=== motion_segment_sequencer ===
Figure 1. Port wiring (motion_segment_sequencer).
The bar under the picture is 100 um long.
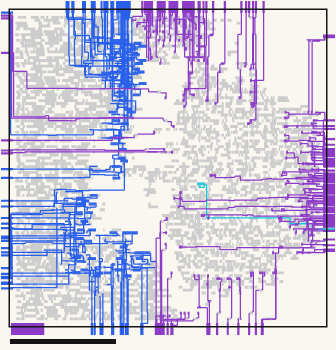

--- src/rtl/motion_segment_sequencer.sv ---
// Plays out a four-segment motion profile (accel, cruise, decel, tail) in real time,
// producing the current segment, elapsed ticks and commanded speed.
module motion_segment_sequencer #(
    parameter int TW = 64,
    parameter int PW = 32
) (
    input  logic          clk,
    input  logic          reset,
    input  logic          start,
    input  logic          in_valid,
    input  logic [TW-1:0] max_timing [0:3],
    input  logic [PW-1:0] max_params [0:4],
    input  logic          tick_en,
    output logic          busy,
    output logic [2:0]    seg,
    output logic          seg_first,
    output logic [TW-1:0] elapsed,
    output logic [PW-1:0] speed,
    output logic [PW-1:0] steps,
    output logic          done
);

    typedef enum logic [1:0] {S_IDLE, S_RUN, S_DONE} state_t;

    state_t        state_q, state_d;
    logic          busy_q, busy_d;
    logic [2:0]    seg_q, seg_d;
    logic          seg_first_q, seg_first_d;
    logic [TW-1:0] elapsed_q, elapsed_d;
    logic [PW-1:0] speed_q, speed_d;
    logic [PW-1:0] steps_q, steps_d;
    logic          done_q, done_d;
    logic [TW-1:0] t_q [0:3];
    logic [TW-1:0] t_d [0:3];
    logic [PW-1:0] vmin_q, vmin_d;
    logic [PW-1:0] vmax_q, vmax_d;
    logic [PW-1:0] acc_q, acc_d;
    logic          clear_outs;

    // Jerk is carried by the upstream bus but has no role in playback.
    logic unused_jerk;
    assign unused_jerk = ^max_params[4];

    // Sum formed one bit wider so a large acc can never wrap past vmax.
    function automatic logic [PW-1:0] sat_add(input logic [PW-1:0] v,
                                              input logic [PW-1:0] a,
                                              input logic [PW-1:0] hi);
        logic [PW:0] sum;
        sum = {1'b0, v} + {1'b0, a};
        return (sum > {1'b0, hi}) ? hi : sum[PW-1:0];
    endfunction

    function automatic logic [PW-1:0] sat_sub(input logic [PW-1:0] v,
                                              input logic [PW-1:0] a,
                                              input logic [PW-1:0] lo);
        logic [PW:0] floor_sum;
        floor_sum = {1'b0, lo} + {1'b0, a};
        return ({1'b0, v} < floor_sum) ? lo : v - a;
    endfunction

    always_comb begin
        state_d     = state_q;
        busy_d      = busy_q;
        seg_d       = seg_q;
        seg_first_d = 1'b0;
        elapsed_d   = elapsed_q;
        speed_d     = speed_q;
        steps_d     = steps_q;
        done_d      = done_q;
        vmin_d      = vmin_q;
        vmax_d      = vmax_q;
        acc_d       = acc_q;
        for (int k = 0; k < 4; k++) t_d[k] = t_q[k];
        clear_outs  = 1'b0;

        case (state_q)
            S_IDLE: begin
                if (start && in_valid) begin
                    for (int k = 0; k < 4; k++) t_d[k] = max_timing[k];
                    steps_d     = max_params[0];
                    vmin_d      = max_params[1];
                    vmax_d      = max_params[2];
                    acc_d       = max_params[3];
                    speed_d     = max_params[1];
                    elapsed_d   = '0;
                    seg_d       = 3'd0;
                    seg_first_d = 1'b1;
                    busy_d      = 1'b1;
                    state_d     = S_RUN;
                end
            end
            S_RUN: begin
                if (!start) begin
                    clear_outs = 1'b1;
                end else if (elapsed_q >= t_q[seg_q[1:0]]) begin
                    // Segment boundary costs one clk and no tick, so empty segments still pulse.
                    seg_d       = seg_q + 3'd1;
                    seg_first_d = 1'b1;
                    if (seg_q == 3'd3) begin
                        busy_d  = 1'b0;
                        done_d  = 1'b1;
                        state_d = S_DONE;
                    end
                end else if (tick_en) begin
                    elapsed_d = elapsed_q + TW'(1);
                    case (seg_q)
                        3'd0:    speed_d = sat_add(speed_q, acc_q, vmax_q);
                        3'd2:    speed_d = sat_sub(speed_q, acc_q, vmin_q);
                        default: speed_d = speed_q;
                    endcase
                end
            end
            S_DONE: begin
                if (!start) clear_outs = 1'b1;
            end
            default: clear_outs = 1'b1;
        endcase

        if (clear_outs) begin
            state_d     = S_IDLE;
            busy_d      = 1'b0;
            seg_d       = 3'd0;
            seg_first_d = 1'b0;
            elapsed_d   = '0;
            speed_d     = '0;
            steps_d     = '0;
            done_d      = 1'b0;
        end
    end

    always_ff @(posedge clk) begin
        if (reset) begin
            state_q     <= S_IDLE;
            busy_q      <= 1'b0;
            seg_q       <= 3'd0;
            seg_first_q <= 1'b0;
            elapsed_q   <= '0;
            speed_q     <= '0;
            steps_q     <= '0;
            done_q      <= 1'b0;
            vmin_q      <= '0;
            vmax_q      <= '0;
            acc_q       <= '0;
            for (int k = 0; k < 4; k++) t_q[k] <= '0;
        end else begin
            state_q     <= state_d;
            busy_q      <= busy_d;
            seg_q       <= seg_d;
            seg_first_q <= seg_first_d;
            elapsed_q   <= elapsed_d;
            speed_q     <= speed_d;
            steps_q     <= steps_d;
            done_q      <= done_d;
            vmin_q      <= vmin_d;
            vmax_q      <= vmax_d;
            acc_q       <= acc_d;
            for (int k = 0; k < 4; k++) t_q[k] <= t_d[k];
        end
    end

    assign busy      = busy_q;
    assign seg       = seg_q;
    assign seg_first = seg_first_q;
    assign elapsed   = elapsed_q;
    assign speed     = speed_q;
    assign steps     = steps_q;
    assign done      = done_q;

endmodule

--- config.mk ---
export PLATFORM = sky130hd
export DESIGN_NAME = motion_segment_sequencer
export DESIGN_NICKNAME = d
export VERILOG_FILES = /design/src/rtl/motion_segment_sequencer.sv
export SDC_FILE = /design/constraint.sdc
export NUM_CORES = 1
export LEC_CHECK = 0
export CAP_MARGIN = 20
export CORE_MARGIN = 5
export CORE_UTILIZATION = 35
export DETAILED_ROUTE_END_ITERATION = 10
export SLEW_MARGIN = 20
export SYNTH_ARGS = -nofsm -noshare
export SYNTH_HDL_FRONTEND = slang
export SYNTH_SLANG_ARGS = --single-unit
--- constraint.sdc ---
create_clock -name clk -period 11.85 [get_ports clk]
set_input_delay 1.7775 -clock clk [delete_from_list [all_inputs] [get_ports clk]]
set_output_delay 1.7775 -clock clk [all_outputs]
set_load 0.05 [all_outputs]
=== flush_scheduler_flat ===
==> src/rtl/flush_scheduler_if.sv <==
// -----------------------------------------------------------------------------
// flush_scheduler_if
//   Write port between the frame-flush controller and the VGA adapter.
//
//   Handshake: vga_plot is a valid-only strobe. The adapter has no ready and
//   accepts every beat, so one pixel is written on each cycle where vga_plot=1.
//   vga_x/vga_y/vga_colour are qualified by vga_plot and hold their last value
//   while it is low.
//
//   Signals:
//     vga_x      [7:0]  write column
//     vga_y      [6:0]  write row
//     vga_colour [5:0]  write colour
//     vga_plot          write strobe
//   Modports:
//     master  - the flush controller (drives the port)
//     slave   - the VGA adapter (observes the port)
// -----------------------------------------------------------------------------
interface flush_scheduler_if;
  logic [7:0] vga_x;
  logic [6:0] vga_y;
  logic [5:0] vga_colour;
  logic       vga_plot;

  modport master (output vga_x, output vga_y, output vga_colour, output vga_plot);
  modport slave  (input  vga_x, input  vga_y, input  vga_colour, input  vga_plot);
endinterface

==> src/rtl/flush_scheduler.sv <==
// -----------------------------------------------------------------------------
// flush_scheduler
//   Frame-flush controller for the 160x120, 6-bit-colour framebuffer path.
//   On start it sweeps flush_x/flush_y across the whole screen in raster order,
//   resolves the renderer layers by fixed priority (layer 0 highest, BG_COLOUR
//   when nothing is enabled) and writes one pixel per clock to the VGA adapter
//   through a single output register stage.
//
//   Optional build macro: FLUSH_AUTO_RESTART_EN
//     defined   - after DONE the scan restarts at (0,0) without a new start;
//                 the DONE cycle itself scans pixel (0,0), so frames repeat
//                 every SCREEN_W*SCREEN_H+1 cycles and frame_busy only drops
//                 during DONE.
//     undefined - DONE returns to IDLE; every frame needs its own start.
//
//   Ports:
//     clk           system clock
//     reset         asynchronous reset, active-high
//     start         request one frame flush (sampled only in IDLE)
//     hold          freezes the scan while in SCAN
//     layer_colour  layer i colour in bits [6i+5:6i]
//     layer_enable  layer i covers the current flush pixel
//     flush_x/y     current scan coordinate, fed to all renderers
//     vga           write port to the adapter (master modport)
//     frame_busy    high in SCAN and DRAIN
//     frame_done    one-cycle pulse at end of frame (DONE state)
//     state_dbg     current FSM state: 0 IDLE, 1 SCAN, 2 DRAIN, 3 DONE
// -----------------------------------------------------------------------------
module flush_scheduler #(
  parameter int          SCREEN_W   = 160,
  parameter int          SCREEN_H   = 120,
  parameter int          NUM_LAYERS = 4,
  parameter logic [5:0]  BG_COLOUR  = 6'b000000
) (
  input  logic                      clk,
  input  logic                      reset,
  input  logic                      start,
  input  logic                      hold,
  input  logic [6*NUM_LAYERS-1:0]   layer_colour,
  input  logic [NUM_LAYERS-1:0]     layer_enable,
  output logic [7:0]                flush_x,
  output logic [7:0]                flush_y,
  flush_scheduler_if.master         vga,
  output logic                      frame_busy,
  output logic                      frame_done,
  output logic [1:0]                state_dbg
);

  localparam logic [7:0] X_LAST = 8'(SCREEN_W - 1);
  localparam logic [7:0] Y_LAST = 8'(SCREEN_H - 1);

  typedef enum logic [1:0] {
    IDLE  = 2'd0,
    SCAN  = 2'd1,
    DRAIN = 2'd2,
    DONE  = 2'd3
  } state_t;

  state_t     state, state_nxt;
  logic [7:0] x_q, y_q;
  logic       last_px;
  logic       step;        // current pixel is emitted and the scan advances
  logic [5:0] pix_colour;

  assign last_px   = (x_q == X_LAST) && (y_q == Y_LAST);
  assign flush_x   = x_q;
  assign flush_y   = y_q;
  assign state_dbg = state;

  // ---------------------------------------------------------------------------
  // FSM: state register
  // ---------------------------------------------------------------------------
  always_ff @(posedge clk or posedge reset) begin
    if (reset) state <= IDLE;
    else       state <= state_nxt;
  end

  // ---------------------------------------------------------------------------
  // FSM: next state
  // ---------------------------------------------------------------------------
  always_comb begin
    state_nxt = state;
    case (state)
      IDLE:  if (start) state_nxt = SCAN;
      SCAN:  if (step && last_px) state_nxt = DRAIN;
      DRAIN: state_nxt = DONE;
      DONE: begin
`ifdef FLUSH_AUTO_RESTART_EN
        // DONE already scanned (0,0); a 1x1 screen is finished right here.
        state_nxt = last_px ? DRAIN : SCAN;
`else
        state_nxt = IDLE;
`endif
      end
      default: state_nxt = IDLE;
    endcase
  end

  // ---------------------------------------------------------------------------
  // FSM: outputs
  // ---------------------------------------------------------------------------
  always_comb begin
    step       = 1'b0;
    frame_busy = 1'b0;
    frame_done = 1'b0;
    case (state)
      SCAN: begin
        step       = !hold;
        frame_busy = 1'b1;
      end
      DRAIN: frame_busy = 1'b1;
      DONE: begin
        frame_done = 1'b1;
`ifdef FLUSH_AUTO_RESTART_EN
        // hold is ignored outside SCAN, so the restart pixel always goes out.
        step = 1'b1;
`endif
      end
      default: ;
    endcase
  end

  // ---------------------------------------------------------------------------
  // Scan counters: raster order, back to (0,0) after the last pixel so IDLE
  // and the next frame both start from the origin.
  // ---------------------------------------------------------------------------
  always_ff @(posedge clk or posedge reset) begin
    if (reset) begin
      x_q <= 8'd0;
      y_q <= 8'd0;
    end else if (step) begin
      if (last_px) begin
        x_q <= 8'd0;
        y_q <= 8'd0;
      end else if (x_q == X_LAST) begin
        x_q <= 8'd0;
        y_q <= y_q + 8'd1;
      end else begin
        x_q <= x_q + 8'd1;
      end
    end
  end

  // ---------------------------------------------------------------------------
  // Priority resolve: walk from the lowest priority up so the lowest enabled
  // index is the last assignment and wins.
  // ---------------------------------------------------------------------------
  always_comb begin
    pix_colour = BG_COLOUR;
    for (int i = NUM_LAYERS - 1; i >= 0; i--) begin
      if (layer_enable[i]) pix_colour = layer_colour[6*i +: 6];
    end
  end

  // ---------------------------------------------------------------------------
  // Output stage: one register, latency 1. Coordinate/colour only load on a
  // plotted pixel so they hold while vga_plot is low. vga_y keeps the low
  // 7 bits only; the row count never exceeds 128.
  // ---------------------------------------------------------------------------
  always_ff @(posedge clk or posedge reset) begin
    if (reset) begin
      vga.vga_x      <= 8'd0;
      vga.vga_y      <= 7'd0;
      vga.vga_colour <= 6'd0;
      vga.vga_plot   <= 1'b0;
    end else begin
      vga.vga_plot <= step;
      if (step) begin
        vga.vga_x      <= x_q;
        vga.vga_y      <= y_q[6:0];
        vga.vga_colour <= pix_colour;
      end
    end
  end

endmodule

==> src/flat_wrapper.sv <==
// flat-port wrapper written by rule: the top's interface ports become plain ports
module flush_scheduler_flat 
#(
  parameter int          SCREEN_W   = 160,
  parameter int          SCREEN_H   = 120,
  parameter int          NUM_LAYERS = 4,
  parameter logic [5:0]  BG_COLOUR  = 6'b000000
)
  (clk, reset, start, hold, layer_colour, layer_enable, flush_x, flush_y, frame_busy, frame_done, state_dbg, vga_vga_x, vga_vga_y, vga_vga_colour, vga_vga_plot);
  flush_scheduler_if vga_i ();
  input  logic clk;
  input  logic reset;
  input  logic start;
  input  logic hold;
  input  logic [6*NUM_LAYERS-1:0] layer_colour;
  input  logic [NUM_LAYERS-1:0] layer_enable;
  output logic [7:0] flush_x;
  output logic [7:0] flush_y;
  output logic frame_busy;
  output logic frame_done;
  output logic [1:0] state_dbg;
  output wire logic [$bits(vga_i.vga_x)-1:0] vga_vga_x;
  output wire logic [$bits(vga_i.vga_y)-1:0] vga_vga_y;
  output wire logic [$bits(vga_i.vga_colour)-1:0] vga_vga_colour;
  output wire logic [$bits(vga_i.vga_plot)-1:0] vga_vga_plot;
  assign vga_vga_x = vga_i.vga_x;
  assign vga_vga_y = vga_i.vga_y;
  assign vga_vga_colour = vga_i.vga_colour;
  assign vga_vga_plot = vga_i.vga_plot;
  flush_scheduler #(.SCREEN_W(SCREEN_W), .SCREEN_H(SCREEN_H), .NUM_LAYERS(NUM_LAYERS), .BG_COLOUR(BG_COLOUR)) u_core (.clk(clk), .reset(reset), .start(start), .hold(hold), .layer_colour(layer_colour), .layer_enable(layer_enable), .flush_x(flush_x), .flush_y(flush_y), .vga(vga_i), .frame_busy(frame_busy), .frame_done(frame_done), .state_dbg(state_dbg));
endmodule
==> config.mk <==
export PLATFORM = sky130hd
export DESIGN_NAME = flush_scheduler_flat
export DESIGN_NICKNAME = d
export VERILOG_FILES = /design/src/rtl/flush_scheduler_if.sv /design/src/rtl/flush_scheduler.sv /design/src/flat_wrapper.sv
export SDC_FILE = /design/constraint.sdc
export NUM_CORES = 1
export LEC_CHECK = 0
export CAP_MARGIN = 10
export CORE_UTILIZATION = 38
export CTS_CLUSTER_SIZE = 24
export DETAILED_ROUTE_END_ITERATION = 8
export PLACE_DENSITY = 0.71
export SLEW_MARGIN = 20
export SYNTH_ARGS = -nofsm -noshare
export SYNTH_HDL_FRONTEND = slang
export SYNTH_SLANG_ARGS = --single-unit
==> constraint.sdc <==
create_clock -name clk -period 2.3 [get_ports clk]
set_input_delay 0.46 -clock clk [delete_from_list [all_inputs] [get_ports clk]]
set_output_delay 0.46 -clock clk [all_outputs]
set_load 0.03 [all_outputs]
=== aggr_ctrl ===
[config.mk]
export PLATFORM = sky130hd
export DESIGN_NAME = aggr_ctrl
export DESIGN_NICKNAME = d
export VERILOG_FILES = /design/src/rtl/aggr_ctrl.sv
export SDC_FILE = /design/constraint.sdc
export NUM_CORES = 1
export LEC_CHECK = 0
export CAP_MARGIN = 25
export CORE_AREA = 2 2 39 41
export CTS_BUF_LIST = sky130_fd_sc_hd__clkbuf_8
export CTS_CLUSTER_DIAMETER = 150
export DETAILED_ROUTE_END_ITERATION = 10
export DIE_AREA = 0 0 41 43
export HOLD_SLACK_MARGIN = 0.02
export PLACE_DENSITY = 0.62
export SETUP_SLACK_MARGIN = 0.4
export SLEW_MARGIN = 20
export SYNTH_ARGS = -nofsm -noshare
export SYNTH_HDL_FRONTEND = slang
export SYNTH_SLANG_ARGS = --single-unit
[constraint.sdc]
create_clock -name clk -period 2.8 [get_ports clk]
set_input_delay 0.28 -clock clk [delete_from_list [all_inputs] [get_ports clk]]
set_output_delay 0.28 -clock clk [all_outputs]
set_load 0.02 [all_outputs]
[src/rtl/aggr_ctrl.sv]
// Tile/layer sequencer for a GNN aggregation unit: LOAD -> AGGR -> WAIT -> COMB per tile.
// Define AGGR_CTRL_TIMEOUT_EN to build the WAIT watchdog and the sticky err flag.
module aggr_ctrl #(
    parameter int NUM_TILES      = 4,
    parameter int NUM_LAYERS     = 2,
    parameter int TIMEOUT_CYCLES = 16
) (
    input  logic                                             clk,
    input  logic                                             rst_n,
    input  logic                                             start,
    input  logic                                             abort,
    input  logic                                             feat_valid,
    output logic                                             feat_ready,
    output logic                                             in_ready_aggr,
    input  logic                                             out_ready_aggr,
    output logic                                             comb_valid,
    input  logic                                             comb_ready,
    output logic [((NUM_TILES  > 1) ? $clog2(NUM_TILES)  : 1)-1:0] tile_idx,
    output logic [((NUM_LAYERS > 1) ? $clog2(NUM_LAYERS) : 1)-1:0] layer_idx,
    output logic                                             busy,
    output logic                                             done,
    output logic                                             err
);
    localparam int TW = (NUM_TILES  > 1) ? $clog2(NUM_TILES)  : 1;
    localparam int LW = (NUM_LAYERS > 1) ? $clog2(NUM_LAYERS) : 1;
    localparam logic [TW-1:0] TILE_MAX  = TW'(NUM_TILES - 1);
    localparam logic [LW-1:0] LAYER_MAX = LW'(NUM_LAYERS - 1);

    typedef enum logic [2:0] {
        IDLE = 3'd0,
        LOAD = 3'd1,
        AGGR = 3'd2,
        WAIT = 3'd3,
        COMB = 3'd4,
        DONE = 3'd5,
        ERR  = 3'd6
    } state_t;

    state_t          state_q, state_d;
    logic [TW-1:0]   tile_q, tile_d;
    logic [LW-1:0]   layer_q, layer_d;
`ifdef AGGR_CTRL_TIMEOUT_EN
    localparam logic [9:0] CNT_MAX = 10'(TIMEOUT_CYCLES - 1);
    logic [9:0]      wait_cnt_q, wait_cnt_d;
    logic            err_q, err_d;
`endif

    always_ff @(posedge clk or negedge rst_n) begin
        if (!rst_n) begin
            state_q    <= IDLE;
            tile_q     <= '0;
            layer_q    <= '0;
`ifdef AGGR_CTRL_TIMEOUT_EN
            wait_cnt_q <= '0;
            err_q      <= 1'b0;
`endif
        end else begin
            state_q    <= state_d;
            tile_q     <= tile_d;
            layer_q    <= layer_d;
`ifdef AGGR_CTRL_TIMEOUT_EN
            wait_cnt_q <= wait_cnt_d;
            err_q      <= err_d;
`endif
        end
    end

    always_comb begin
        state_d = state_q;
        tile_d  = tile_q;
        layer_d = layer_q;
`ifdef AGGR_CTRL_TIMEOUT_EN
        err_d      = err_q;
        // Any cycle outside WAIT zeroes the count, so it starts fresh on every entry.
        wait_cnt_d = (state_q == WAIT) ? wait_cnt_q + 10'd1 : '0;
`endif
        if (abort) begin
            state_d = IDLE;
            tile_d  = '0;
            layer_d = '0;
        end else begin
            case (state_q)
                IDLE: begin
                    if (start) begin
                        state_d = LOAD;
                        tile_d  = '0;
                        layer_d = '0;
`ifdef AGGR_CTRL_TIMEOUT_EN
                        err_d   = 1'b0;
`endif
                    end
                end
                LOAD: if (feat_valid) state_d = AGGR;
                AGGR: state_d = WAIT;
                WAIT: begin
                    if (out_ready_aggr) begin
                        state_d = COMB;
`ifdef AGGR_CTRL_TIMEOUT_EN
                    end else if (wait_cnt_q == CNT_MAX) begin
                        state_d = ERR;
                        err_d   = 1'b1;
`endif
                    end
                end
                COMB: begin
                    if (comb_ready) begin
                        if (tile_q != TILE_MAX) begin
                            tile_d  = tile_q + 1'b1;
                            state_d = LOAD;
                        end else if (layer_q != LAYER_MAX) begin
                            tile_d  = '0;
                            layer_d = layer_q + 1'b1;
                            state_d = LOAD;
                        end else begin
                            state_d = DONE;
                        end
                    end
                end
                DONE: begin
                    state_d = IDLE;
                    tile_d  = '0;
                    layer_d = '0;
                end
                ERR:     state_d = ERR;
                default: state_d = IDLE;
            endcase
        end
    end

    always_comb begin
        feat_ready    = (state_q == LOAD);
        in_ready_aggr = (state_q == AGGR);
        comb_valid    = (state_q == COMB);
        busy          = (state_q != IDLE);
        done          = (state_q == DONE);
        tile_idx      = tile_q;
        layer_idx     = layer_q;
`ifdef AGGR_CTRL_TIMEOUT_EN
        err           = err_q;
`else
        err           = 1'b0;
`endif
    end
endmodule

=== beat_sequencer ===
### src/rtl/beat_sequencer.sv
// beat_sequencer: machine-cycle beat generator for the hardwired CPU controller.
// Produces one-hot beats w1/w2/w3 per machine cycle; cycle length follows the
// controller's short/long requests, and execution is started by a synchronized
// front-panel qd edge and halted by stop or step_mode at cycle end.
module beat_sequencer #(
  parameter int CNT_W   = 16,
  parameter int QD_SYNC = 2    // synchronizer depth on qd, must be at least 2
) (
  input  logic             t3,
  input  logic             clr,
  input  logic             qd,
  input  logic             step_mode,
  input  logic             short,
  input  logic             long,
  input  logic             stop,
  output logic             w1,
  output logic             w2,
  output logic             w3,
  output logic             cyc_end,
  output logic             running,
  output logic [CNT_W-1:0] cycle_cnt
);

  typedef enum logic [1:0] {
    IDLE = 2'd0,
    W1   = 2'd1,
    W2   = 2'd2,
    W3   = 2'd3
  } state_t;

  state_t             state_reg;
  state_t             state_next;
  logic [QD_SYNC-1:0] qd_sync_reg;
  logic               qd_dly_reg;
  logic               qd_rise;
  logic [CNT_W-1:0]   cnt_reg;

  // Synchronize the asynchronous qd level, then delay once more for edge detect
  always_ff @(posedge t3 or negedge clr) begin
    if (!clr) begin
      qd_sync_reg <= '0;
      qd_dly_reg  <= 1'b0;
    end else begin
      qd_sync_reg <= {qd_sync_reg[QD_SYNC-2:0], qd};
      qd_dly_reg  <= qd_sync_reg[QD_SYNC-1];
    end
  end

  // A held-high qd yields a single pulse; a new start needs qd low then high
  assign qd_rise = qd_sync_reg[QD_SYNC-1] & ~qd_dly_reg;

  // Beat state register
  always_ff @(posedge t3 or negedge clr) begin
    if (!clr) begin
      state_reg <= IDLE;
    end else begin
      state_reg <= state_next;
    end
  end

  // Next beat and last-beat detection; stop/step_mode only matter at cycle end
  always_comb begin
    state_next = state_reg;
    cyc_end    = 1'b0;
    case (state_reg)
      IDLE: begin
        if (qd_rise) begin
          state_next = W1;
        end
      end
      W1: begin
        // short has priority over long: a short cycle never reaches W2
        if (short) begin
          cyc_end = 1'b1;
        end else begin
          state_next = W2;
        end
      end
      W2: begin
        if (!long) begin
          cyc_end = 1'b1;
        end else begin
          state_next = W3;
        end
      end
      W3: begin
        cyc_end = 1'b1;
      end
      default: begin
        state_next = IDLE;
      end
    endcase
    if (cyc_end) begin
      state_next = (stop || step_mode) ? IDLE : W1;
    end
  end

  // Count completed machine cycles, wrapping naturally at the counter width
  always_ff @(posedge t3 or negedge clr) begin
    if (!clr) begin
      cnt_reg <= '0;
    end else if (cyc_end) begin
      cnt_reg <= cnt_reg + CNT_W'(1);
    end
  end

  // Beats decode straight from the registered state, so they are glitch-free
  always_comb begin
    w1      = (state_reg == W1);
    w2      = (state_reg == W2);
    w3      = (state_reg == W3);
    running = (state_reg != IDLE);
  end

  assign cycle_cnt = cnt_reg;

endmodule

### config.mk
export PLATFORM = sky130hd
export DESIGN_NAME = beat_sequencer
export DESIGN_NICKNAME = d
export VERILOG_FILES = /design/src/rtl/beat_sequencer.sv
export SDC_FILE = /design/constraint.sdc
export NUM_CORES = 1
export LEC_CHECK = 0
export CAP_MARGIN = 20
export CORE_ASPECT_RATIO = 1.4
export CORE_MARGIN = 2
export CORE_UTILIZATION = 40
export DETAILED_ROUTE_END_ITERATION = 8
export PLACE_DENSITY = 0.69
export SLEW_MARGIN = 30
export SYNTH_ARGS = -nofsm -noshare
export SYNTH_HDL_FRONTEND = slang
export SYNTH_SLANG_ARGS = --single-unit
### constraint.sdc
create_clock -name t3 -period 2.6 [get_ports t3]
set_input_delay 0.39 -clock t3 [delete_from_list [all_inputs] [get_ports t3]]
set_output_delay 0.39 -clock t3 [all_outputs]
set_load 0.05 [all_outputs]
Figure 2. Local utilization (aggr_ctrl).
The bar under the picture is 10 um long. 8 x 9 tiles, from white (low) to dark blue (high), 0 to 100% covered.
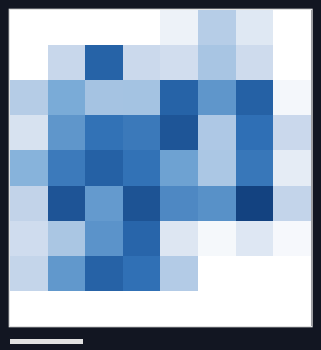
14% of the tiles are over 75% full. The densest ninth of the die: middle. The emptiest ninth of the die: bottom right. 25% of the tiles are nearly empty.
FP Core Util: 33.2%
fin util: 45.9%
core box area: 1380 um2

==> flow_summary.toml, aggr_ctrl <==
# implementation run metrics
[run_status]
status = "complete, no violations"

[timing]
whs_ns = 0.305
rsz0062_at_grt = "false"

[cells_and_area]
final-nonclk-buf-share_pct = 22.0
diodes = 0
sh_seq_area_pct = 23.6
areaGrowthSynthToFinish_pct = 38.4
nClkBuffers = 3

[worst_setup_path]
worstSetupPathDepth = 3
max_stage_delay_ns = 0.63
worst_setup_path_end_kind = "output port"

[power_and_ir_drop]
p_leak_nw = 0.246
power.density_nw_per_um2 = 535
switching_share_pct = 30.6

[clocking]
cts_tree = "yes"
numCtsBuffers = 3
clkSinkCount = 6

[drt]
routed.top_layer = "met3"

[yosys]
synth.largest_area_cell = "dfrtp_1"

[placement]
dpl_cell_area_um2 = 594
pre_cts_slack_ns = 1.03
## aggr_ctrl: cells in the mapped netlist
master	n
buf_4	2
nand2_1	4
nor2b_1	1
nand2b_1	2
ha_1	1
nor3b_4	1
o22ai_1	1
nor3b_1	2
a21oi_1	5
conb_1	1
dfrtp_1	6
o21ai_0	2
o21ai_2	2
nor3_1	1
nand4_1	1
nand3b_1	1
mux2i_1	2
buf_2	2
or3b_1	1
a21oi_2	1
nand3_1	3
or3_1	1
o21a_1	2
o22a_2	1
or2b_1	1
inv_1	3
o21ai_1	1
nor2_1	4
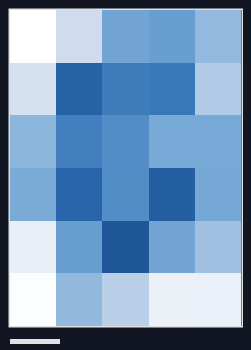
Figure 3: beat_sequencer, local utilization.
The bar under the picture is 10 um long. 5 x 6 tiles, from white (low) to dark blue (high), 0 to 100% covered.
The fullest tile reaches 85%. 6.7% of the tiles are nearly empty. 13% of the tiles are over 75% full. The mean over all tiles is 46%. The densest ninth of the die: middle.
FP Core Util: 42.0%
core box area: 2360 um2
fin util: 57.2%

==> flow_summary.toml, beat_sequencer <==
# implementation run metrics
[placement]
detailed_place_hpwl_um = 1440

[power_and_ir_drop]
p_int_uw = 743
netSwitchingPower_uw = 647
p_leak_nw = 0.548
clkPwrFrac_pct = 11.1
seqPwrFrac_pct = 33.1

[global_routing]
grt_antenna_before_repair = 0
grt_overflow = 0
first_global_vias = 730

[min_path]
hold_class = "reg -> reg"
min_from = "qd_sync_reg[0]$_DFF_PN0_"

[clocking]
clkSinkCount = 21
clock_latency_ns = 0.30
path_clk_slew_ns = 0.11

[timing]
whs_ns = 0.387
slew_viol_final = 0
tns_ns = 0

[yosys]
synth.avg_cell_area_um2 = 11.7
synth_top_area_share_pct = 52.9

[cells_and_area]
stdcell_count = 142
nets = 132
stdcell_area_um2 = 1350

[worst_setup_path]
reg2reg_depth = 6

[run_status]
status = "complete, no violations"
beat_sequencer: cell type report:
class / count / area share, %
clock buffers: 3 / 1.67
clock inverters: 1 / 0.370
inverters: 7 / 1.94
multi-input cells: 57 / 32.7
flip-flops and latches: 21 / 38.9
well taps: 23 / 2.13
repair buffers: 30 / 22.4
beat_sequencer: routing by layer:
metal | part of all wire [%] | vias to the layer above | global-route usage [%]
li1 | - | 354 | -
met2 | 52 | 21 | 24.3
met4 | 3.0 | 0 | 9.64
met3 | 2.7 | 4 | 1.73
met5 | 0 | - | 0
met1 | 42 | 367 | 19.2
Figure 4. Port wiring (flush_scheduler_flat).
The bar under the picture is 20 um long.
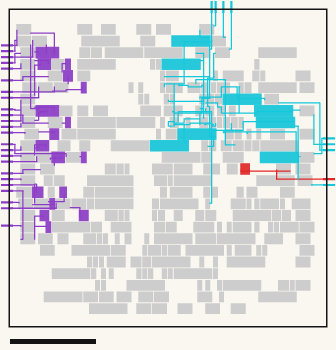
Key: cyan = `flush_y` [bits 8, direction output, end cells 8, buffers 8, wire 407 um]; purple = `layer_colour` [bits 24, direction input, end cells 19, buffers 24, wire 269 um]; red = `hold` [bits 1, direction input, end cells 1, buffers 1, wire 24.9 um]
number of port buffers: 73
num ports: 74

Figure 5. Sequential cells grouped by signal name (flush_scheduler_flat).
The bar under the picture is 20 um long. Other sequential cells in the stronger gray, the rest of the logic in the fainter gray.
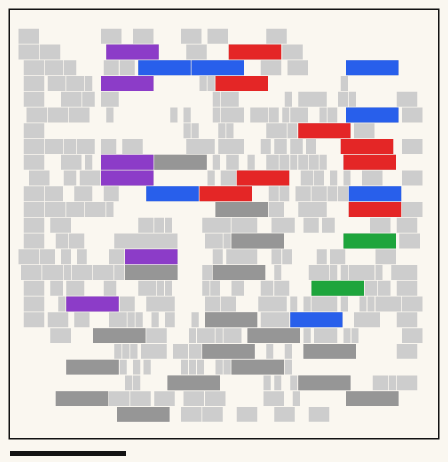
Key: red = `u_core.flush_y` [sequential cells 8]; green = `u_core.state_dbg` [sequential cells 2]; blue = `u_core.vga.vga_y` [sequential cells 7]; purple = `u_core.vga.vga_colour` [sequential cells 6]
Another 17 sequential cells are not colored.
register area: 1000 um2
Seq area share: 34.2%
sequential power: 897 uW

==> flow_summary.toml, flush_scheduler_flat <==
# implementation run metrics
[drt]
wl_met3_um = 293
vias = 1750
dr.pass1.iters = 5
ant_nets = 0
wl_met1_um = 2010
vias_per_cell = 4.93
wl_um = 4490
wl_per_cell_um = 12.6

[global_routing]
use_met3_pct = 5.76

[worst_setup_path]
crit_fanout = 5
path_class = "reg -> reg"
worstSetupPathDepth = 6

[timing]
finalWorstSetupSlack_ns = 0.234
rsz0062_at_grt = "false"
period_used_pct = 89.8

[clocking]
max-clock-path-buffers = 2

[yosys]
ys_async_sr_fraction_pct = 100
ys_seq_share_pct = 51.0
yosys-top-cells-count = "nand2_1, dfrtp_1, o21ai_0"
synth_flops = 40

[floorplan]
die_w_um = 73.9

[power_and_ir_drop]
power.density_nw_per_um2 = 750

[run_status]
status = "complete, no violations"

[cells_and_area]
clkCellAreaFrac_pct = 4.32
-- flush_scheduler_flat: power by group --
part / internal, mW / switching [mW]
clock: 0.383 / 0.234
combinational: 0.303 / 0.376
sequential: 0.800 / 0.0974
-- flush_scheduler_flat: cells by family (layout without fill, tap and decap cells) --
family	count (synthesis)	in the layout	synth area share, %
XOR/XNOR	6	6	2.68
AND/OR/NAND/NOR	99	99	24.6
AND-OR/OR-AND	39	39	13.4
adder cells (fa/ha/maj)	6	6	3.82
flip-flops	40	40	51.0
multiplexers	1	1	0.573
buffers and inverters	16	97	3.95
Figure 6. Cell outlines without signal wires (motion_segment_sequencer).
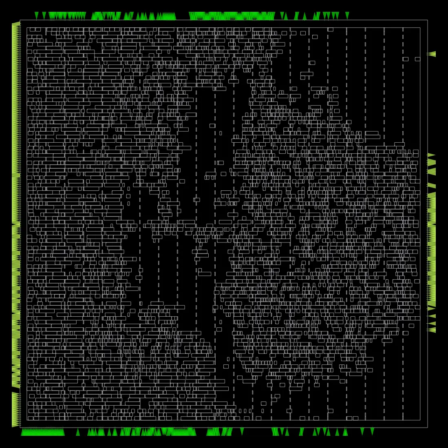
# Taps: 1080
Fill cells: 8036
Flops: 489
row count: 106
fin cells: 4629

Notes on Figure 1 above:
Key: cyan = `done` [bits 1, direction output, end cells 1, buffers 1, wire 163 um]; purple = `max_params` [bits 160, direction input, end cells 160, buffers 128, wire 6830 um]; blue = `elapsed` [bits 64, direction output, end cells 64, buffers 64, wire 7730 um]
num ports: 555
number of port buffers: 522

==> flow_summary.toml, motion_segment_sequencer <==
# implementation run metrics
[clocking]
path_clk_slew_ns = 0.06
cts_resized = 0
cts_setup_buffers = 0
clock_latency_ns = 0.63

[timing]
finalWorstSetupSlack_ns = 4.50
tightest_slew_ns = 1.08
max_freq_mhz = 136
tns_ns = 0

[yosys]
synthTopLogicFamily = "simple AND/OR/NAND/NOR gates"
muxShareOfSynthArea_pct = 6.44

[cells_and_area]
comb_area_um2 = 15600

[drt]
wl_um = 96800

[min_path]
hold_end = "steps[28]$_SDFFE_PP0P_"

[run_status]
status = "complete, no violations"

[placement]
gp_congestion = 0.943

[worst_setup_path]
path_class = "reg -> reg"

[global_routing]
grt_antenna_before_repair = 25
-- motion_segment_sequencer: area by class of cell --
| cell class | count | area share [%] |
|---|---|---|
| Antenna cell | 13 | 0.0872 |
| Clock buffer | 74 | 4.18 |
| Clock inverter | 30 | 0.718 |
| Inverter | 197 | 1.98 |
| Multi-Input combinational cell | 2201 | 41.8 |
| Sequential cell | 489 | 33.1 |
| Tap cell | 1080 | 3.62 |
| Timing Repair Buffer | 545 | 14.5 |

=== id_ex_stage ===
Figure 7. Cell outlines without signal wires (id_ex_stage).
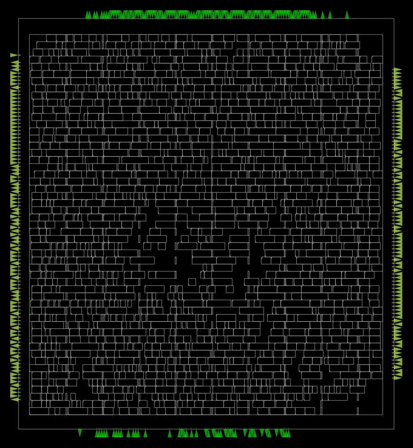

File: src/rtl/mips_pkg.sv
// Shared constants for the MIPS pipeline: datapath widths, ALU opcodes,
// register $0 and the forwarding-select encoding.
package mips_pkg;

  localparam int DATA_W   = 32;
  localparam int REG_AW   = 5;
  localparam int REG_ZERO = 0;

  localparam logic [3:0] ALU_AND  = 4'd0;
  localparam logic [3:0] ALU_OR   = 4'd1;
  localparam logic [3:0] ALU_ADD  = 4'd2;
  localparam logic [3:0] ALU_SUB  = 4'd6;
  localparam logic [3:0] ALU_SLT  = 4'd7;
  localparam logic [3:0] ALU_SLTU = 4'd8;
  localparam logic [3:0] ALU_SHL  = 4'd9;
  localparam logic [3:0] ALU_SHR  = 4'd10;
  localparam logic [3:0] ALU_NOR  = 4'd12;

  typedef enum logic [1:0] {
    FWD_REG   = 2'b00,
    FWD_MEMWB = 2'b01,
    FWD_EXMEM = 2'b10
  } fwd_sel_e;

endpackage

File: src/rtl/forward_unit.sv
// Combinational forwarding comparator: picks the youngest in-flight producer
// of each EX operand, with register $0 never forwarded.
module forward_unit
  import mips_pkg::*;
#(
  parameter int REG_AW = mips_pkg::REG_AW
) (
  input  logic [REG_AW-1:0] ex_rs,
  input  logic [REG_AW-1:0] ex_rt,
  input  logic              exmem_reg_write,
  input  logic [REG_AW-1:0] exmem_rd,
  input  logic              memwb_reg_write,
  input  logic [REG_AW-1:0] memwb_rd,
  output logic [1:0]        fwd_rs,
  output logic [1:0]        fwd_rt
);

  logic [REG_AW-1:0] src [2];
  logic [1:0]        sel [2];

  assign src[0] = ex_rs;
  assign src[1] = ex_rt;

  // EX/MEM is checked first so the most recent producer wins on a double match.
  genvar gi;
  generate
    for (gi = 0; gi < 2; gi++) begin : g_op
      assign sel[gi] =
        (exmem_reg_write && (exmem_rd != REG_AW'(REG_ZERO)) && (exmem_rd == src[gi])) ? FWD_EXMEM :
        (memwb_reg_write && (memwb_rd != REG_AW'(REG_ZERO)) && (memwb_rd == src[gi])) ? FWD_MEMWB :
                                                                                          FWD_REG;
    end
  endgenerate

  assign fwd_rs = sel[0];
  assign fwd_rt = sel[1];

endmodule

File: src/rtl/id_ex_stage.sv
// ID/EX pipeline register with writeback write-through at capture,
// EX-side operand forwarding and load-use hazard detection.
module id_ex_stage
  import mips_pkg::*;
#(
  parameter int DATA_W = mips_pkg::DATA_W,
  parameter int REG_AW = mips_pkg::REG_AW
) (
  input  logic              clk,
  input  logic              rst,
  input  logic              stall,
  input  logic              flush,
  input  logic              id_valid,
  input  logic [DATA_W-1:0] id_rs_data,
  input  logic [DATA_W-1:0] id_rt_data,
  input  logic [DATA_W-1:0] id_imm,
  input  logic [REG_AW-1:0] id_rs,
  input  logic [REG_AW-1:0] id_rt,
  input  logic [REG_AW-1:0] id_rd,
  input  logic [4:0]        id_shamt,
  input  logic [3:0]        id_alu_ctrl,
  input  logic              id_alu_src,
  input  logic              id_reg_dst,
  input  logic              id_uses_rt,
  input  logic              id_reg_write,
  input  logic              id_mem_read,
  input  logic              id_mem_write,
  input  logic              id_mem_to_reg,
  input  logic              exmem_reg_write,
  input  logic [REG_AW-1:0] exmem_rd,
  input  logic [DATA_W-1:0] exmem_result,
  input  logic              memwb_reg_write,
  input  logic [REG_AW-1:0] memwb_rd,
  input  logic [DATA_W-1:0] memwb_result,
  output logic              hazard_stall,
  output logic [3:0]        alu_control,
  output logic [DATA_W-1:0] alu_in1,
  output logic [DATA_W-1:0] alu_in2,
  output logic [4:0]        alu_shamt,
  output logic [DATA_W-1:0] ex_store_data,
  output logic [REG_AW-1:0] ex_dest,
  output logic              ex_valid,
  output logic              ex_reg_write,
  output logic              ex_mem_read,
  output logic              ex_mem_write,
  output logic              ex_mem_to_reg
);

  logic [DATA_W-1:0] rs_data_reg;
  logic [DATA_W-1:0] rt_data_reg;
  logic [DATA_W-1:0] imm_reg;
  logic [REG_AW-1:0] rs_reg;
  logic [REG_AW-1:0] rt_reg;
  logic              alu_src_reg;

  logic              wt_rs;
  logic              wt_rt;
  logic [1:0]        fwd_rs;
  logic [1:0]        fwd_rt;
  logic [DATA_W-1:0] rs_fwd;
  logic [DATA_W-1:0] rt_fwd;

  // A load in EX whose destination is read by the ID instruction cannot be
  // forwarded in time; hold ID for one cycle and inject a bubble.
  assign hazard_stall = ex_valid & ex_mem_read & (ex_dest != REG_AW'(REG_ZERO)) & id_valid &
                        ((ex_dest == id_rs) | (id_uses_rt & (ex_dest == id_rt)));

  // Register file writes in the same cycle it is read, so catch that value here.
  assign wt_rs = memwb_reg_write && (memwb_rd != REG_AW'(REG_ZERO)) && (memwb_rd == id_rs);
  assign wt_rt = memwb_reg_write && (memwb_rd != REG_AW'(REG_ZERO)) && (memwb_rd == id_rt);

  always_ff @(posedge clk) begin
    if (rst || flush || (hazard_stall && !stall)) begin
      ex_valid      <= 1'b0;
      ex_reg_write  <= 1'b0;
      ex_mem_read   <= 1'b0;
      ex_mem_write  <= 1'b0;
      ex_mem_to_reg <= 1'b0;
      alu_control   <= ALU_AND;
      alu_shamt     <= '0;
      ex_dest       <= '0;
      alu_src_reg   <= 1'b0;
      rs_reg        <= '0;
      rt_reg        <= '0;
      rs_data_reg   <= '0;
      rt_data_reg   <= '0;
      imm_reg       <= '0;
    end else if (!stall) begin
      ex_valid      <= id_valid;
      ex_reg_write  <= id_valid & id_reg_write;
      ex_mem_read   <= id_valid & id_mem_read;
      ex_mem_write  <= id_valid & id_mem_write;
      ex_mem_to_reg <= id_valid & id_mem_to_reg;
      alu_control   <= id_alu_ctrl;
      alu_shamt     <= id_shamt;
      ex_dest       <= id_reg_dst ? id_rd : id_rt;
      alu_src_reg   <= id_alu_src;
      rs_reg        <= id_rs;
      rt_reg        <= id_rt;
      rs_data_reg   <= wt_rs ? memwb_result : id_rs_data;
      rt_data_reg   <= wt_rt ? memwb_result : id_rt_data;
      imm_reg       <= id_imm;
    end
  end

  forward_unit #(
    .REG_AW(REG_AW)
  ) u_forward_unit (
    .ex_rs           (rs_reg),
    .ex_rt           (rt_reg),
    .exmem_reg_write (exmem_reg_write),
    .exmem_rd        (exmem_rd),
    .memwb_reg_write (memwb_reg_write),
    .memwb_rd        (memwb_rd),
    .fwd_rs          (fwd_rs),
    .fwd_rt          (fwd_rt)
  );

  always_comb begin
    rs_fwd = rs_data_reg;
    rt_fwd = rt_data_reg;
    case (fwd_rs)
      FWD_EXMEM: rs_fwd = exmem_result;
      FWD_MEMWB: rs_fwd = memwb_result;
      default:   rs_fwd = rs_data_reg;
    endcase
    case (fwd_rt)
      FWD_EXMEM: rt_fwd = exmem_result;
      FWD_MEMWB: rt_fwd = memwb_result;
      default:   rt_fwd = rt_data_reg;
    endcase
  end

  assign alu_in1       = rs_fwd;
  assign ex_store_data = rt_fwd;
  assign alu_in2       = alu_src_reg ? imm_reg : rt_fwd;

endmodule

File: config.mk
export PLATFORM = sky130hd
export DESIGN_NAME = id_ex_stage
export DESIGN_NICKNAME = d
export VERILOG_FILES = /design/src/rtl/mips_pkg.sv /design/src/rtl/forward_unit.sv /design/src/rtl/id_ex_stage.sv
export SDC_FILE = /design/constraint.sdc
export NUM_CORES = 1
export LEC_CHECK = 0
export CAP_MARGIN = 20
export CORE_ASPECT_RATIO = 1.1
export CORE_MARGIN = 4
export CORE_UTILIZATION = 39
export DETAILED_ROUTE_END_ITERATION = 12
export PLACE_DENSITY = 0.75
export SETUP_SLACK_MARGIN = 0.5
export SYNTH_ARGS = -nofsm -noshare
export SYNTH_HDL_FRONTEND = slang
export SYNTH_HIERARCHICAL = 1
export SYNTH_SLANG_ARGS = --single-unit
File: constraint.sdc
create_clock -name clk -period 5.7 [get_ports clk]
set_input_delay 1.71 -clock clk [delete_from_list [all_inputs] [get_ports clk]]
set_output_delay 1.71 -clock clk [all_outputs]
set_load 0.02 [all_outputs]
=== p2s_mux_tx ===
--- config.mk ---
export PLATFORM = sky130hd
export DESIGN_NAME = p2s_mux_tx
export DESIGN_NICKNAME = d
export VERILOG_FILES = /design/src/rtl/p2s_mux_tx.sv
export SDC_FILE = /design/constraint.sdc
export NUM_CORES = 1
export LEC_CHECK = 0
export CORE_MARGIN = 2
export CORE_UTILIZATION = 50
export DETAILED_ROUTE_END_ITERATION = 16
export PLACE_DENSITY_LB_ADDON = 0.2
export SYNTH_ARGS = -nofsm -noshare
export SYNTH_HDL_FRONTEND = slang
export SYNTH_SLANG_ARGS = --single-unit
--- constraint.sdc ---
create_clock -name ck -period 4.9 [get_ports ck]
set_input_delay 0.49 -clock ck [delete_from_list [all_inputs] [get_ports ck]]
set_output_delay 0.49 -clock ck [all_outputs]
set_load 0.02 [all_outputs]
--- src/rtl/p2s_mux_tx.sv ---
// Multi-channel parallel-to-serial transmitter: loaded channel words are sent back-to-back in index order.
// Define P2S_PARITY_EN to append an even-parity bit after each word.
module p2s_mux_tx #(
  parameter int DATA_W    = 4,
  parameter int NUM_CH    = 2,
  parameter int MSB_FIRST = 1
) (
  input  logic              ck,
  input  logic              reset,
  input  logic [DATA_W-1:0] din,
  input  logic [NUM_CH-1:0] ld,
  input  logic              start,
  output logic              out,
  output logic              vo,
  output logic              ok,
  output logic              busy,
  output logic [NUM_CH-1:0] loaded
);

  localparam int CW = (NUM_CH > 1) ? $clog2(NUM_CH) : 1;
  localparam int BW = $clog2(DATA_W + 1);
`ifdef P2S_PARITY_EN
  localparam logic [BW-1:0] LAST_BIT = BW'(DATA_W);
`else
  localparam logic [BW-1:0] LAST_BIT = BW'(DATA_W - 1);
`endif

  localparam logic [1:0] IDLE  = 2'd0;
  localparam logic [1:0] SHIFT = 2'd1;
  localparam logic [1:0] DONE  = 2'd2;

  function automatic logic even_parity(input logic [DATA_W-1:0] word);
    return ^word;
  endfunction

  // Bit index DATA_W is the parity slot; below it the word bit in transmit order.
  function automatic logic pick_bit(input logic [DATA_W-1:0] word, input logic [BW-1:0] idx);
    logic [DATA_W-1:0] sh;
    logic              b;
    sh = '0;
    if (idx >= BW'(DATA_W)) begin
      b = even_parity(word);
    end else if (MSB_FIRST != 0) begin
      sh = word << idx;
      b  = sh[DATA_W-1];
    end else begin
      sh = word >> idx;
      b  = sh[0];
    end
    return b;
  endfunction

  logic [1:0]        r_state;
  logic [CW-1:0]     r_ch;
  logic [BW-1:0]     r_bit;
  logic [NUM_CH-1:0] r_set;
  logic [NUM_CH-1:0] r_loaded;
  logic [DATA_W-1:0] r_data [NUM_CH];
  logic              r_out;
  logic              r_vo;
  logic              r_ok;
  logic              r_busy;

  logic [1:0]        w_nxt_state;
  logic [CW-1:0]     w_nxt_ch;
  logic [BW-1:0]     w_nxt_bit;
  logic [NUM_CH-1:0] w_nxt_set;
  logic [NUM_CH-1:0] w_frame;
  logic [NUM_CH-1:0] w_scan_set;
  logic [CW-1:0]     w_scan_ch;
  logic              w_found;
  logic [DATA_W-1:0] w_word;

  // Lowest candidate channel: any frame member from IDLE, or the next one above r_ch while shifting.
  always_comb begin
    w_frame    = r_loaded | ld;
    w_scan_set = (r_state == IDLE) ? w_frame : r_set;
    w_scan_ch  = '0;
    w_found    = 1'b0;
    for (int i = NUM_CH - 1; i >= 0; i--) begin
      if (w_scan_set[i] && ((r_state == IDLE) || (CW'(i) > r_ch))) begin
        w_found   = 1'b1;
        w_scan_ch = CW'(i);
      end else begin
        w_found   = w_found;
      end
    end
  end

  // Frame sequencing.
  always_comb begin
    w_nxt_state = r_state;
    w_nxt_ch    = r_ch;
    w_nxt_bit   = r_bit;
    w_nxt_set   = r_set;
    case (r_state)
      IDLE: begin
        if (start && (w_frame != '0)) begin
          w_nxt_state = SHIFT;
          w_nxt_set   = w_frame;
          w_nxt_ch    = w_scan_ch;
          w_nxt_bit   = '0;
        end else begin
          w_nxt_state = IDLE;
        end
      end
      SHIFT: begin
        if (r_bit == LAST_BIT) begin
          if (w_found) begin
            w_nxt_ch  = w_scan_ch;
            w_nxt_bit = '0;
          end else begin
            w_nxt_state = DONE;
          end
        end else begin
          w_nxt_bit = r_bit + BW'(1);
        end
      end
      DONE:    w_nxt_state = IDLE;
      default: w_nxt_state = IDLE;
    endcase
  end

  // A word loaded in the same cycle as start is not yet in r_data, so take it from din.
  always_comb begin
    if ((r_state == IDLE) && ld[w_nxt_ch]) begin
      w_word = din;
    end else begin
      w_word = r_data[w_nxt_ch];
    end
  end

  // Channel holding registers; writes only while idle.
  always_ff @(posedge ck) begin
    if (reset) begin
      for (int i = 0; i < NUM_CH; i++) r_data[i] <= '0;
    end else if (r_state == IDLE) begin
      for (int i = 0; i < NUM_CH; i++) begin
        if (ld[i]) r_data[i] <= din;
      end
    end
  end

  // Sequencer state, loaded flags and registered outputs.
  always_ff @(posedge ck) begin
    if (reset) begin
      r_state  <= IDLE;
      r_ch     <= '0;
      r_bit    <= '0;
      r_set    <= '0;
      r_loaded <= '0;
      r_out    <= 1'b0;
      r_vo     <= 1'b0;
      r_ok     <= 1'b0;
      r_busy   <= 1'b0;
    end else begin
      r_state <= w_nxt_state;
      r_ch    <= w_nxt_ch;
      r_bit   <= w_nxt_bit;
      r_set   <= w_nxt_set;
      if (r_state == IDLE) begin
        r_loaded <= w_frame;
      end else if (w_nxt_state == DONE) begin
        r_loaded <= r_loaded & ~r_set;
      end else begin
        r_loaded <= r_loaded;
      end
      r_out  <= (w_nxt_state == SHIFT) ? pick_bit(w_word, w_nxt_bit) : 1'b0;
      r_vo   <= (w_nxt_state == SHIFT);
      r_busy <= (w_nxt_state == SHIFT);
      r_ok   <= (w_nxt_state == DONE);
    end
  end

  assign out    = r_out;
  assign vo     = r_vo;
  assign ok     = r_ok;
  assign busy   = r_busy;
  assign loaded = r_loaded;

endmodule

=== m3_runsequencer ===
### src/rtl/m3_runsequencer.sv
// Run sequencer for the 3-phase motor path: converts operator request edges into
// a ramped speed level, power level, direction and working enable, paced by a 100 Hz tick.
module m3_runsequencer #(
    parameter int SPEED_W    = 8,
    parameter int SPEED_MAX  = 200,
    parameter int SPEED_MIN  = 10,
    parameter int POWER_W    = 4,
    parameter int POWER_MAX  = 15,
    parameter int RAMP_TICKS = 5,
    parameter int REV_DWELL  = 50
) (
    input  logic               clkI,
    input  logic               nRstI,
    input  logic               clk100hzI,
    input  logic               m3startI,
    input  logic               m3forceStopI,
    input  logic               m3invRotateI,
    input  logic               m3speedINCi,
    input  logic               m3speedDECi,
    input  logic               m3powerINCi,
    input  logic               m3powerDECi,
    output logic               workingO,
    output logic               dirO,
    output logic [SPEED_W-1:0] speedLvlO,
    output logic [POWER_W-1:0] powerLvlO,
    output logic [2:0]         stateO,
    output logic               busyO
);

    localparam int CNT_W = 8;

    typedef enum logic [2:0] {
        ST_IDLE      = 3'd0,
        ST_RAMP_UP   = 3'd1,
        ST_RUN       = 3'd2,
        ST_RAMP_DOWN = 3'd3,
        ST_REV_DWELL = 3'd4,
        ST_STOPPING  = 3'd5
    } state_t;

    state_t             state_q, state_d;
    logic [SPEED_W-1:0] speed_q, speed_d;
    logic [SPEED_W-1:0] target_q, target_d;
    logic [POWER_W-1:0] power_q, power_d;
    logic               dir_q, dir_d;
    logic               rev_q, rev_d;
    logic [CNT_W-1:0]   cnt_q, cnt_d;
    logic [6:0]         req_q, req_d;
    logic [6:0]         prev_q, prev_d;

    logic [6:0]       rise;
    logic             tick, start_e, rev_e, sinc_e, sdec_e, pinc_e, pdec_e;
    logic [CNT_W-1:0] limit;
    logic             period_done;

    // Bit order: 0 tick source, 1 start, 2 reverse, 3/4 speed inc/dec, 5/6 power inc/dec
    assign req_d  = {m3powerDECi, m3powerINCi, m3speedDECi, m3speedINCi,
                     m3invRotateI, m3startI, clk100hzI};
    assign prev_d = req_q;
    assign rise   = req_q & ~prev_q;
    assign tick    = rise[0];
    assign start_e = rise[1];
    assign rev_e   = rise[2];
    assign sinc_e  = rise[3];
    assign sdec_e  = rise[4];
    assign pinc_e  = rise[5];
    assign pdec_e  = rise[6];

    assign limit = (state_q == ST_REV_DWELL) ? CNT_W'(REV_DWELL - 1) : CNT_W'(RAMP_TICKS - 1);
    assign period_done = tick && (cnt_q == limit);

    always_comb begin
        state_d  = state_q;
        speed_d  = speed_q;
        target_d = target_q;
        power_d  = power_q;
        dir_d    = dir_q;
        rev_d    = rev_q;
        cnt_d    = '0;

        if (state_q != ST_STOPPING) begin
            if (sinc_e && !sdec_e && target_q < SPEED_W'(SPEED_MAX))
                target_d = target_q + 1'b1;
            else if (sdec_e && !sinc_e && target_q > SPEED_W'(SPEED_MIN))
                target_d = target_q - 1'b1;
        end

        if (pinc_e && !pdec_e && power_q < POWER_W'(POWER_MAX))
            power_d = power_q + 1'b1;
        else if (pdec_e && !pinc_e && power_q != '0)
            power_d = power_q - 1'b1;

        if (state_q == ST_RAMP_UP || state_q == ST_RAMP_DOWN || state_q == ST_REV_DWELL)
            cnt_d = period_done ? '0 : (tick ? cnt_q + 1'b1 : cnt_q);

        case (state_q)
            ST_IDLE: begin
                if (start_e && !m3forceStopI) begin
                    state_d = ST_RAMP_UP;
                    speed_d = SPEED_W'(SPEED_MIN);
                end
            end
            ST_RAMP_UP: begin
                if (rev_e) begin
                    rev_d   = 1'b1;
                    state_d = ST_RAMP_DOWN;
                end else if (speed_q == target_q) begin
                    state_d = ST_RUN;
                end else if (target_q < speed_q) begin
                    state_d = ST_RAMP_DOWN;
                end else if (period_done) begin
                    speed_d = speed_q + 1'b1;
                end
            end
            ST_RUN: begin
                if (rev_e) begin
                    rev_d   = 1'b1;
                    state_d = ST_RAMP_DOWN;
                end else if (target_q > speed_q) begin
                    state_d = ST_RAMP_UP;
                end else if (target_q < speed_q) begin
                    state_d = ST_RAMP_DOWN;
                end
            end
            ST_RAMP_DOWN: begin
                // A pending reversal ignores the target and runs all the way to zero
                if (rev_q) begin
                    if (speed_q == '0)
                        state_d = ST_REV_DWELL;
                    else if (period_done)
                        speed_d = speed_q - 1'b1;
                end else if (rev_e) begin
                    rev_d = 1'b1;
                end else if (speed_q <= target_q) begin
                    state_d = ST_RUN;
                end else if (period_done) begin
                    speed_d = speed_q - 1'b1;
                end
            end
            ST_REV_DWELL: begin
                if (period_done) begin
                    dir_d   = ~dir_q;
                    rev_d   = 1'b0;
                    speed_d = SPEED_W'(SPEED_MIN);
                    state_d = ST_RAMP_UP;
                end
            end
            ST_STOPPING: begin
                if (speed_q == '0) begin
                    state_d = ST_IDLE;
                    power_d = '0;
                end else if (tick) begin
                    speed_d = speed_q - 1'b1;
                end
            end
            default: state_d = ST_IDLE;
        endcase

        if (m3forceStopI && state_q != ST_IDLE && state_q != ST_STOPPING) begin
            state_d = ST_STOPPING;
            speed_d = speed_q;
            dir_d   = dir_q;
            rev_d   = 1'b0;
        end

        if (state_d != state_q)
            cnt_d = '0;
    end

    always_ff @(posedge clkI or negedge nRstI) begin
        if (!nRstI) begin
            state_q  <= ST_IDLE;
            speed_q  <= '0;
            target_q <= SPEED_W'(SPEED_MIN);
            power_q  <= '0;
            dir_q    <= 1'b0;
            rev_q    <= 1'b0;
            cnt_q    <= '0;
            req_q    <= '0;
            prev_q   <= '0;
        end else begin
            state_q  <= state_d;
            speed_q  <= speed_d;
            target_q <= target_d;
            power_q  <= power_d;
            dir_q    <= dir_d;
            rev_q    <= rev_d;
            cnt_q    <= cnt_d;
            req_q    <= req_d;
            prev_q   <= prev_d;
        end
    end

    assign workingO  = (state_q != ST_IDLE);
    assign dirO      = dir_q;
    assign speedLvlO = speed_q;
    assign powerLvlO = power_q;
    assign stateO    = state_q;
    assign busyO     = (state_q == ST_RAMP_UP) || (state_q == ST_RAMP_DOWN) ||
                       (state_q == ST_REV_DWELL) || (state_q == ST_STOPPING);

endmodule

### config.mk
export PLATFORM = sky130hd
export DESIGN_NAME = m3_runsequencer
export DESIGN_NICKNAME = d
export VERILOG_FILES = /design/src/rtl/m3_runsequencer.sv
export SDC_FILE = /design/constraint.sdc
export NUM_CORES = 1
export LEC_CHECK = 0
export ABC_AREA = 1
export CORE_ASPECT_RATIO = 0.8
export CORE_UTILIZATION = 55
export CTS_BUF_LIST = sky130_fd_sc_hd__clkbuf_2 sky130_fd_sc_hd__clkbuf_4 sky130_fd_sc_hd__clkbuf_8
export CTS_CLUSTER_SIZE = 24
export DETAILED_ROUTE_END_ITERATION = 12
export PLACE_DENSITY_LB_ADDON = 0.25
export SYNTH_ARGS = -nofsm -noshare
export SYNTH_HDL_FRONTEND = slang
export SYNTH_SLANG_ARGS = --single-unit
### constraint.sdc
create_clock -name clkI -period 5.4 [get_ports clkI]
set_input_delay 0.81 -clock clkI [delete_from_list [all_inputs] [get_ports clkI]]
set_output_delay 0.81 -clock clkI [all_outputs]
set_load 0.02 [all_outputs]
=== isa_test_sequencer ===
==> src/rtl/isa_test_sequencer.sv <==
// Sequences an ISA test: holds the core in reset, watches its PC for emit/end markers,
// buffers emitted characters in a FIFO and reports pass/overflow. Optional watchdog: ISA_SEQ_TIMEOUT_EN.
module isa_test_sequencer #(
   parameter logic [31:0] PC_EMIT        = 32'h14,
   parameter logic [31:0] PC_END         = 32'h1c,
   parameter int          RESET_HOLD     = 4,
   parameter int          FIFO_DEPTH     = 8,
   parameter int          TIMEOUT_CYCLES = 100000
) (
   input  logic        i_clk,
   input  logic        i_reset,
   input  logic        i_start,
   input  logic [31:0] i_pc_debug,
   input  logic [31:0] i_io_ledr,
   output logic        o_core_reset,
   output logic        o_char_valid,
   output logic [7:0]  o_char_data,
   input  logic        i_char_ready,
   output logic [15:0] o_char_count,
   output logic        o_overflow,
   output logic        o_timeout,
   output logic        o_pass,
   output logic        o_done
);

   localparam int              AW        = $clog2(FIFO_DEPTH);
   localparam int              CW        = AW + 1;
   localparam logic [CW-1:0]   FULL_LVL  = CW'(FIFO_DEPTH);
   localparam logic [7:0]      HOLD_LAST = 8'(RESET_HOLD - 1);
   localparam logic [31:0]     TO_LIM    = 32'(TIMEOUT_CYCLES);

   typedef enum logic [2:0] {
      S_IDLE  = 3'd0,
      S_HOLD  = 3'd1,
      S_RUN   = 3'd2,
      S_DRAIN = 3'd3,
      S_DONE  = 3'd4
   } state_t;

   state_t        r_state;
   logic [7:0]    r_hold_cnt;
   logic          r_core_reset;
   logic          r_done;
   logic          r_pass;
   logic          r_end_pc;
   logic          r_overflow;
   logic [15:0]   r_char_count;

   logic [7:0]    r_mem [FIFO_DEPTH];
   logic [AW-1:0] r_wr_ptr;
   logic [AW-1:0] r_rd_ptr;
   logic [CW-1:0] r_fill;

   logic          w_empty;
   logic          w_full;
   logic          w_start_go;
   logic          w_pc_end;
   logic          w_push_req;
   logic          w_push;
   logic          w_pop;
   logic          w_drop;
   logic          w_drain_en;
   logic          w_wdog_hit;
   logic          w_unused_ledr;

   assign w_empty    = (r_fill == '0);
   assign w_full     = (r_fill == FULL_LVL);
   assign w_start_go = i_start && ((r_state == S_IDLE) || (r_state == S_DONE));
   assign w_pc_end   = (r_state == S_RUN) && (i_pc_debug == PC_END);
   // PC_END wins over a same-cycle emit match, so the emit is suppressed here.
   assign w_push_req = (r_state == S_RUN) && (i_pc_debug == PC_EMIT) && !w_pc_end;
   assign w_drain_en = (r_state != S_IDLE) && (r_state != S_HOLD);
   assign w_pop      = !w_empty && i_char_ready && w_drain_en;
   assign w_push     = w_push_req && (!w_full || w_pop);
   assign w_drop     = w_push_req && w_full && !w_pop;
   assign w_unused_ledr = ^i_io_ledr[31:8];

`ifdef ISA_SEQ_TIMEOUT_EN
   logic [31:0] r_wdog;
   logic        r_timeout;
   logic [31:0] w_wdog_next;

   assign w_wdog_next = r_wdog + 32'd1;
   assign w_wdog_hit  = (r_state == S_RUN) && !w_pc_end && (w_wdog_next == TO_LIM);

   // Held at zero outside RUN so every RUN entry starts a fresh count.
   always_ff @(posedge i_clk) begin
      if (i_reset) begin
         r_wdog    <= '0;
         r_timeout <= 1'b0;
      end else begin
         if (r_state == S_RUN) begin
            r_wdog <= w_wdog_next;
         end else begin
            r_wdog <= '0;
         end
         if (w_start_go) begin
            r_timeout <= 1'b0;
         end else if (w_wdog_hit) begin
            r_timeout <= 1'b1;
         end
      end
   end

   assign o_timeout = r_timeout;
`else
   logic w_unused_to;

   assign w_unused_to = ^TO_LIM;
   assign w_wdog_hit  = 1'b0;
   assign o_timeout   = 1'b0;
`endif

   always_ff @(posedge i_clk) begin
      if (i_reset) begin
         r_state      <= S_IDLE;
         r_hold_cnt   <= '0;
         r_core_reset <= 1'b1;
         r_done       <= 1'b0;
         r_pass       <= 1'b0;
         r_end_pc     <= 1'b0;
      end else begin
         case (r_state)
            S_IDLE: begin
               r_core_reset <= 1'b1;
               if (i_start) begin
                  r_state    <= S_HOLD;
                  r_hold_cnt <= '0;
                  r_pass     <= 1'b0;
                  r_end_pc   <= 1'b0;
               end
            end
            S_HOLD: begin
               if (r_hold_cnt == HOLD_LAST) begin
                  r_state      <= S_RUN;
                  r_core_reset <= 1'b0;
               end else begin
                  r_hold_cnt <= r_hold_cnt + 8'd1;
               end
            end
            S_RUN: begin
               if (w_pc_end) begin
                  r_state      <= S_DRAIN;
                  r_core_reset <= 1'b1;
                  r_end_pc     <= 1'b1;
               end else if (w_wdog_hit) begin
                  r_state      <= S_DRAIN;
                  r_core_reset <= 1'b1;
               end
            end
            S_DRAIN: begin
               // Overflow cannot change here (no pushes), so it is final.
               if (w_empty) begin
                  r_state <= S_DONE;
                  r_done  <= 1'b1;
                  r_pass  <= r_end_pc && !r_overflow;
               end
            end
            S_DONE: begin
               if (i_start) begin
                  r_state    <= S_HOLD;
                  r_done     <= 1'b0;
                  r_hold_cnt <= '0;
                  r_pass     <= 1'b0;
                  r_end_pc   <= 1'b0;
               end
            end
            default: begin
               r_state      <= S_IDLE;
               r_core_reset <= 1'b1;
               r_done       <= 1'b0;
            end
         endcase
      end
   end

   always_ff @(posedge i_clk) begin
      if (w_push) begin
         r_mem[r_wr_ptr] <= i_io_ledr[7:0];
      end
   end

   always_ff @(posedge i_clk) begin
      if (i_reset) begin
         r_wr_ptr     <= '0;
         r_rd_ptr     <= '0;
         r_fill       <= '0;
         r_overflow   <= 1'b0;
         r_char_count <= '0;
      end else begin
         if (w_push) begin
            r_wr_ptr <= r_wr_ptr + AW'(1);
         end
         if (w_pop) begin
            r_rd_ptr <= r_rd_ptr + AW'(1);
         end
         case ({w_push, w_pop})
            2'b10:   r_fill <= r_fill + CW'(1);
            2'b01:   r_fill <= r_fill - CW'(1);
            default: r_fill <= r_fill;
         endcase
         if (w_start_go) begin
            r_overflow   <= 1'b0;
            r_char_count <= '0;
         end else begin
            if (w_drop) begin
               r_overflow <= 1'b1;
            end
            if (w_pop && (r_char_count != 16'hFFFF)) begin
               r_char_count <= r_char_count + 16'd1;
            end
         end
      end
   end

   assign o_core_reset = r_core_reset;
   assign o_char_valid = !w_empty;
   assign o_char_data  = w_empty ? 8'h00 : r_mem[r_rd_ptr];
   assign o_char_count = r_char_count;
   assign o_overflow   = r_overflow;
   assign o_pass       = r_pass;
   assign o_done       = r_done;

endmodule

==> config.mk <==
export PLATFORM = sky130hd
export DESIGN_NAME = isa_test_sequencer
export DESIGN_NICKNAME = d
export VERILOG_FILES = /design/src/rtl/isa_test_sequencer.sv
export SDC_FILE = /design/constraint.sdc
export NUM_CORES = 1
export LEC_CHECK = 0
export CORE_ASPECT_RATIO = 1.2
export CORE_UTILIZATION = 57
export CTS_BUF_LIST = sky130_fd_sc_hd__clkbuf_2 sky130_fd_sc_hd__clkbuf_4 sky130_fd_sc_hd__clkbuf_8
export CTS_CLUSTER_DIAMETER = 80
export DETAILED_ROUTE_END_ITERATION = 12
export PLACE_DENSITY = 0.95
export SYNTH_ARGS = -nofsm -noshare
export SYNTH_HDL_FRONTEND = slang
export SYNTH_SLANG_ARGS = --single-unit
==> constraint.sdc <==
create_clock -name i_clk -period 6.3 [get_ports i_clk]
set_clock_uncertainty 0.2 [all_clocks]
set_input_delay 1.575 -clock i_clk [delete_from_list [all_inputs] [get_ports i_clk]]
set_output_delay 1.575 -clock i_clk [all_outputs]
set_load 0.01 [all_outputs]

==> screenshots <==
Sequential cells grouped by signal name.
image #1
The bar under the picture is 50 um long. Other sequential cells in the stronger gray, the rest of the logic in the fainter gray.
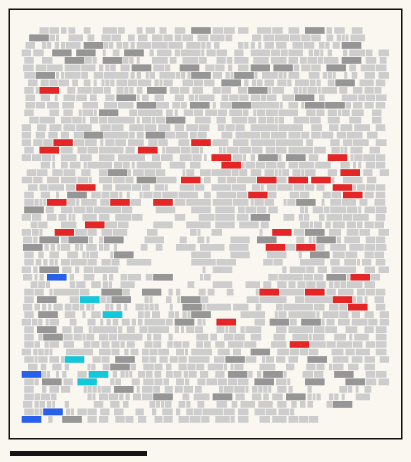
image #2
The bar under the picture is 20 um long. Other sequential cells in the stronger gray, the rest of the logic in the fainter gray.
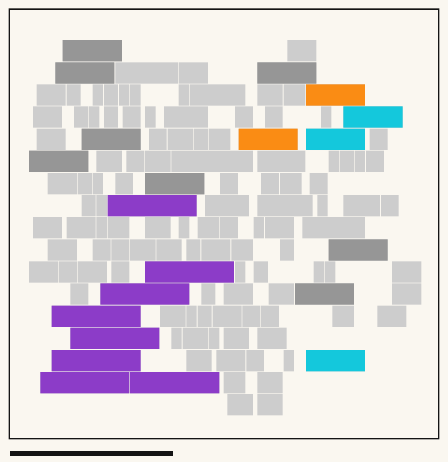
image #3
The bar under the picture is 20 um long. Other sequential cells in the stronger gray, the rest of the logic in the fainter gray.
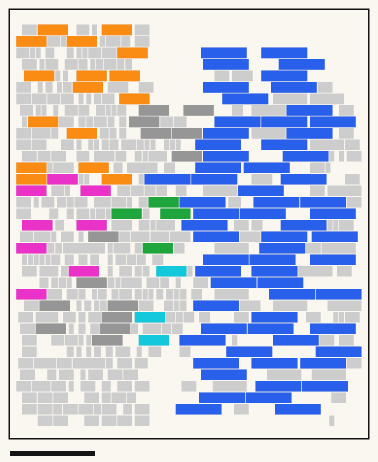
image #4
The bar under the picture is 20 um long. Other sequential cells in the stronger gray, the rest of the logic in the fainter gray.
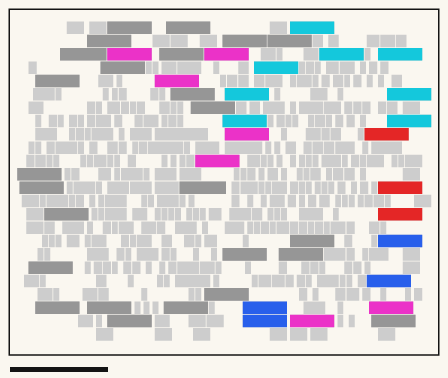
Of these, fewest sequential cells: image #2
Image #2 is p2s_mux_tx.
Image #4 is m3_runsequencer.
Image #3 is isa_test_sequencer.
Image #1 is id_ex_stage.

Key to image #1:
Key: red = `rs_data_reg` [sequential cells 32]; blue = `alu_control` [sequential cells 4, where bottom left]; cyan = `ex_dest` [sequential cells 5, where bottom left]

Figure 8. Power grid (p2s_mux_tx).
The bar under the picture is 20 um long. Pins as bars on the die edge. Tap cells in gray.
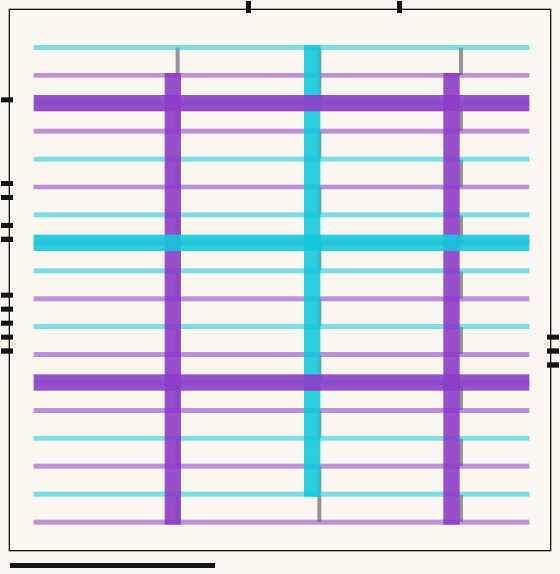
Key: purple = VSS; cyan = VDD
15 signal pins sit on the boundary. 28 tap cells. The core has 17 rows.
Peak VDD IR: 0.179 mV
Die W: 52.6 um
core box area: 2230 um2

Figure 9. Local utilization (p2s_mux_tx).
The bar under the picture is 20 um long. 11 x 11 tiles, from white (low) to dark blue (high), 0 to 100% covered.
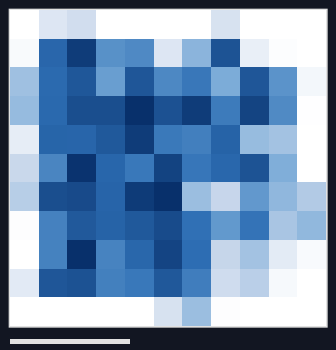
The mean over all tiles is 48%. The emptiest ninth of the die: bottom right. 21% of the tiles are nearly empty. The densest ninth of the die: middle. 33% of the tiles are over 75% full.
fin util: 61.5%
FP Core Util: 52.9%

==> flow_summary.toml, p2s_mux_tx <==
# implementation run metrics
[global_routing]
grt_start_max_net_pins = 16

[drt]
wl_um = 2190
wl_per_cell_um = 13.9

[cells_and_area]
nClkBuffers = 3

[placement]
dpl_cell_area_um2 = 1350

[timing]
rsz0062_at_grt = "false"
slew_viol_final = 0

[run_status]
status = "complete, no violations"

[job]
cap_violations = 0

[yosys]
synth_flops = 21
synth-edff-count = 8

[clocking]
cts_tree = "yes"
max-clock-path-buffers = 2
cts-root-buf = "clkbuf_4"

[power_and_ir_drop]
seqPwrFrac_pct = 52.0

[worst_setup_path]
arrival_ns = 2.61
reg2reg_depth = 8
crit_fanout = 7
crit_required_ns = 5.16
crit_start = "start"

[min_path]
hold_class = "reg -> reg"
[p2s_mux_tx: power groups by stage]
stage	Combinational (mW)	Sequential, mW	Clock, mW
floorplan	0.0737	0.212	0
global placement	0.104	0.210	0
detailed placement	0.106	0.210	0
CTS	0.106	0.207	0.0861
global route	0.115	0.209	0.0944
finish	0.106	0.207	0.0843
[p2s_mux_tx: routing by layer]
metal	vias to the layer above	track usage, %	share of wire (%)
met5	-	0	0
met4	0	3.85	0.37
met3	3	5.14	4.9
met2	26	29.4	45
met1	415	23.5	49
li1	442	-	-
Figure 10. Power grid (m3_runsequencer).
The bar under the picture is 20 um long. Pins as bars on the die edge. Tap cells in gray.
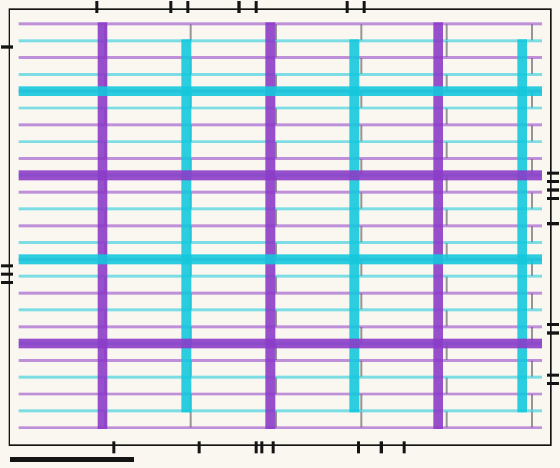
Key: purple = VSS; cyan = VDD
25 met1 rails follow the rows. 4 straps on met5. The core has 24 rows. 28 signal pins sit on the boundary. 78 tap cells.
Peak VDD IR: 0.318 mV
core box area: 5530 um2
Die W: 87.3 um
die height: 70.2 um

==> flow_summary.toml, m3_runsequencer <==
# implementation run metrics
[yosys]
ys_sh_xor_pct = 3.83
synth_area_um2 = 3200
ys_async_sr_fraction_pct = 100
syn_nets = 439

[timing]
period_used_pct = 54.1

[min_path]
hold_end = "prev_q[0]$_DFF_PN0_"

[worst_setup_path]
crit_required_ns = 5.65
r2r_setup_slack_ns = 2.48
startpoint_type = "flip-flop"

[cells_and_area]
fillCellCount = 486
nClkBuffers = 5
largest_cell_class = "logic gates"
flop-count = 47
final_util_pct = 66.3
nets = 472
inverters_excl_clock = 61

[global_routing]
grt_start_max_net_pins = 48
grt_antenna_before_repair = 0

[floorplan]
fp-utilization_pct = 57.9

[run_status]
status = "complete, no violations"

[power_and_ir_drop]
clkPwrFrac_pct = 12.2

[clocking]
cts_setup_buffers = 0
h-tree-depth = 2
## m3_runsequencer: stage by stage
stage          area (um2)  setup WS (ns)  power (mW)  std cells
2_1_floorplan        3200           2.84        1.58        404
3_3_place_gp         3550           2.59        1.87        508
3_5_place_dp         3550           2.51        1.92        508
4_1_cts              3670           2.50        2.20        516
5_1_grt              3670           2.25        2.41        516
6_report             3670           2.48        2.20        516
## m3_runsequencer: metal layers
metal / vias to the layer above / wire length [um] / GRT usage [%]
met4: 0 / 87 / 6.38
met3: 11 / 308 / 3.55
met1: 1254 / 3210 / 34.6
li1: 1388 / - / -
met2: 64 / 3160 / 39.1
met5: - / 0 / 0
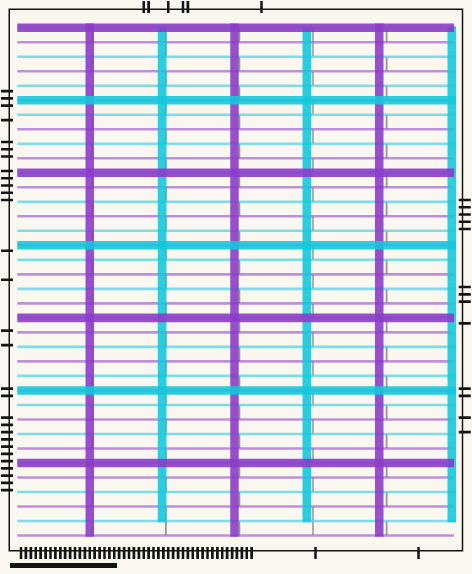
Figure 11: isa_test_sequencer, power grid.
The bar under the picture is 20 um long. Pins as bars on the die edge. Tap cells in gray.
Key: cyan = VDD; purple = VSS
7 straps on met5. The core has 35 rows. 98 signal pins sit on the boundary.
Peak VDD IR: 0.153 mV
core box area: 7790 um2
Die W: 84.7 um
die height: 101 um

==> flow_summary.toml, isa_test_sequencer <==
# implementation run metrics
[cells_and_area]
layout_top_cell = "clkdlybuf4s50_1"
flop-count = 109
fillCellCount = 518
buffers = 78
final-nonclk-buf-share_pct = 13.5
stdcell_count = 538

[drt]
route.detailed.drc = 4
wl_met1_um = 3540

[run_status]
status = "complete, but fails checks"
violations = "design-rule violations"

[floorplan]
die-area_um2 = 8580

[yosys]
synth.largest_area_cell = "edfxtp_1"
synth.most_common_cell = "edfxtp_1"

[timing]
tightest_slew_ns = 1.06

[clocking]
cts_resized = 0

[worst_setup_path]
crit_buf_inv = 2

[power_and_ir_drop]
netSwitchingPower_uw = 290

[placement]
detailed_place_hpwl_um = 6320

[job]
warnings = 50
isa_test_sequencer: power by group through the flow:
stage | Sequential, mW | Combinational (mW) | Clock, mW
2_1_floorplan | 0.780 | 0.0434 | 0
3_3_place_gp | 0.782 | 0.0816 | 0
3_5_place_dp | 0.782 | 0.0848 | 0
4_1_cts | 0.766 | 0.0852 | 0.405
5_1_grt | 0.767 | 0.0931 | 0.430
6_report | 0.766 | 0.0849 | 0.398
Figure 12. Local utilization (id_ex_stage).
The bar under the picture is 50 um long. 14 x 16 tiles, from white (low) to dark blue (high), 0 to 100% covered.
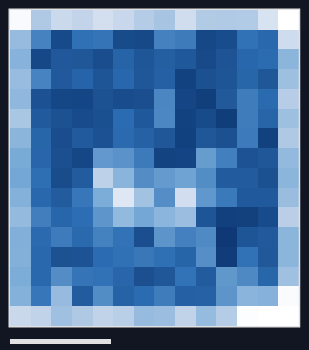
The fullest tile reaches 96%. 1.8% of the tiles are nearly empty. 47% of the tiles are over 75% full.
fin util: 76.1%
core box area: 19300 um2
FP Core Util: 40.1%

About Figure 7:
Fill cells: 1356
fin cells: 1603

==> flow_summary.toml, id_ex_stage <==
# implementation run metrics
[power_and_ir_drop]
p_leak_nw = 5.03
power.density_nw_per_um2 = 178
switching_share_pct = 27.5
combPwrFrac_pct = 23.9
finalPower_mw = 2.62

[clocking]
max-clock-path-buffers = 2
numCtsBuffers = 17
cts_tree = "yes"
clkSinkCount = 126

[cells_and_area]
nets = 1553
lay_top_cells = "clkdlybuf4s50_1, nand2_1, dfxtp_1"
register_area_um2 = 2520

[global_routing]
grt_use_met2_pct = 50.8

[timing]
finalWorstSetupSlack_ns = -0.139
finalSetupViolCount = 64
tightest_slew_ns = 1.10
period_used_pct = 102

[drt]
drt-initial-drc-count = 747
dr.pass1.iters = 5

[worst_setup_path]
path_class = "in -> out"
worst_setup_path_end_kind = "output port"
crit_fanout = 5
arrival_ns = 4.13

[yosys]
ys_warn_count = 6
synth.avg_cell_area_um2 = 8.01
area_leaders = "dfxtp_1, nand2_1, mux2i_1"

[run_status]
violations = "negative setup slack"
status = "complete, but fails checks"

[placement]
numPortBuffers = 323

[floorplan]
die-height_um = 156
id_ex_stage: area by class of cell:
class                   count  share of cell area [%]
flip-flops and latches    126                    17.2
diodes                      3                  0.0511
clock buffers              25                    3.44
multi-input cells         738                    42.9
repair buffers            454                    33.9
well taps                 247                    2.10
clock inverters             6                   0.392
inverters                   4                   0.102
id_ex_stage: worst max-delay path: stages:
cell and delay, ns:
buf_6 0.09, or4_4 0.53, o21ai_4 0.19, buf_6 0.13
nor4_4 0.04, nor4_2 0.29, inv_1 0.12, ha_4 0.30
buf_6 0.14, buf_16 0.14, buf_6 0.11, o21ai_4 0.19
buf_6 0.14

=== lt24_pixel_writer ===
Figure 13. Local utilization (lt24_pixel_writer).
The bar under the picture is 50 um long. 13 x 13 tiles, from white (low) to dark blue (high), 0 to 100% covered.
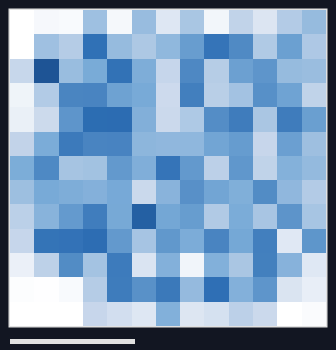

## src/rtl/lt24_pixel_writer.sv

```systemverilog
`default_nettype none
// ============================================================================
// Module   : lt24_pixel_writer
// Brief    : Turns accepted pixels into LT24 8080-style write cycles. A full
//            CASET/PASET/RAMWR address set is sent only when the pixel is not
//            where the panel's address counter will auto-increment to.
// Revision : 1.0  initial release
// ============================================================================
module lt24_pixel_writer #(
    parameter int WIDTH          = 240,
    parameter int HEIGHT         = 320,
    parameter int WR_LOW_CYCLES  = 2,
    parameter int WR_HIGH_CYCLES = 2
) (
    input  logic        clock,
    input  logic        resetApp_n,
    input  logic [7:0]  xAddr,
    input  logic [8:0]  yAddr,
    input  logic [15:0] pixelData,
    input  logic        pixelWrite,
    output logic        pixelReady,
    output logic        LT24CS_n,
    output logic        LT24RS,
    output logic        LT24Wr_n,
    output logic        LT24Rd_n,
    output logic [15:0] LT24Data
);

    localparam int          P_CYCLES  = WR_LOW_CYCLES + WR_HIGH_CYCLES;
    localparam int          PW        = $clog2(P_CYCLES + 1);
    localparam logic [3:0]  LAST_WORD = 4'd11;
    localparam logic [15:0] X_MAX     = 16'(WIDTH - 1);
    localparam logic [15:0] Y_MAX     = 16'(HEIGHT - 1);

    typedef enum logic [1:0] {
        S_IDLE = 2'd0,
        S_SEND = 2'd1,
        S_SKIP = 2'd2
    } state_t;

    state_t state, state_next;

    logic [7:0]    x_lat;
    logic [8:0]    y_lat;
    logic [15:0]   d_lat;
    logic [3:0]    idx;
    logic [PW-1:0] phase;
    logic          addr_valid;
    logic [7:0]    nx, xs;
    logic [8:0]    ny, ys;

    logic          accept, out_of_range, hit, phase_last;
    logic [3:0]    start_idx;
    logic [16:0]   next_word;
    logic [7:0]    base_x;
    logic [8:0]    base_y;

    // Word i of the transfer as {RS, data}; index 11 is always the pixel word.
    function automatic logic [16:0] word_of(input logic [3:0]  i,
                                            input logic [7:0]  x,
                                            input logic [8:0]  y,
                                            input logic [15:0] d);
        case (i)
            4'd0:    word_of = {1'b0, 16'h002A};
            4'd1:    word_of = {1'b1, 16'h0000};
            4'd2:    word_of = {1'b1, 8'h00, x};
            4'd3:    word_of = {1'b1, 8'h00, X_MAX[15:8]};
            4'd4:    word_of = {1'b1, 8'h00, X_MAX[7:0]};
            4'd5:    word_of = {1'b0, 16'h002B};
            4'd6:    word_of = {1'b1, 15'h0000, y[8]};
            4'd7:    word_of = {1'b1, 8'h00, y[7:0]};
            4'd8:    word_of = {1'b1, 8'h00, Y_MAX[15:8]};
            4'd9:    word_of = {1'b1, 8'h00, Y_MAX[7:0]};
            4'd10:   word_of = {1'b0, 16'h002C};
            default: word_of = {1'b1, d};
        endcase
    endfunction

    assign LT24Rd_n     = 1'b1;
    assign accept       = (state == S_IDLE) && pixelWrite && pixelReady;
    assign out_of_range = (16'(xAddr) > X_MAX) || (16'(yAddr) > Y_MAX);
    assign hit          = addr_valid && (xAddr == nx) && (yAddr == ny);
    assign phase_last   = (phase == PW'(P_CYCLES - 1));
    assign start_idx    = hit ? LAST_WORD : 4'd0;
    assign base_x       = hit ? xs : xAddr;
    assign base_y       = hit ? ys : yAddr;

    always_comb begin
        next_word = word_of(idx + 4'd1, x_lat, y_lat, d_lat);
        if (state == S_IDLE) begin
            next_word = word_of(start_idx, xAddr, yAddr, pixelData);
        end
    end

    always_comb begin
        state_next = state;
        case (state)
            S_IDLE: if (accept) state_next = out_of_range ? S_SKIP : S_SEND;
            S_SEND: if (phase_last && (idx == LAST_WORD)) state_next = S_IDLE;
            S_SKIP: state_next = S_IDLE;
            default: state_next = S_IDLE;
        endcase
    end

    always_ff @(posedge clock or negedge resetApp_n) begin
        if (!resetApp_n) state <= S_IDLE;
        else             state <= state_next;
    end

    always_ff @(posedge clock or negedge resetApp_n) begin
        if (!resetApp_n) begin
            pixelReady <= 1'b0;
            LT24CS_n   <= 1'b1;
            LT24RS     <= 1'b1;
            LT24Wr_n   <= 1'b1;
            LT24Data   <= 16'h0000;
            x_lat      <= 8'h00;
            y_lat      <= 9'h000;
            d_lat      <= 16'h0000;
            idx        <= 4'd0;
            phase      <= '0;
            addr_valid <= 1'b0;
            nx         <= 8'h00;
            ny         <= 9'h000;
            xs         <= 8'h00;
            ys         <= 9'h000;
        end else begin
            LT24CS_n <= 1'b0;
            case (state)
                S_IDLE: begin
                    pixelReady <= 1'b1;
                    if (accept) begin
                        pixelReady <= 1'b0;
                        x_lat      <= xAddr;
                        y_lat      <= yAddr;
                        d_lat      <= pixelData;
                        if (!out_of_range) begin
                            // Track where the panel's address counter lands next.
                            xs         <= base_x;
                            ys         <= base_y;
                            addr_valid <= 1'b1;
                            if (16'(xAddr) < X_MAX) begin
                                nx <= xAddr + 8'd1;
                                ny <= yAddr;
                            end else if (16'(yAddr) < Y_MAX) begin
                                nx <= base_x;
                                ny <= yAddr + 9'd1;
                            end else begin
                                nx <= base_x;
                                ny <= base_y;
                            end
                            idx                <= start_idx;
                            phase              <= '0;
                            {LT24RS, LT24Data} <= next_word;
                            LT24Wr_n           <= 1'b0;
                        end
                    end
                end
                S_SEND: begin
                    if (phase_last) begin
                        phase <= '0;
                        if (idx == LAST_WORD) begin
                            pixelReady <= 1'b1;
                            LT24Wr_n   <= 1'b1;
                        end else begin
                            idx                <= idx + 4'd1;
                            {LT24RS, LT24Data} <= next_word;
                            LT24Wr_n           <= 1'b0;
                        end
                    end else begin
                        phase    <= phase + PW'(1);
                        LT24Wr_n <= !((phase + PW'(1)) < PW'(WR_LOW_CYCLES));
                    end
                end
                S_SKIP: pixelReady <= 1'b1;
                default: pixelReady <= 1'b0;
            endcase
        end
    end

endmodule
`default_nettype wire

```

## config.mk

```make
export PLATFORM = sky130hd
export DESIGN_NAME = lt24_pixel_writer
export DESIGN_NICKNAME = d
export VERILOG_FILES = /design/src/rtl/lt24_pixel_writer.sv
export SDC_FILE = /design/constraint.sdc
export NUM_CORES = 1
export LEC_CHECK = 0
export CAP_MARGIN = 20
export CORE_UTILIZATION = 36
export DETAILED_ROUTE_END_ITERATION = 8
export PLACE_DENSITY_LB_ADDON = 0.05
export SLEW_MARGIN = 0
export SYNTH_ARGS = -nofsm -noshare
export SYNTH_HDL_FRONTEND = slang
export SYNTH_SLANG_ARGS = --single-unit
```

## constraint.sdc

```tcl
create_clock -name clock -period 3.1 [get_ports clock]
set_clock_uncertainty 0.15 [all_clocks]
set_input_delay 0.775 -clock clock [delete_from_list [all_inputs] [get_ports clock]]
set_output_delay 0.775 -clock clock [all_outputs]
set_load 0.005 [all_outputs]
```

=== rom_burst_arbiter ===
===== src/rtl/rom_burst_arbiter_pkg.sv =====
// Shared FSM encodings, requester ids and read-tag layout for the ROM burst arbiter.
package rom_burst_arbiter_pkg;

    typedef enum logic {
        ST_IDLE  = 1'b0,
        ST_BURST = 1'b1
    } state_t;

    localparam logic REQ0 = 1'b0;
    localparam logic REQ1 = 1'b1;

    // Travels with each ROM read until its data reaches the response registers.
    typedef struct packed {
        logic vld;
        logic owner;
        logic last;
    } tag_t;

endpackage


===== src/rtl/rom_burst_arbiter_rr_arb2.sv =====
// Two-way round-robin arbiter; the pointer favours the requester not granted last.
// Latency: combinational grant while en is high. Backpressure: none, requests simply wait for en.
module rr_arb2
    import rom_burst_arbiter_pkg::*;
(
    input  logic       clk,
    input  logic       rst_n,
    input  logic [1:0] req,
    input  logic       en,
    output logic [1:0] gnt
);

    logic ptr_q;
    logic ptr_d;

    always_comb begin
        gnt   = 2'b00;
        ptr_d = ptr_q;
        if (en) begin
            if (req == 2'b11) begin
                gnt = (ptr_q == REQ1) ? 2'b10 : 2'b01;
            end else begin
                gnt = req;
            end
        end
        if (gnt[0]) begin
            ptr_d = REQ1;
        end else if (gnt[1]) begin
            ptr_d = REQ0;
        end
    end

    always_ff @(posedge clk or negedge rst_n) begin
        if (!rst_n) begin
            ptr_q <= REQ0;
        end else begin
            ptr_q <= ptr_d;
        end
    end

endmodule


===== src/rtl/rom_burst_arbiter.sv =====
// Shares one registered-output ROM between two burst requesters, round-robin per burst.
// Latency: grant and first read in the request cycle; each word returns two cycles after issue.
// Backpressure: a request waits until no burst is issuing; responses cannot be stalled.
module rom_burst_arbiter
    import rom_burst_arbiter_pkg::*;
#(
    parameter int ADDR_WIDTH = 4,
    parameter int DATA_WIDTH = 16
) (
    input  logic                  clk,
    input  logic                  rst_n,
    input  logic                  req0,
    input  logic [ADDR_WIDTH-1:0] addr0,
    input  logic [ADDR_WIDTH-1:0] len0,
    output logic                  gnt0,
    output logic                  vld0,
    output logic [DATA_WIDTH-1:0] do0,
    output logic                  last0,
    input  logic                  req1,
    input  logic [ADDR_WIDTH-1:0] addr1,
    input  logic [ADDR_WIDTH-1:0] len1,
    output logic                  gnt1,
    output logic                  vld1,
    output logic [DATA_WIDTH-1:0] do1,
    output logic                  last1,
    output logic                  rom_en,
    output logic [ADDR_WIDTH-1:0] rom_a,
    input  logic [DATA_WIDTH-1:0] rom_do,
    output logic                  busy
);

    localparam logic [ADDR_WIDTH-1:0] ONE = ADDR_WIDTH'(1);

    state_t                state_q, state_d;
    logic [ADDR_WIDTH-1:0] addr_q, addr_d;
    logic [ADDR_WIDTH-1:0] cnt_q, cnt_d;
    logic                  owner_q, owner_d;
    tag_t                  tag_q, tag_d;
    logic                  vld0_q, vld0_d, vld1_q, vld1_d;
    logic                  last0_q, last0_d, last1_q, last1_d;
    logic [DATA_WIDTH-1:0] do0_q, do0_d, do1_q, do1_d;

    logic [1:0]            arb_gnt;
    logic                  arb_en;
    logic                  issue_vld;
    logic                  issue_last;
    logic                  issue_owner;
    logic [ADDR_WIDTH-1:0] issue_addr;

    // Gating with rst_n keeps grants and ROM enables dead while reset is held.
    assign arb_en = rst_n && (state_q == ST_IDLE);

    rr_arb2 u_arb (
        .clk   (clk),
        .rst_n (rst_n),
        .req   ({req1, req0}),
        .en    (arb_en),
        .gnt   (arb_gnt)
    );

    always_comb begin
        state_d     = state_q;
        addr_d      = addr_q;
        cnt_d       = cnt_q;
        owner_d     = owner_q;
        issue_vld   = 1'b0;
        issue_last  = 1'b0;
        issue_owner = owner_q;
        issue_addr  = '0;
        case (state_q)
            ST_IDLE: begin
                if (arb_gnt != 2'b00) begin
                    issue_vld   = 1'b1;
                    issue_owner = arb_gnt[1] ? REQ1 : REQ0;
                    issue_addr  = arb_gnt[1] ? addr1 : addr0;
                    cnt_d       = arb_gnt[1] ? len1 : len0;
                    addr_d      = issue_addr + ONE;
                    owner_d     = issue_owner;
                    issue_last  = (cnt_d == '0);
                    state_d     = issue_last ? ST_IDLE : ST_BURST;
                end
            end
            ST_BURST: begin
                // Dropping to IDLE on the final issue lets the next grant land with no bubble.
                issue_vld  = 1'b1;
                issue_addr = addr_q;
                addr_d     = addr_q + ONE;
                cnt_d      = cnt_q - ONE;
                issue_last = (cnt_q == ONE);
                if (issue_last) begin
                    state_d = ST_IDLE;
                end
            end
            default: state_d = ST_IDLE;
        endcase

        tag_d.vld   = issue_vld;
        tag_d.owner = issue_owner;
        tag_d.last  = issue_last;

        vld0_d  = tag_q.vld && (tag_q.owner == REQ0);
        vld1_d  = tag_q.vld && (tag_q.owner == REQ1);
        last0_d = vld0_d && tag_q.last;
        last1_d = vld1_d && tag_q.last;
        do0_d   = vld0_d ? rom_do : do0_q;
        do1_d   = vld1_d ? rom_do : do1_q;
    end

    always_ff @(posedge clk or negedge rst_n) begin
        if (!rst_n) begin
            state_q <= ST_IDLE;
            addr_q  <= '0;
            cnt_q   <= '0;
            owner_q <= REQ0;
            tag_q   <= '0;
            vld0_q  <= 1'b0;
            vld1_q  <= 1'b0;
            last0_q <= 1'b0;
            last1_q <= 1'b0;
            do0_q   <= '0;
            do1_q   <= '0;
        end else begin
            state_q <= state_d;
            addr_q  <= addr_d;
            cnt_q   <= cnt_d;
            owner_q <= owner_d;
            tag_q   <= tag_d;
            vld0_q  <= vld0_d;
            vld1_q  <= vld1_d;
            last0_q <= last0_d;
            last1_q <= last1_d;
            do0_q   <= do0_d;
            do1_q   <= do1_d;
        end
    end

    assign gnt0   = arb_gnt[0];
    assign gnt1   = arb_gnt[1];
    assign rom_en = issue_vld;
    assign rom_a  = issue_addr;
    assign vld0   = vld0_q;
    assign vld1   = vld1_q;
    assign last0  = last0_q;
    assign last1  = last1_q;
    assign do0    = do0_q;
    assign do1    = do1_q;
    assign busy   = issue_vld || tag_q.vld || vld0_q || vld1_q;

endmodule


===== config.mk =====
export PLATFORM = sky130hd
export DESIGN_NAME = rom_burst_arbiter
export DESIGN_NICKNAME = d
export VERILOG_FILES = /design/src/rtl/rom_burst_arbiter_pkg.sv /design/src/rtl/rom_burst_arbiter_rr_arb2.sv /design/src/rtl/rom_burst_arbiter.sv
export SDC_FILE = /design/constraint.sdc
export NUM_CORES = 1
export LEC_CHECK = 0
export ABC_AREA = 1
export CORE_AREA = 5 5 80 82
export CTS_BUF_LIST = sky130_fd_sc_hd__clkbuf_16
export DETAILED_ROUTE_END_ITERATION = 8
export DIE_AREA = 0 0 85 87
export PLACE_DENSITY = 0.75
export RECOVER_POWER = 25
export SYNTH_ARGS = -nofsm -noshare
export SYNTH_HDL_FRONTEND = slang
export SYNTH_SLANG_ARGS = --single-unit

===== constraint.sdc =====
create_clock -name clk -period 1.39 [get_ports clk]
set_input_delay 0.278 -clock clk [delete_from_list [all_inputs] [get_ports clk]]
set_output_delay 0.278 -clock clk [all_outputs]
set_load 0.01 [all_outputs]

=== hazard_sequencer ===
$ cat src/rtl/hazard_sequencer_pkg.sv
// hazard_sequencer_pkg
//   Shared definitions for the hazard sequencer:
//     - state_e            : sequencer FSM state encoding (RUN / HOLD)
//     - FWD_RF/EXMEM/MEMWB : EX operand forward-select codes
//     - REG_AW_DEFAULT     : default register-address width
package hazard_sequencer_pkg;

  localparam int REG_AW_DEFAULT = 4;

  typedef enum logic {
    ST_RUN  = 1'b0,
    ST_HOLD = 1'b1
  } state_e;

  localparam logic [1:0] FWD_RF    = 2'b00;
  localparam logic [1:0] FWD_EXMEM = 2'b10;
  localparam logic [1:0] FWD_MEMWB = 2'b01;

endpackage

$ cat src/rtl/hazard_sequencer_fwd_select.sv
// fwd_select
//   Combinational forward-select for one EX operand.
//   Ports:
//     src_reg        in  REG_AW  source register of the ID instruction
//     ex_rd          in  REG_AW  destination of the EX instruction
//     ex_reg_write   in  1       EX instruction writes a register
//     mem_rd         in  REG_AW  destination of the MEM instruction
//     mem_reg_write  in  1       MEM instruction writes a register
//     sel            out 2       FWD_EXMEM, FWD_MEMWB or FWD_RF
module fwd_select
  import hazard_sequencer_pkg::*;
#(
  parameter int REG_AW = REG_AW_DEFAULT
) (
  input  logic [REG_AW-1:0] src_reg,
  input  logic [REG_AW-1:0] ex_rd,
  input  logic              ex_reg_write,
  input  logic [REG_AW-1:0] mem_rd,
  input  logic              mem_reg_write,
  output logic [1:0]        sel
);

  // The younger producer (EX) wins over the older one (MEM); register 0
  // is hard-wired and never forwarded.
  always_comb begin
    sel = FWD_RF;
    if (ex_reg_write && (ex_rd != '0) && (ex_rd == src_reg)) begin
      sel = FWD_EXMEM;
    end else if (mem_reg_write && (mem_rd != '0) && (mem_rd == src_reg)) begin
      sel = FWD_MEMWB;
    end
  end

endmodule

$ cat src/rtl/hazard_sequencer.sv
// hazard_sequencer
//   Pipeline hazard control: memory-busy freeze, taken-branch flush,
//   load-use stall, jump flush, registered operand forwarding and
//   saturating stall/flush performance counters.
//   Ports:
//     clk, reset                     clock, async active-high reset
//     id_rs, id_rt, id_uses_rs/rt    ID instruction sources
//     id_jump                        ID instruction is an unconditional jump
//     ex_rd, ex_reg_write, ex_mem_read, ex_branch_taken   EX stage info
//     mem_rd, mem_reg_write          MEM stage info
//     mem_busy                       data memory not ready -> freeze
//     pc_write, ifid_write, pipe_hold, ifid_flush, idex_bubble  controls
//     fwd_a, fwd_b                   registered EX operand selects
//     stall_cnt, flush_cnt           saturating performance counters
module hazard_sequencer
  import hazard_sequencer_pkg::*;
#(
  parameter int REG_AW = REG_AW_DEFAULT,
  parameter int CNT_W  = 16
) (
  input  logic              clk,
  input  logic              reset,
  input  logic [REG_AW-1:0] id_rs,
  input  logic [REG_AW-1:0] id_rt,
  input  logic              id_uses_rs,
  input  logic              id_uses_rt,
  input  logic              id_jump,
  input  logic [REG_AW-1:0] ex_rd,
  input  logic              ex_reg_write,
  input  logic              ex_mem_read,
  input  logic              ex_branch_taken,
  input  logic [REG_AW-1:0] mem_rd,
  input  logic              mem_reg_write,
  input  logic              mem_busy,
  output logic              pc_write,
  output logic              ifid_write,
  output logic              pipe_hold,
  output logic              ifid_flush,
  output logic              idex_bubble,
  output logic [1:0]        fwd_a,
  output logic [1:0]        fwd_b,
  output logic [CNT_W-1:0]  stall_cnt,
  output logic [CNT_W-1:0]  flush_cnt
);

  state_e             state_q, state_d;
  logic [1:0]         fwd_a_q, fwd_a_d;
  logic [1:0]         fwd_b_q, fwd_b_d;
  logic [CNT_W-1:0]   stall_cnt_q, stall_cnt_d;
  logic [CNT_W-1:0]   flush_cnt_q, flush_cnt_d;
  logic [1:0]         sel_a, sel_b;
  logic               load_use;
  logic               in_hold;

  fwd_select #(.REG_AW(REG_AW)) u_fwd_a (
    .src_reg       (id_rs),
    .ex_rd         (ex_rd),
    .ex_reg_write  (ex_reg_write),
    .mem_rd        (mem_rd),
    .mem_reg_write (mem_reg_write),
    .sel           (sel_a)
  );

  fwd_select #(.REG_AW(REG_AW)) u_fwd_b (
    .src_reg       (id_rt),
    .ex_rd         (ex_rd),
    .ex_reg_write  (ex_reg_write),
    .mem_rd        (mem_rd),
    .mem_reg_write (mem_reg_write),
    .sel           (sel_b)
  );

  assign load_use = ex_mem_read && (ex_rd != '0) &&
                    ((id_uses_rs && (id_rs == ex_rd)) ||
                     (id_uses_rt && (id_rt == ex_rd)));

  always_ff @(posedge clk or posedge reset) begin
    if (reset) begin
      state_q     <= ST_RUN;
      fwd_a_q     <= FWD_RF;
      fwd_b_q     <= FWD_RF;
      stall_cnt_q <= '0;
      flush_cnt_q <= '0;
    end else begin
      state_q     <= state_d;
      fwd_a_q     <= fwd_a_d;
      fwd_b_q     <= fwd_b_d;
      stall_cnt_q <= stall_cnt_d;
      flush_cnt_q <= flush_cnt_d;
    end
  end

  // Transitions take effect in the same cycle as mem_busy changes, so the
  // controls are decoded from state_d (the state in force this cycle).
  // While reset is high the controls follow the RUN rules.
  always_comb begin
    state_d = state_q;
    unique case (state_q)
      ST_RUN:  if (mem_busy)  state_d = ST_HOLD;
      ST_HOLD: if (!mem_busy) state_d = ST_RUN;
      default: state_d = ST_RUN;
    endcase
    if (reset) state_d = ST_RUN;
    in_hold = (state_d == ST_HOLD);

    pc_write    = 1'b1;
    ifid_write  = 1'b1;
    pipe_hold   = 1'b0;
    ifid_flush  = 1'b0;
    idex_bubble = 1'b0;

    if (in_hold) begin
      pc_write   = 1'b0;
      ifid_write = 1'b0;
      pipe_hold  = 1'b1;
    end else if (ex_branch_taken) begin
      ifid_flush  = 1'b1;
      idex_bubble = 1'b1;
    end else if (load_use) begin
      // PC and IF-ID stay put, so a jump in ID is simply seen again next cycle.
      pc_write    = 1'b0;
      ifid_write  = 1'b0;
      idex_bubble = 1'b1;
    end else if (id_jump) begin
      ifid_flush = 1'b1;
    end

    // A bubble entering EX carries no operands, so it gets the RF select.
    fwd_a_d = fwd_a_q;
    fwd_b_d = fwd_b_q;
    if (!in_hold) begin
      fwd_a_d = idex_bubble ? FWD_RF : sel_a;
      fwd_b_d = idex_bubble ? FWD_RF : sel_b;
    end

    stall_cnt_d = stall_cnt_q;
    if (!pc_write && (stall_cnt_q != {CNT_W{1'b1}})) begin
      stall_cnt_d = stall_cnt_q + CNT_W'(1);
    end
    flush_cnt_d = flush_cnt_q;
    if (ifid_flush && (flush_cnt_q != {CNT_W{1'b1}})) begin
      flush_cnt_d = flush_cnt_q + CNT_W'(1);
    end
  end

  assign fwd_a     = fwd_a_q;
  assign fwd_b     = fwd_b_q;
  assign stall_cnt = stall_cnt_q;
  assign flush_cnt = flush_cnt_q;

endmodule

$ cat config.mk
export PLATFORM = sky130hd
export DESIGN_NAME = hazard_sequencer
export DESIGN_NICKNAME = d
export VERILOG_FILES = /design/src/rtl/hazard_sequencer_pkg.sv /design/src/rtl/hazard_sequencer_fwd_select.sv /design/src/rtl/hazard_sequencer.sv
export SDC_FILE = /design/constraint.sdc
export NUM_CORES = 1
export LEC_CHECK = 0
export ABC_AREA = 1
export CORE_MARGIN = 5
export CORE_UTILIZATION = 49
export DETAILED_ROUTE_END_ITERATION = 10
export PLACE_DENSITY_LB_ADDON = 0.2
export SYNTH_ARGS = -nofsm -noshare
export SYNTH_HDL_FRONTEND = slang
export SYNTH_SLANG_ARGS = --single-unit
$ cat constraint.sdc
create_clock -name clk -period 2.27 [get_ports clk]
set_clock_uncertainty 0.2 [all_clocks]
set_input_delay 0.454 -clock clk [delete_from_list [all_inputs] [get_ports clk]]
set_output_delay 0.454 -clock clk [all_outputs]
set_load 0.01 [all_outputs]
=== cipher_msg_framer ===
File: config.mk
export PLATFORM = sky130hd
export DESIGN_NAME = cipher_msg_framer
export DESIGN_NICKNAME = d
export VERILOG_FILES = /design/src/rtl/cipher_msg_framer.sv
export SDC_FILE = /design/constraint.sdc
export NUM_CORES = 1
export LEC_CHECK = 0
export CAP_MARGIN = 20
export CORE_MARGIN = 10
export CORE_UTILIZATION = 50
export CTS_BUF_LIST = sky130_fd_sc_hd__clkbuf_8
export CTS_CLUSTER_DIAMETER = 100
export DETAILED_ROUTE_END_ITERATION = 8
export GPL_TIMING_DRIVEN = 1
export PLACE_DENSITY = 0.74
export SLEW_MARGIN = 30
export SYNTH_ARGS = -nofsm -noshare
export SYNTH_HDL_FRONTEND = slang
export SYNTH_SLANG_ARGS = --single-unit
export TNS_END_PERCENT = 50
File: constraint.sdc
create_clock -name clk -period 4.2 [get_ports clk]
set_clock_uncertainty 0.1 [all_clocks]
set_input_delay 0.63 -clock clk [delete_from_list [all_inputs] [get_ports clk]]
set_output_delay 0.63 -clock clk [all_outputs]
set_load 0.01 [all_outputs]
File: src/rtl/cipher_msg_framer.sv
// cipher_msg_framer: store-and-forward framer that buffers one message, then replays it
// to the keystream cipher as a new_message pulse followed by a gap-free byte burst.
`default_nettype none

module cipher_msg_framer #(
  parameter int DEPTH  = 64,
  parameter int ADDR_W = $clog2(DEPTH)
) (
  input  logic       clk,
  input  logic       reset,
  input  logic [7:0] in_data,
  input  logic [7:0] in_key,
  input  logic       in_valid,
  input  logic       in_last,
  output logic       in_ready,
  output logic       new_message,
  output logic [7:0] key,
  output logic [7:0] data_in,
  output logic       valid_in,
  output logic       trunc,
  output logic       busy
);

  typedef enum logic [2:0] {
    S_IDLE   = 3'd0,
    S_LOAD   = 3'd1,
    S_DROP   = 3'd2,
    S_START  = 3'd3,
    S_STREAM = 3'd4
  } state_t;

  localparam logic [ADDR_W:0]   c_DEPTH = (ADDR_W + 1)'(DEPTH);
  localparam logic [ADDR_W-1:0] c_ADDR0 = '0;

  state_t            r_state;
  state_t            w_next;
  logic [7:0]        r_mem [DEPTH];
  logic [ADDR_W:0]   r_count;
  logic [ADDR_W:0]   r_rd;
  logic [7:0]        r_key;
  logic [7:0]        r_data;
  logic              r_in_ready;
  logic              r_new_message;
  logic              r_valid_in;
  logic              r_trunc;

  logic              w_hs;
  logic              w_wr;
  logic [ADDR_W-1:0] w_wr_addr;
  logic              w_fill_end;
  logic              w_rd_done;

  assign w_hs       = in_valid & r_in_ready;
  assign w_wr       = w_hs & ((r_state == S_IDLE) | (r_state == S_LOAD));
  assign w_wr_addr  = (r_state == S_IDLE) ? c_ADDR0 : r_count[ADDR_W-1:0];
  assign w_fill_end = ((r_count + 1'b1) == c_DEPTH);
  // r_rd counts bytes already presented; reaching r_count ends the burst
  assign w_rd_done  = (r_rd == r_count);

  always_ff @(posedge clk or posedge reset) begin
    if (reset) begin
      r_state <= S_IDLE;
    end else begin
      r_state <= w_next;
    end
  end

  always_comb begin
    w_next = r_state;
    case (r_state)
      S_IDLE: begin
        if (w_hs) begin
          w_next = in_last ? S_START : S_LOAD;
        end
      end
      S_LOAD: begin
        if (w_hs) begin
          if (in_last) begin
            w_next = S_START;
          end else if (w_fill_end) begin
            w_next = S_DROP;
          end
        end
      end
      S_DROP: begin
        if (w_hs && in_last) begin
          w_next = S_START;
        end
      end
      S_START: begin
        w_next = S_STREAM;
      end
      S_STREAM: begin
        if (w_rd_done) begin
          w_next = S_IDLE;
        end
      end
      default: begin
        w_next = S_IDLE;
      end
    endcase
  end

  always_ff @(posedge clk) begin
    if (w_wr) begin
      r_mem[w_wr_addr] <= in_data;
    end
  end

  always_ff @(posedge clk or posedge reset) begin
    if (reset) begin
      r_count <= '0;
      r_key   <= 8'h00;
      r_trunc <= 1'b0;
    end else begin
      if (w_hs && (r_state == S_IDLE)) begin
        r_count <= {{ADDR_W{1'b0}}, 1'b1};
        r_key   <= in_key;
      end else if (w_hs && (r_state == S_LOAD)) begin
        r_count <= r_count + 1'b1;
      end
      r_trunc <= w_hs && (r_state == S_LOAD) && !in_last && w_fill_end;
    end
  end

  // Cipher-side outputs are registered from the next state so they carry no input path
  always_ff @(posedge clk or posedge reset) begin
    if (reset) begin
      r_in_ready    <= 1'b0;
      r_new_message <= 1'b0;
      r_rd          <= '0;
      r_data        <= 8'h00;
      r_valid_in    <= 1'b0;
    end else begin
      r_in_ready    <= (w_next == S_IDLE) || (w_next == S_LOAD) || (w_next == S_DROP);
      r_new_message <= (w_next == S_START);
      if (r_state == S_START) begin
        r_rd       <= {{ADDR_W{1'b0}}, 1'b1};
        r_data     <= r_mem[c_ADDR0];
        r_valid_in <= 1'b1;
      end else if ((r_state == S_STREAM) && !w_rd_done) begin
        r_rd       <= r_rd + 1'b1;
        r_data     <= r_mem[r_rd[ADDR_W-1:0]];
        r_valid_in <= 1'b1;
      end else begin
        if (r_state == S_STREAM) begin
          r_rd <= '0;
        end
        r_data     <= 8'h00;
        r_valid_in <= 1'b0;
      end
    end
  end

  assign in_ready    = r_in_ready;
  assign new_message = r_new_message;
  assign key         = r_key;
  assign data_in     = r_data;
  assign valid_in    = r_valid_in;
  assign trunc       = r_trunc;
  assign busy        = (r_state != S_IDLE);

endmodule

`default_nettype wire


## Gallery

Sequential cells grouped by signal name.
panel A
The bar under the picture is 50 um long. Other sequential cells in the stronger gray, the rest of the logic in the fainter gray.
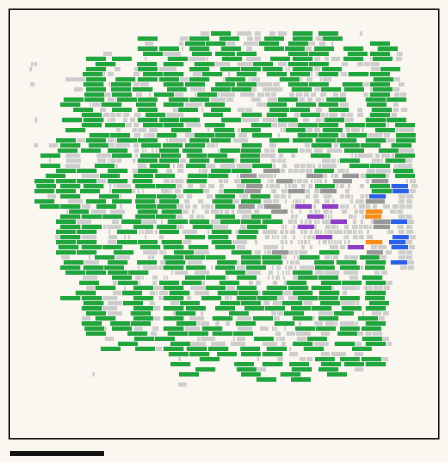
panel B
The bar under the picture is 20 um long. Other sequential cells in the stronger gray, the rest of the logic in the fainter gray.
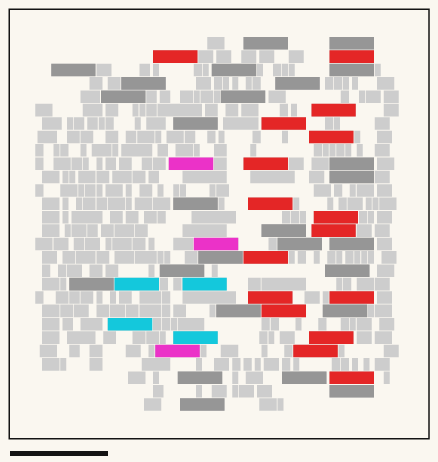
panel C
The bar under the picture is 50 um long. Other sequential cells in the stronger gray, the rest of the logic in the fainter gray.
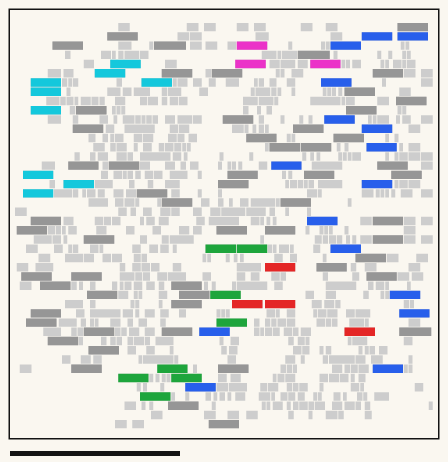
panel D
The bar under the picture is 20 um long. Other sequential cells in the stronger gray, the rest of the logic in the fainter gray.
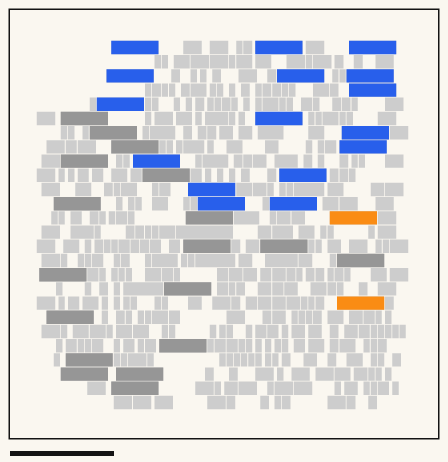
The one with the most sequential cells is panel A.
The one with the fewest sequential cells is panel D.
cipher_msg_framer is panel A.
lt24_pixel_writer is panel C.
hazard_sequencer is panel D.
rom_burst_arbiter is panel B.

Figure 14. Power grid (cipher_msg_framer).
The bar under the picture is 50 um long. Pins as bars on the die edge. Tap cells in gray.
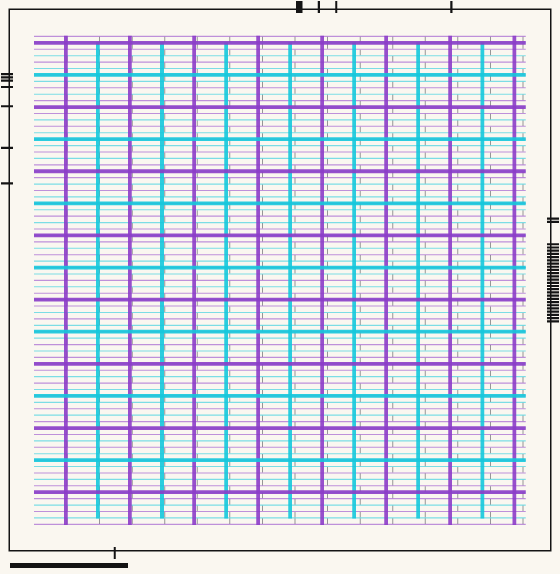
Key: cyan = VDD; purple = VSS
585 tap cells. The core has 76 rows.
die height: 229 um
Peak VDD IR: 0.271 mV
core box area: 43100 um2
Die W: 229 um

==> flow_summary.toml, cipher_msg_framer <==
# implementation run metrics
[timing]
slew_viol_final = 0

[yosys]
yosys.area_share.adder_pct = 0.115
synth_flops = 549
synth.largest_area_cell = "edfxtp_1"
synthTopLogicFamily = "multiplexers"
synth.avg_cell_area_um2 = 19.2

[drt]
wl_met3_um = 4300
dr.pass1.iters = 6
wl_per_cell_um = 26.5

[cells_and_area]
logic_gate_count = 511
inverters_excl_clock = 6
buffers = 90
final_util_pct = 56.7
comb_area_um2 = 5040

[global_routing]
grt_pass1_wl_um = 74900
track_usage_pct = 18.9

[power_and_ir_drop]
seqPwrFrac_pct = 50.0

[floorplan]
die-area_um2 = 52300
fp-utilization_pct = 50.6

[worst_setup_path]
path_class = "reg -> reg"
crit_start = "r_rd[1]$_DFFE_PP0P_"
crit_fanout = 54

[placement]
gp_congestion = 0.882
detailed_place_hpwl_um = 32000

[run_status]
status = "complete, no violations"

[min_path]
hold_class = "in -> async"

[job]
cap_violations = 0

[clocking]
cts_hold_buf = 0
[cipher_msg_framer: critical path: stages (launching register included)]
cell and delay, ns:
dfrtp_4 0.99, buf_4 0.32, mux2i_1 0.12, a221oi_2 0.27, o21ai_1 0.18, a2111oi_0 0.93, a221o_1 0.22
[cipher_msg_framer: layout by cell type (no fill, tap or decap), drive strengths merged, types with 16 or more instances in the layout]
cell type,count
edfxtp,512
clkbuf,92
mux2i,87
mux4,86
nor2,81
buf,58
inv,41
dfrtp,37
clkdlybuf4s50,32
o221ai,30
a21oi,26
o21ai,26
nand2,21
clkinv,19
a221oi,18
mux2,16
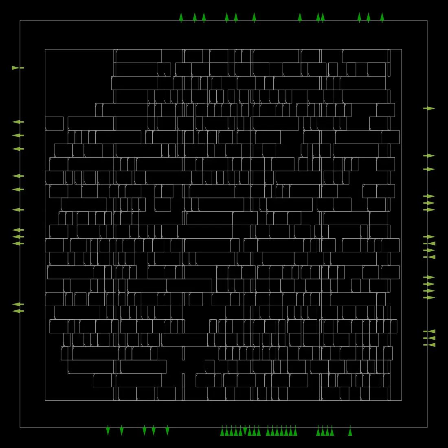
Figure 15: hazard_sequencer, cell outlines without signal wires.
# Taps: 70
Flops: 36
row count: 26

==> flow_summary.toml, hazard_sequencer <==
# implementation run metrics
[power_and_ir_drop]
p_leak_nw = 1.71
power.density_nw_per_um2 = 578

[yosys]
synth_top_area_share_pct = 35.5
synth-edff-count = 0
synth.avg_cell_area_um2 = 7.17

[worst_setup_path]
slowest_stage = "clkdlybuf4s50_1"
path_class = "in -> out"

[cells_and_area]
final-nonclk-buf-share_pct = 22.9
comb_area_share_pct = 41.8
inverters_excl_clock = 35
diodes = 0
comb_area_um2 = 1460
lay_top_cells = "nand2_1, clkdlybuf4s50_1, dfrtp_1"

[timing]
max_freq_mhz = 454
period_used_pct = 97.0
rsz0062_at_grt = "false"

[drt]
drt-initial-drc-count = 117

[placement]
numPortBuffers = 66

[global_routing]
first_global_vias = 2442
use_met3_pct = 4.71

[min_path]
min_from = "fwd_a[1]$_DFFE_PP0N_"

[run_status]
status = "complete, no violations"

[floorplan]
fp-utilization_pct = 50.0
[hazard_sequencer: where the power goes]
part	total, mW	internal (mW)	switching [mW]
clock	0.545	0.326	0.220
combinational	0.616	0.327	0.290
sequential	0.848	0.720	0.128
[hazard_sequencer: Yosys cell counts, types with 9 or more instances]
library cell	instances
nand2_1	126
dfrtp_1	36
inv_1	31
nand3_1	30
nor2_1	29
nand4_1	22
xnor2_1	16
xor2_1	16
nor3_1	9
[hazard_sequencer: what timing repair did]
action / CTS / global route
hold buffers: 0 / 0
gates resized: 50 / 19
buffers inserted: 5 / 0
endpoints found under the setup margin: 8 / 4
pin swaps: 4 / 9
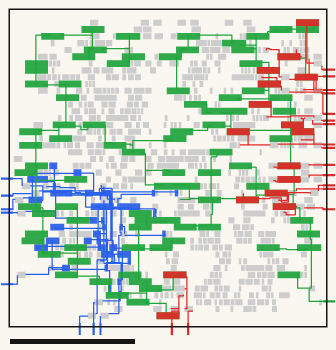
Figure 16: lt24_pixel_writer, port wiring.
The bar under the picture is 50 um long.
Key: blue = `xAddr` [bits 8, direction input, end cells 40, buffers 18, wire 808 um]; green = `resetApp_n` [bits 1, direction input, end cells 97, buffers 2, wire 842 um]; red = `LT24Data` [bits 16, direction output, end cells 16, buffers 16, wire 363 um]
num ports: 57
number of port buffers: 55

Notes on Figure 13 above:
The emptiest ninth of the die: bottom left. 4.7% of the tiles are nearly empty. The fullest tile reaches 86%. 3.0% of the tiles are over 75% full. The mean over all tiles is 42%.
FP Core Util: 37.6%
fin util: 46.5%
core box area: 14800 um2

==> flow_summary.toml, lt24_pixel_writer <==
# implementation run metrics
[run_status]
status = "complete, no violations"

[floorplan]
die-area_um2 = 15900
tap_cells = 184
die-height_um = 126

[timing]
hold_viol = 0

[yosys]
ys_warn_count = 0
synth_chip_area_um2 = 5540
synth_area_um2 = 5540

[clocking]
max-clock-path-buffers = 2
path_clk_slew_ns = 0.07

[cells_and_area]
stdcell_count = 885
lay_top_cells = "nand2_1, dfrtp_1, buf_4"
flop-count = 97
buffers = 116
diodes = 0
layout_top_cell = "nand2_1"

[placement]
dp.cells = 869
pre_cts_slack_ns = -0.127

[worst_setup_path]
endpoint = "ys[6]$_DFFE_PN0P_"
r2r-start = "idx[0]$_DFFE_PN0P_"

[power_and_ir_drop]
top_power_group = "combinational cells"
seqPwrFrac_pct = 38.6

[drt]
vias = 4770
lt24_pixel_writer: flip-flops by register name, indices dropped and copies added (netlist names), 8 cells and up:
register,count
LT24Data,16
d_lat,16
ny,9
y_lat,9
ys,9
nx,8
x_lat,8
xs,8
lt24_pixel_writer: layer usage:
metal / global-route usage (%) / vias up / part of all wire [%]
li1: - / 2299 / -
met1: 28.6 / 2333 / 47
met2: 34.5 / 115 / 47
met3: 3.10 / 23 / 3.3
met4: 8.36 / 0 / 2.5
met5: 0 / - / 0
Figure 17. Cell outlines without signal wires (rom_burst_arbiter).
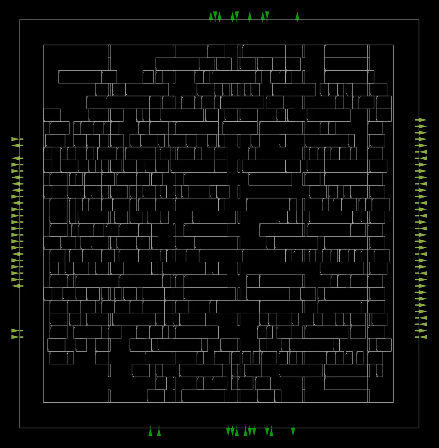
row count: 28
core box area: 5680 um2
fin cells: 449
fin util: 64.3%
Fill cells: 504

==> flow_summary.toml, rom_burst_arbiter <==
# implementation run metrics
[run_status]
status = "complete, but fails checks"
violations = "negative setup slack"

[placement]
detailed_place_hpwl_um = 4230
dpl_cell_area_um2 = 3330

[clocking]
numCtsBuffers = 5
cts_hold_buf = 0
max-clock-path-buffers = 2
path_clk_slew_ns = 0.06

[worst_setup_path]
crit_start = "u_arb.ptr_q$_DFFE_PN0P_"
crit_chain = "clkinv_2 -> nand2_4 -> nand3_4 -> nand2_2 -> nand3_2 -> a21oi_2 -> buf_2"
r2r_end = "addr_q[2]$_DFFE_PN0P_"
path_class = "reg -> out"

[timing]
period_used_pct = 126
finalWorstSetupSlack_ns = -0.356
finalSetupViolCount = 17
slew_viol_final = 0

[drt]
vias_per_cell = 4.77
wl_met1_um = 2420
wl_met3_um = 452

[yosys]
synthAoiAreaFrac_pct = 12.7
yosys.area_share.adder_pct = 1.73
synth.avg_cell_area_um2 = 8.73
synth-edff-count = 0

[cells_and_area]
clkCellAreaFrac_pct = 4.56
diodes = 0

[job]
warnings = 30

[power_and_ir_drop]
finalPower_mw = 7.79
==> rom_burst_arbiter: registers in the layout (all words and copies together) (netlist names) <==
name         count
do1             16
do0             16
last1            1
state_q          1
last0            1
cnt_q            4
tag_q            3
u_arb.ptr_q      1
addr_q           4
vld1             1
vld0             1
==> rom_burst_arbiter: where the power goes <==
group          switching, mW  internal (mW)
sequential             0.347           2.12
combinational           2.12           1.87
clock                  0.488          0.842


==> screenshots <==
Port wiring.
Plate I
The bar under the picture is 20 um long.
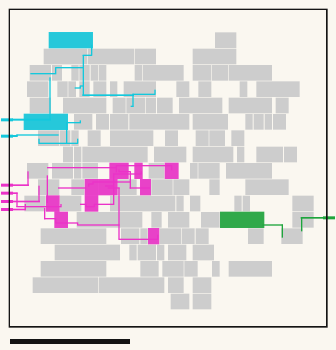
Plate II
The bar under the picture is 20 um long.
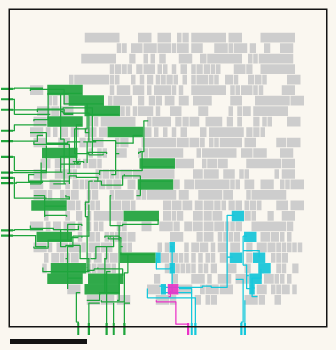
Plate III
The bar under the picture is 50 um long.
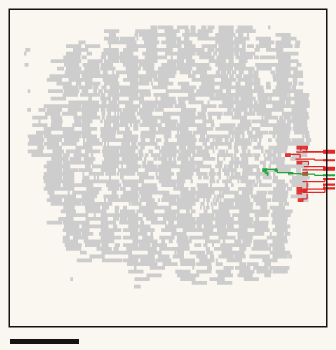
Plate IV
The bar under the picture is 20 um long.
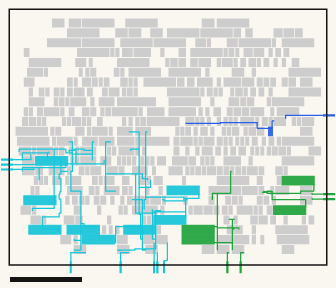
Plate V
The bar under the picture is 50 um long.
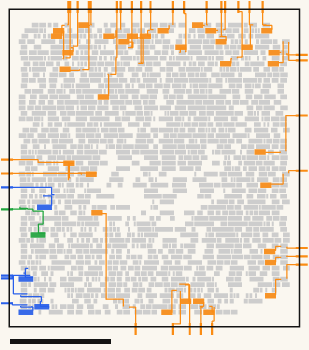
Plate VI
The bar under the picture is 20 um long.
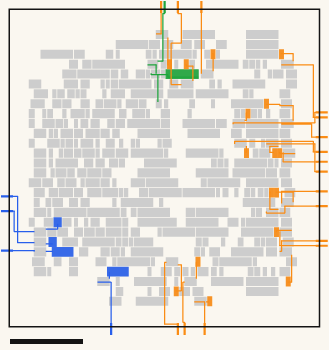
id_ex_stage: Plate V
cipher_msg_framer: Plate III
p2s_mux_tx: Plate I
rom_burst_arbiter: Plate VI
hazard_sequencer: Plate II
m3_runsequencer: Plate IV
- smallest die: Plate I
- largest die: Plate III


==> layout pictures side by side <==
Sequential cells grouped by signal name.
(a)
The bar under the picture is 10 um long. Other sequential cells in the stronger gray, the rest of the logic in the fainter gray.
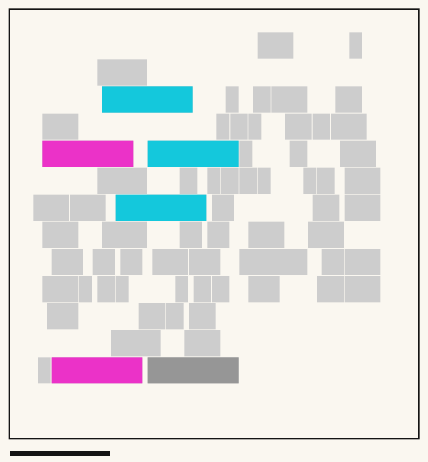
(b)
The bar under the picture is 100 um long. Other sequential cells in the stronger gray, the rest of the logic in the fainter gray.
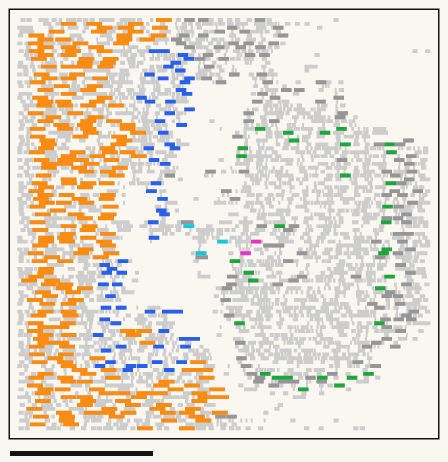
(c)
The bar under the picture is 10 um long. Other sequential cells in the stronger gray, the rest of the logic in the fainter gray.
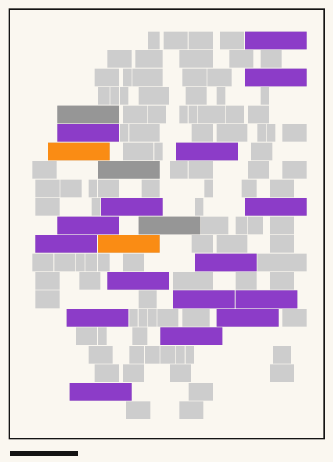
The one with the fewest sequential cells is (a).
The one with the smallest die is (a).
aggr_ctrl -> (a)
beat_sequencer -> (c)
motion_segment_sequencer -> (b)

No activity file was given, so power comes from the tool's default toggle rates.
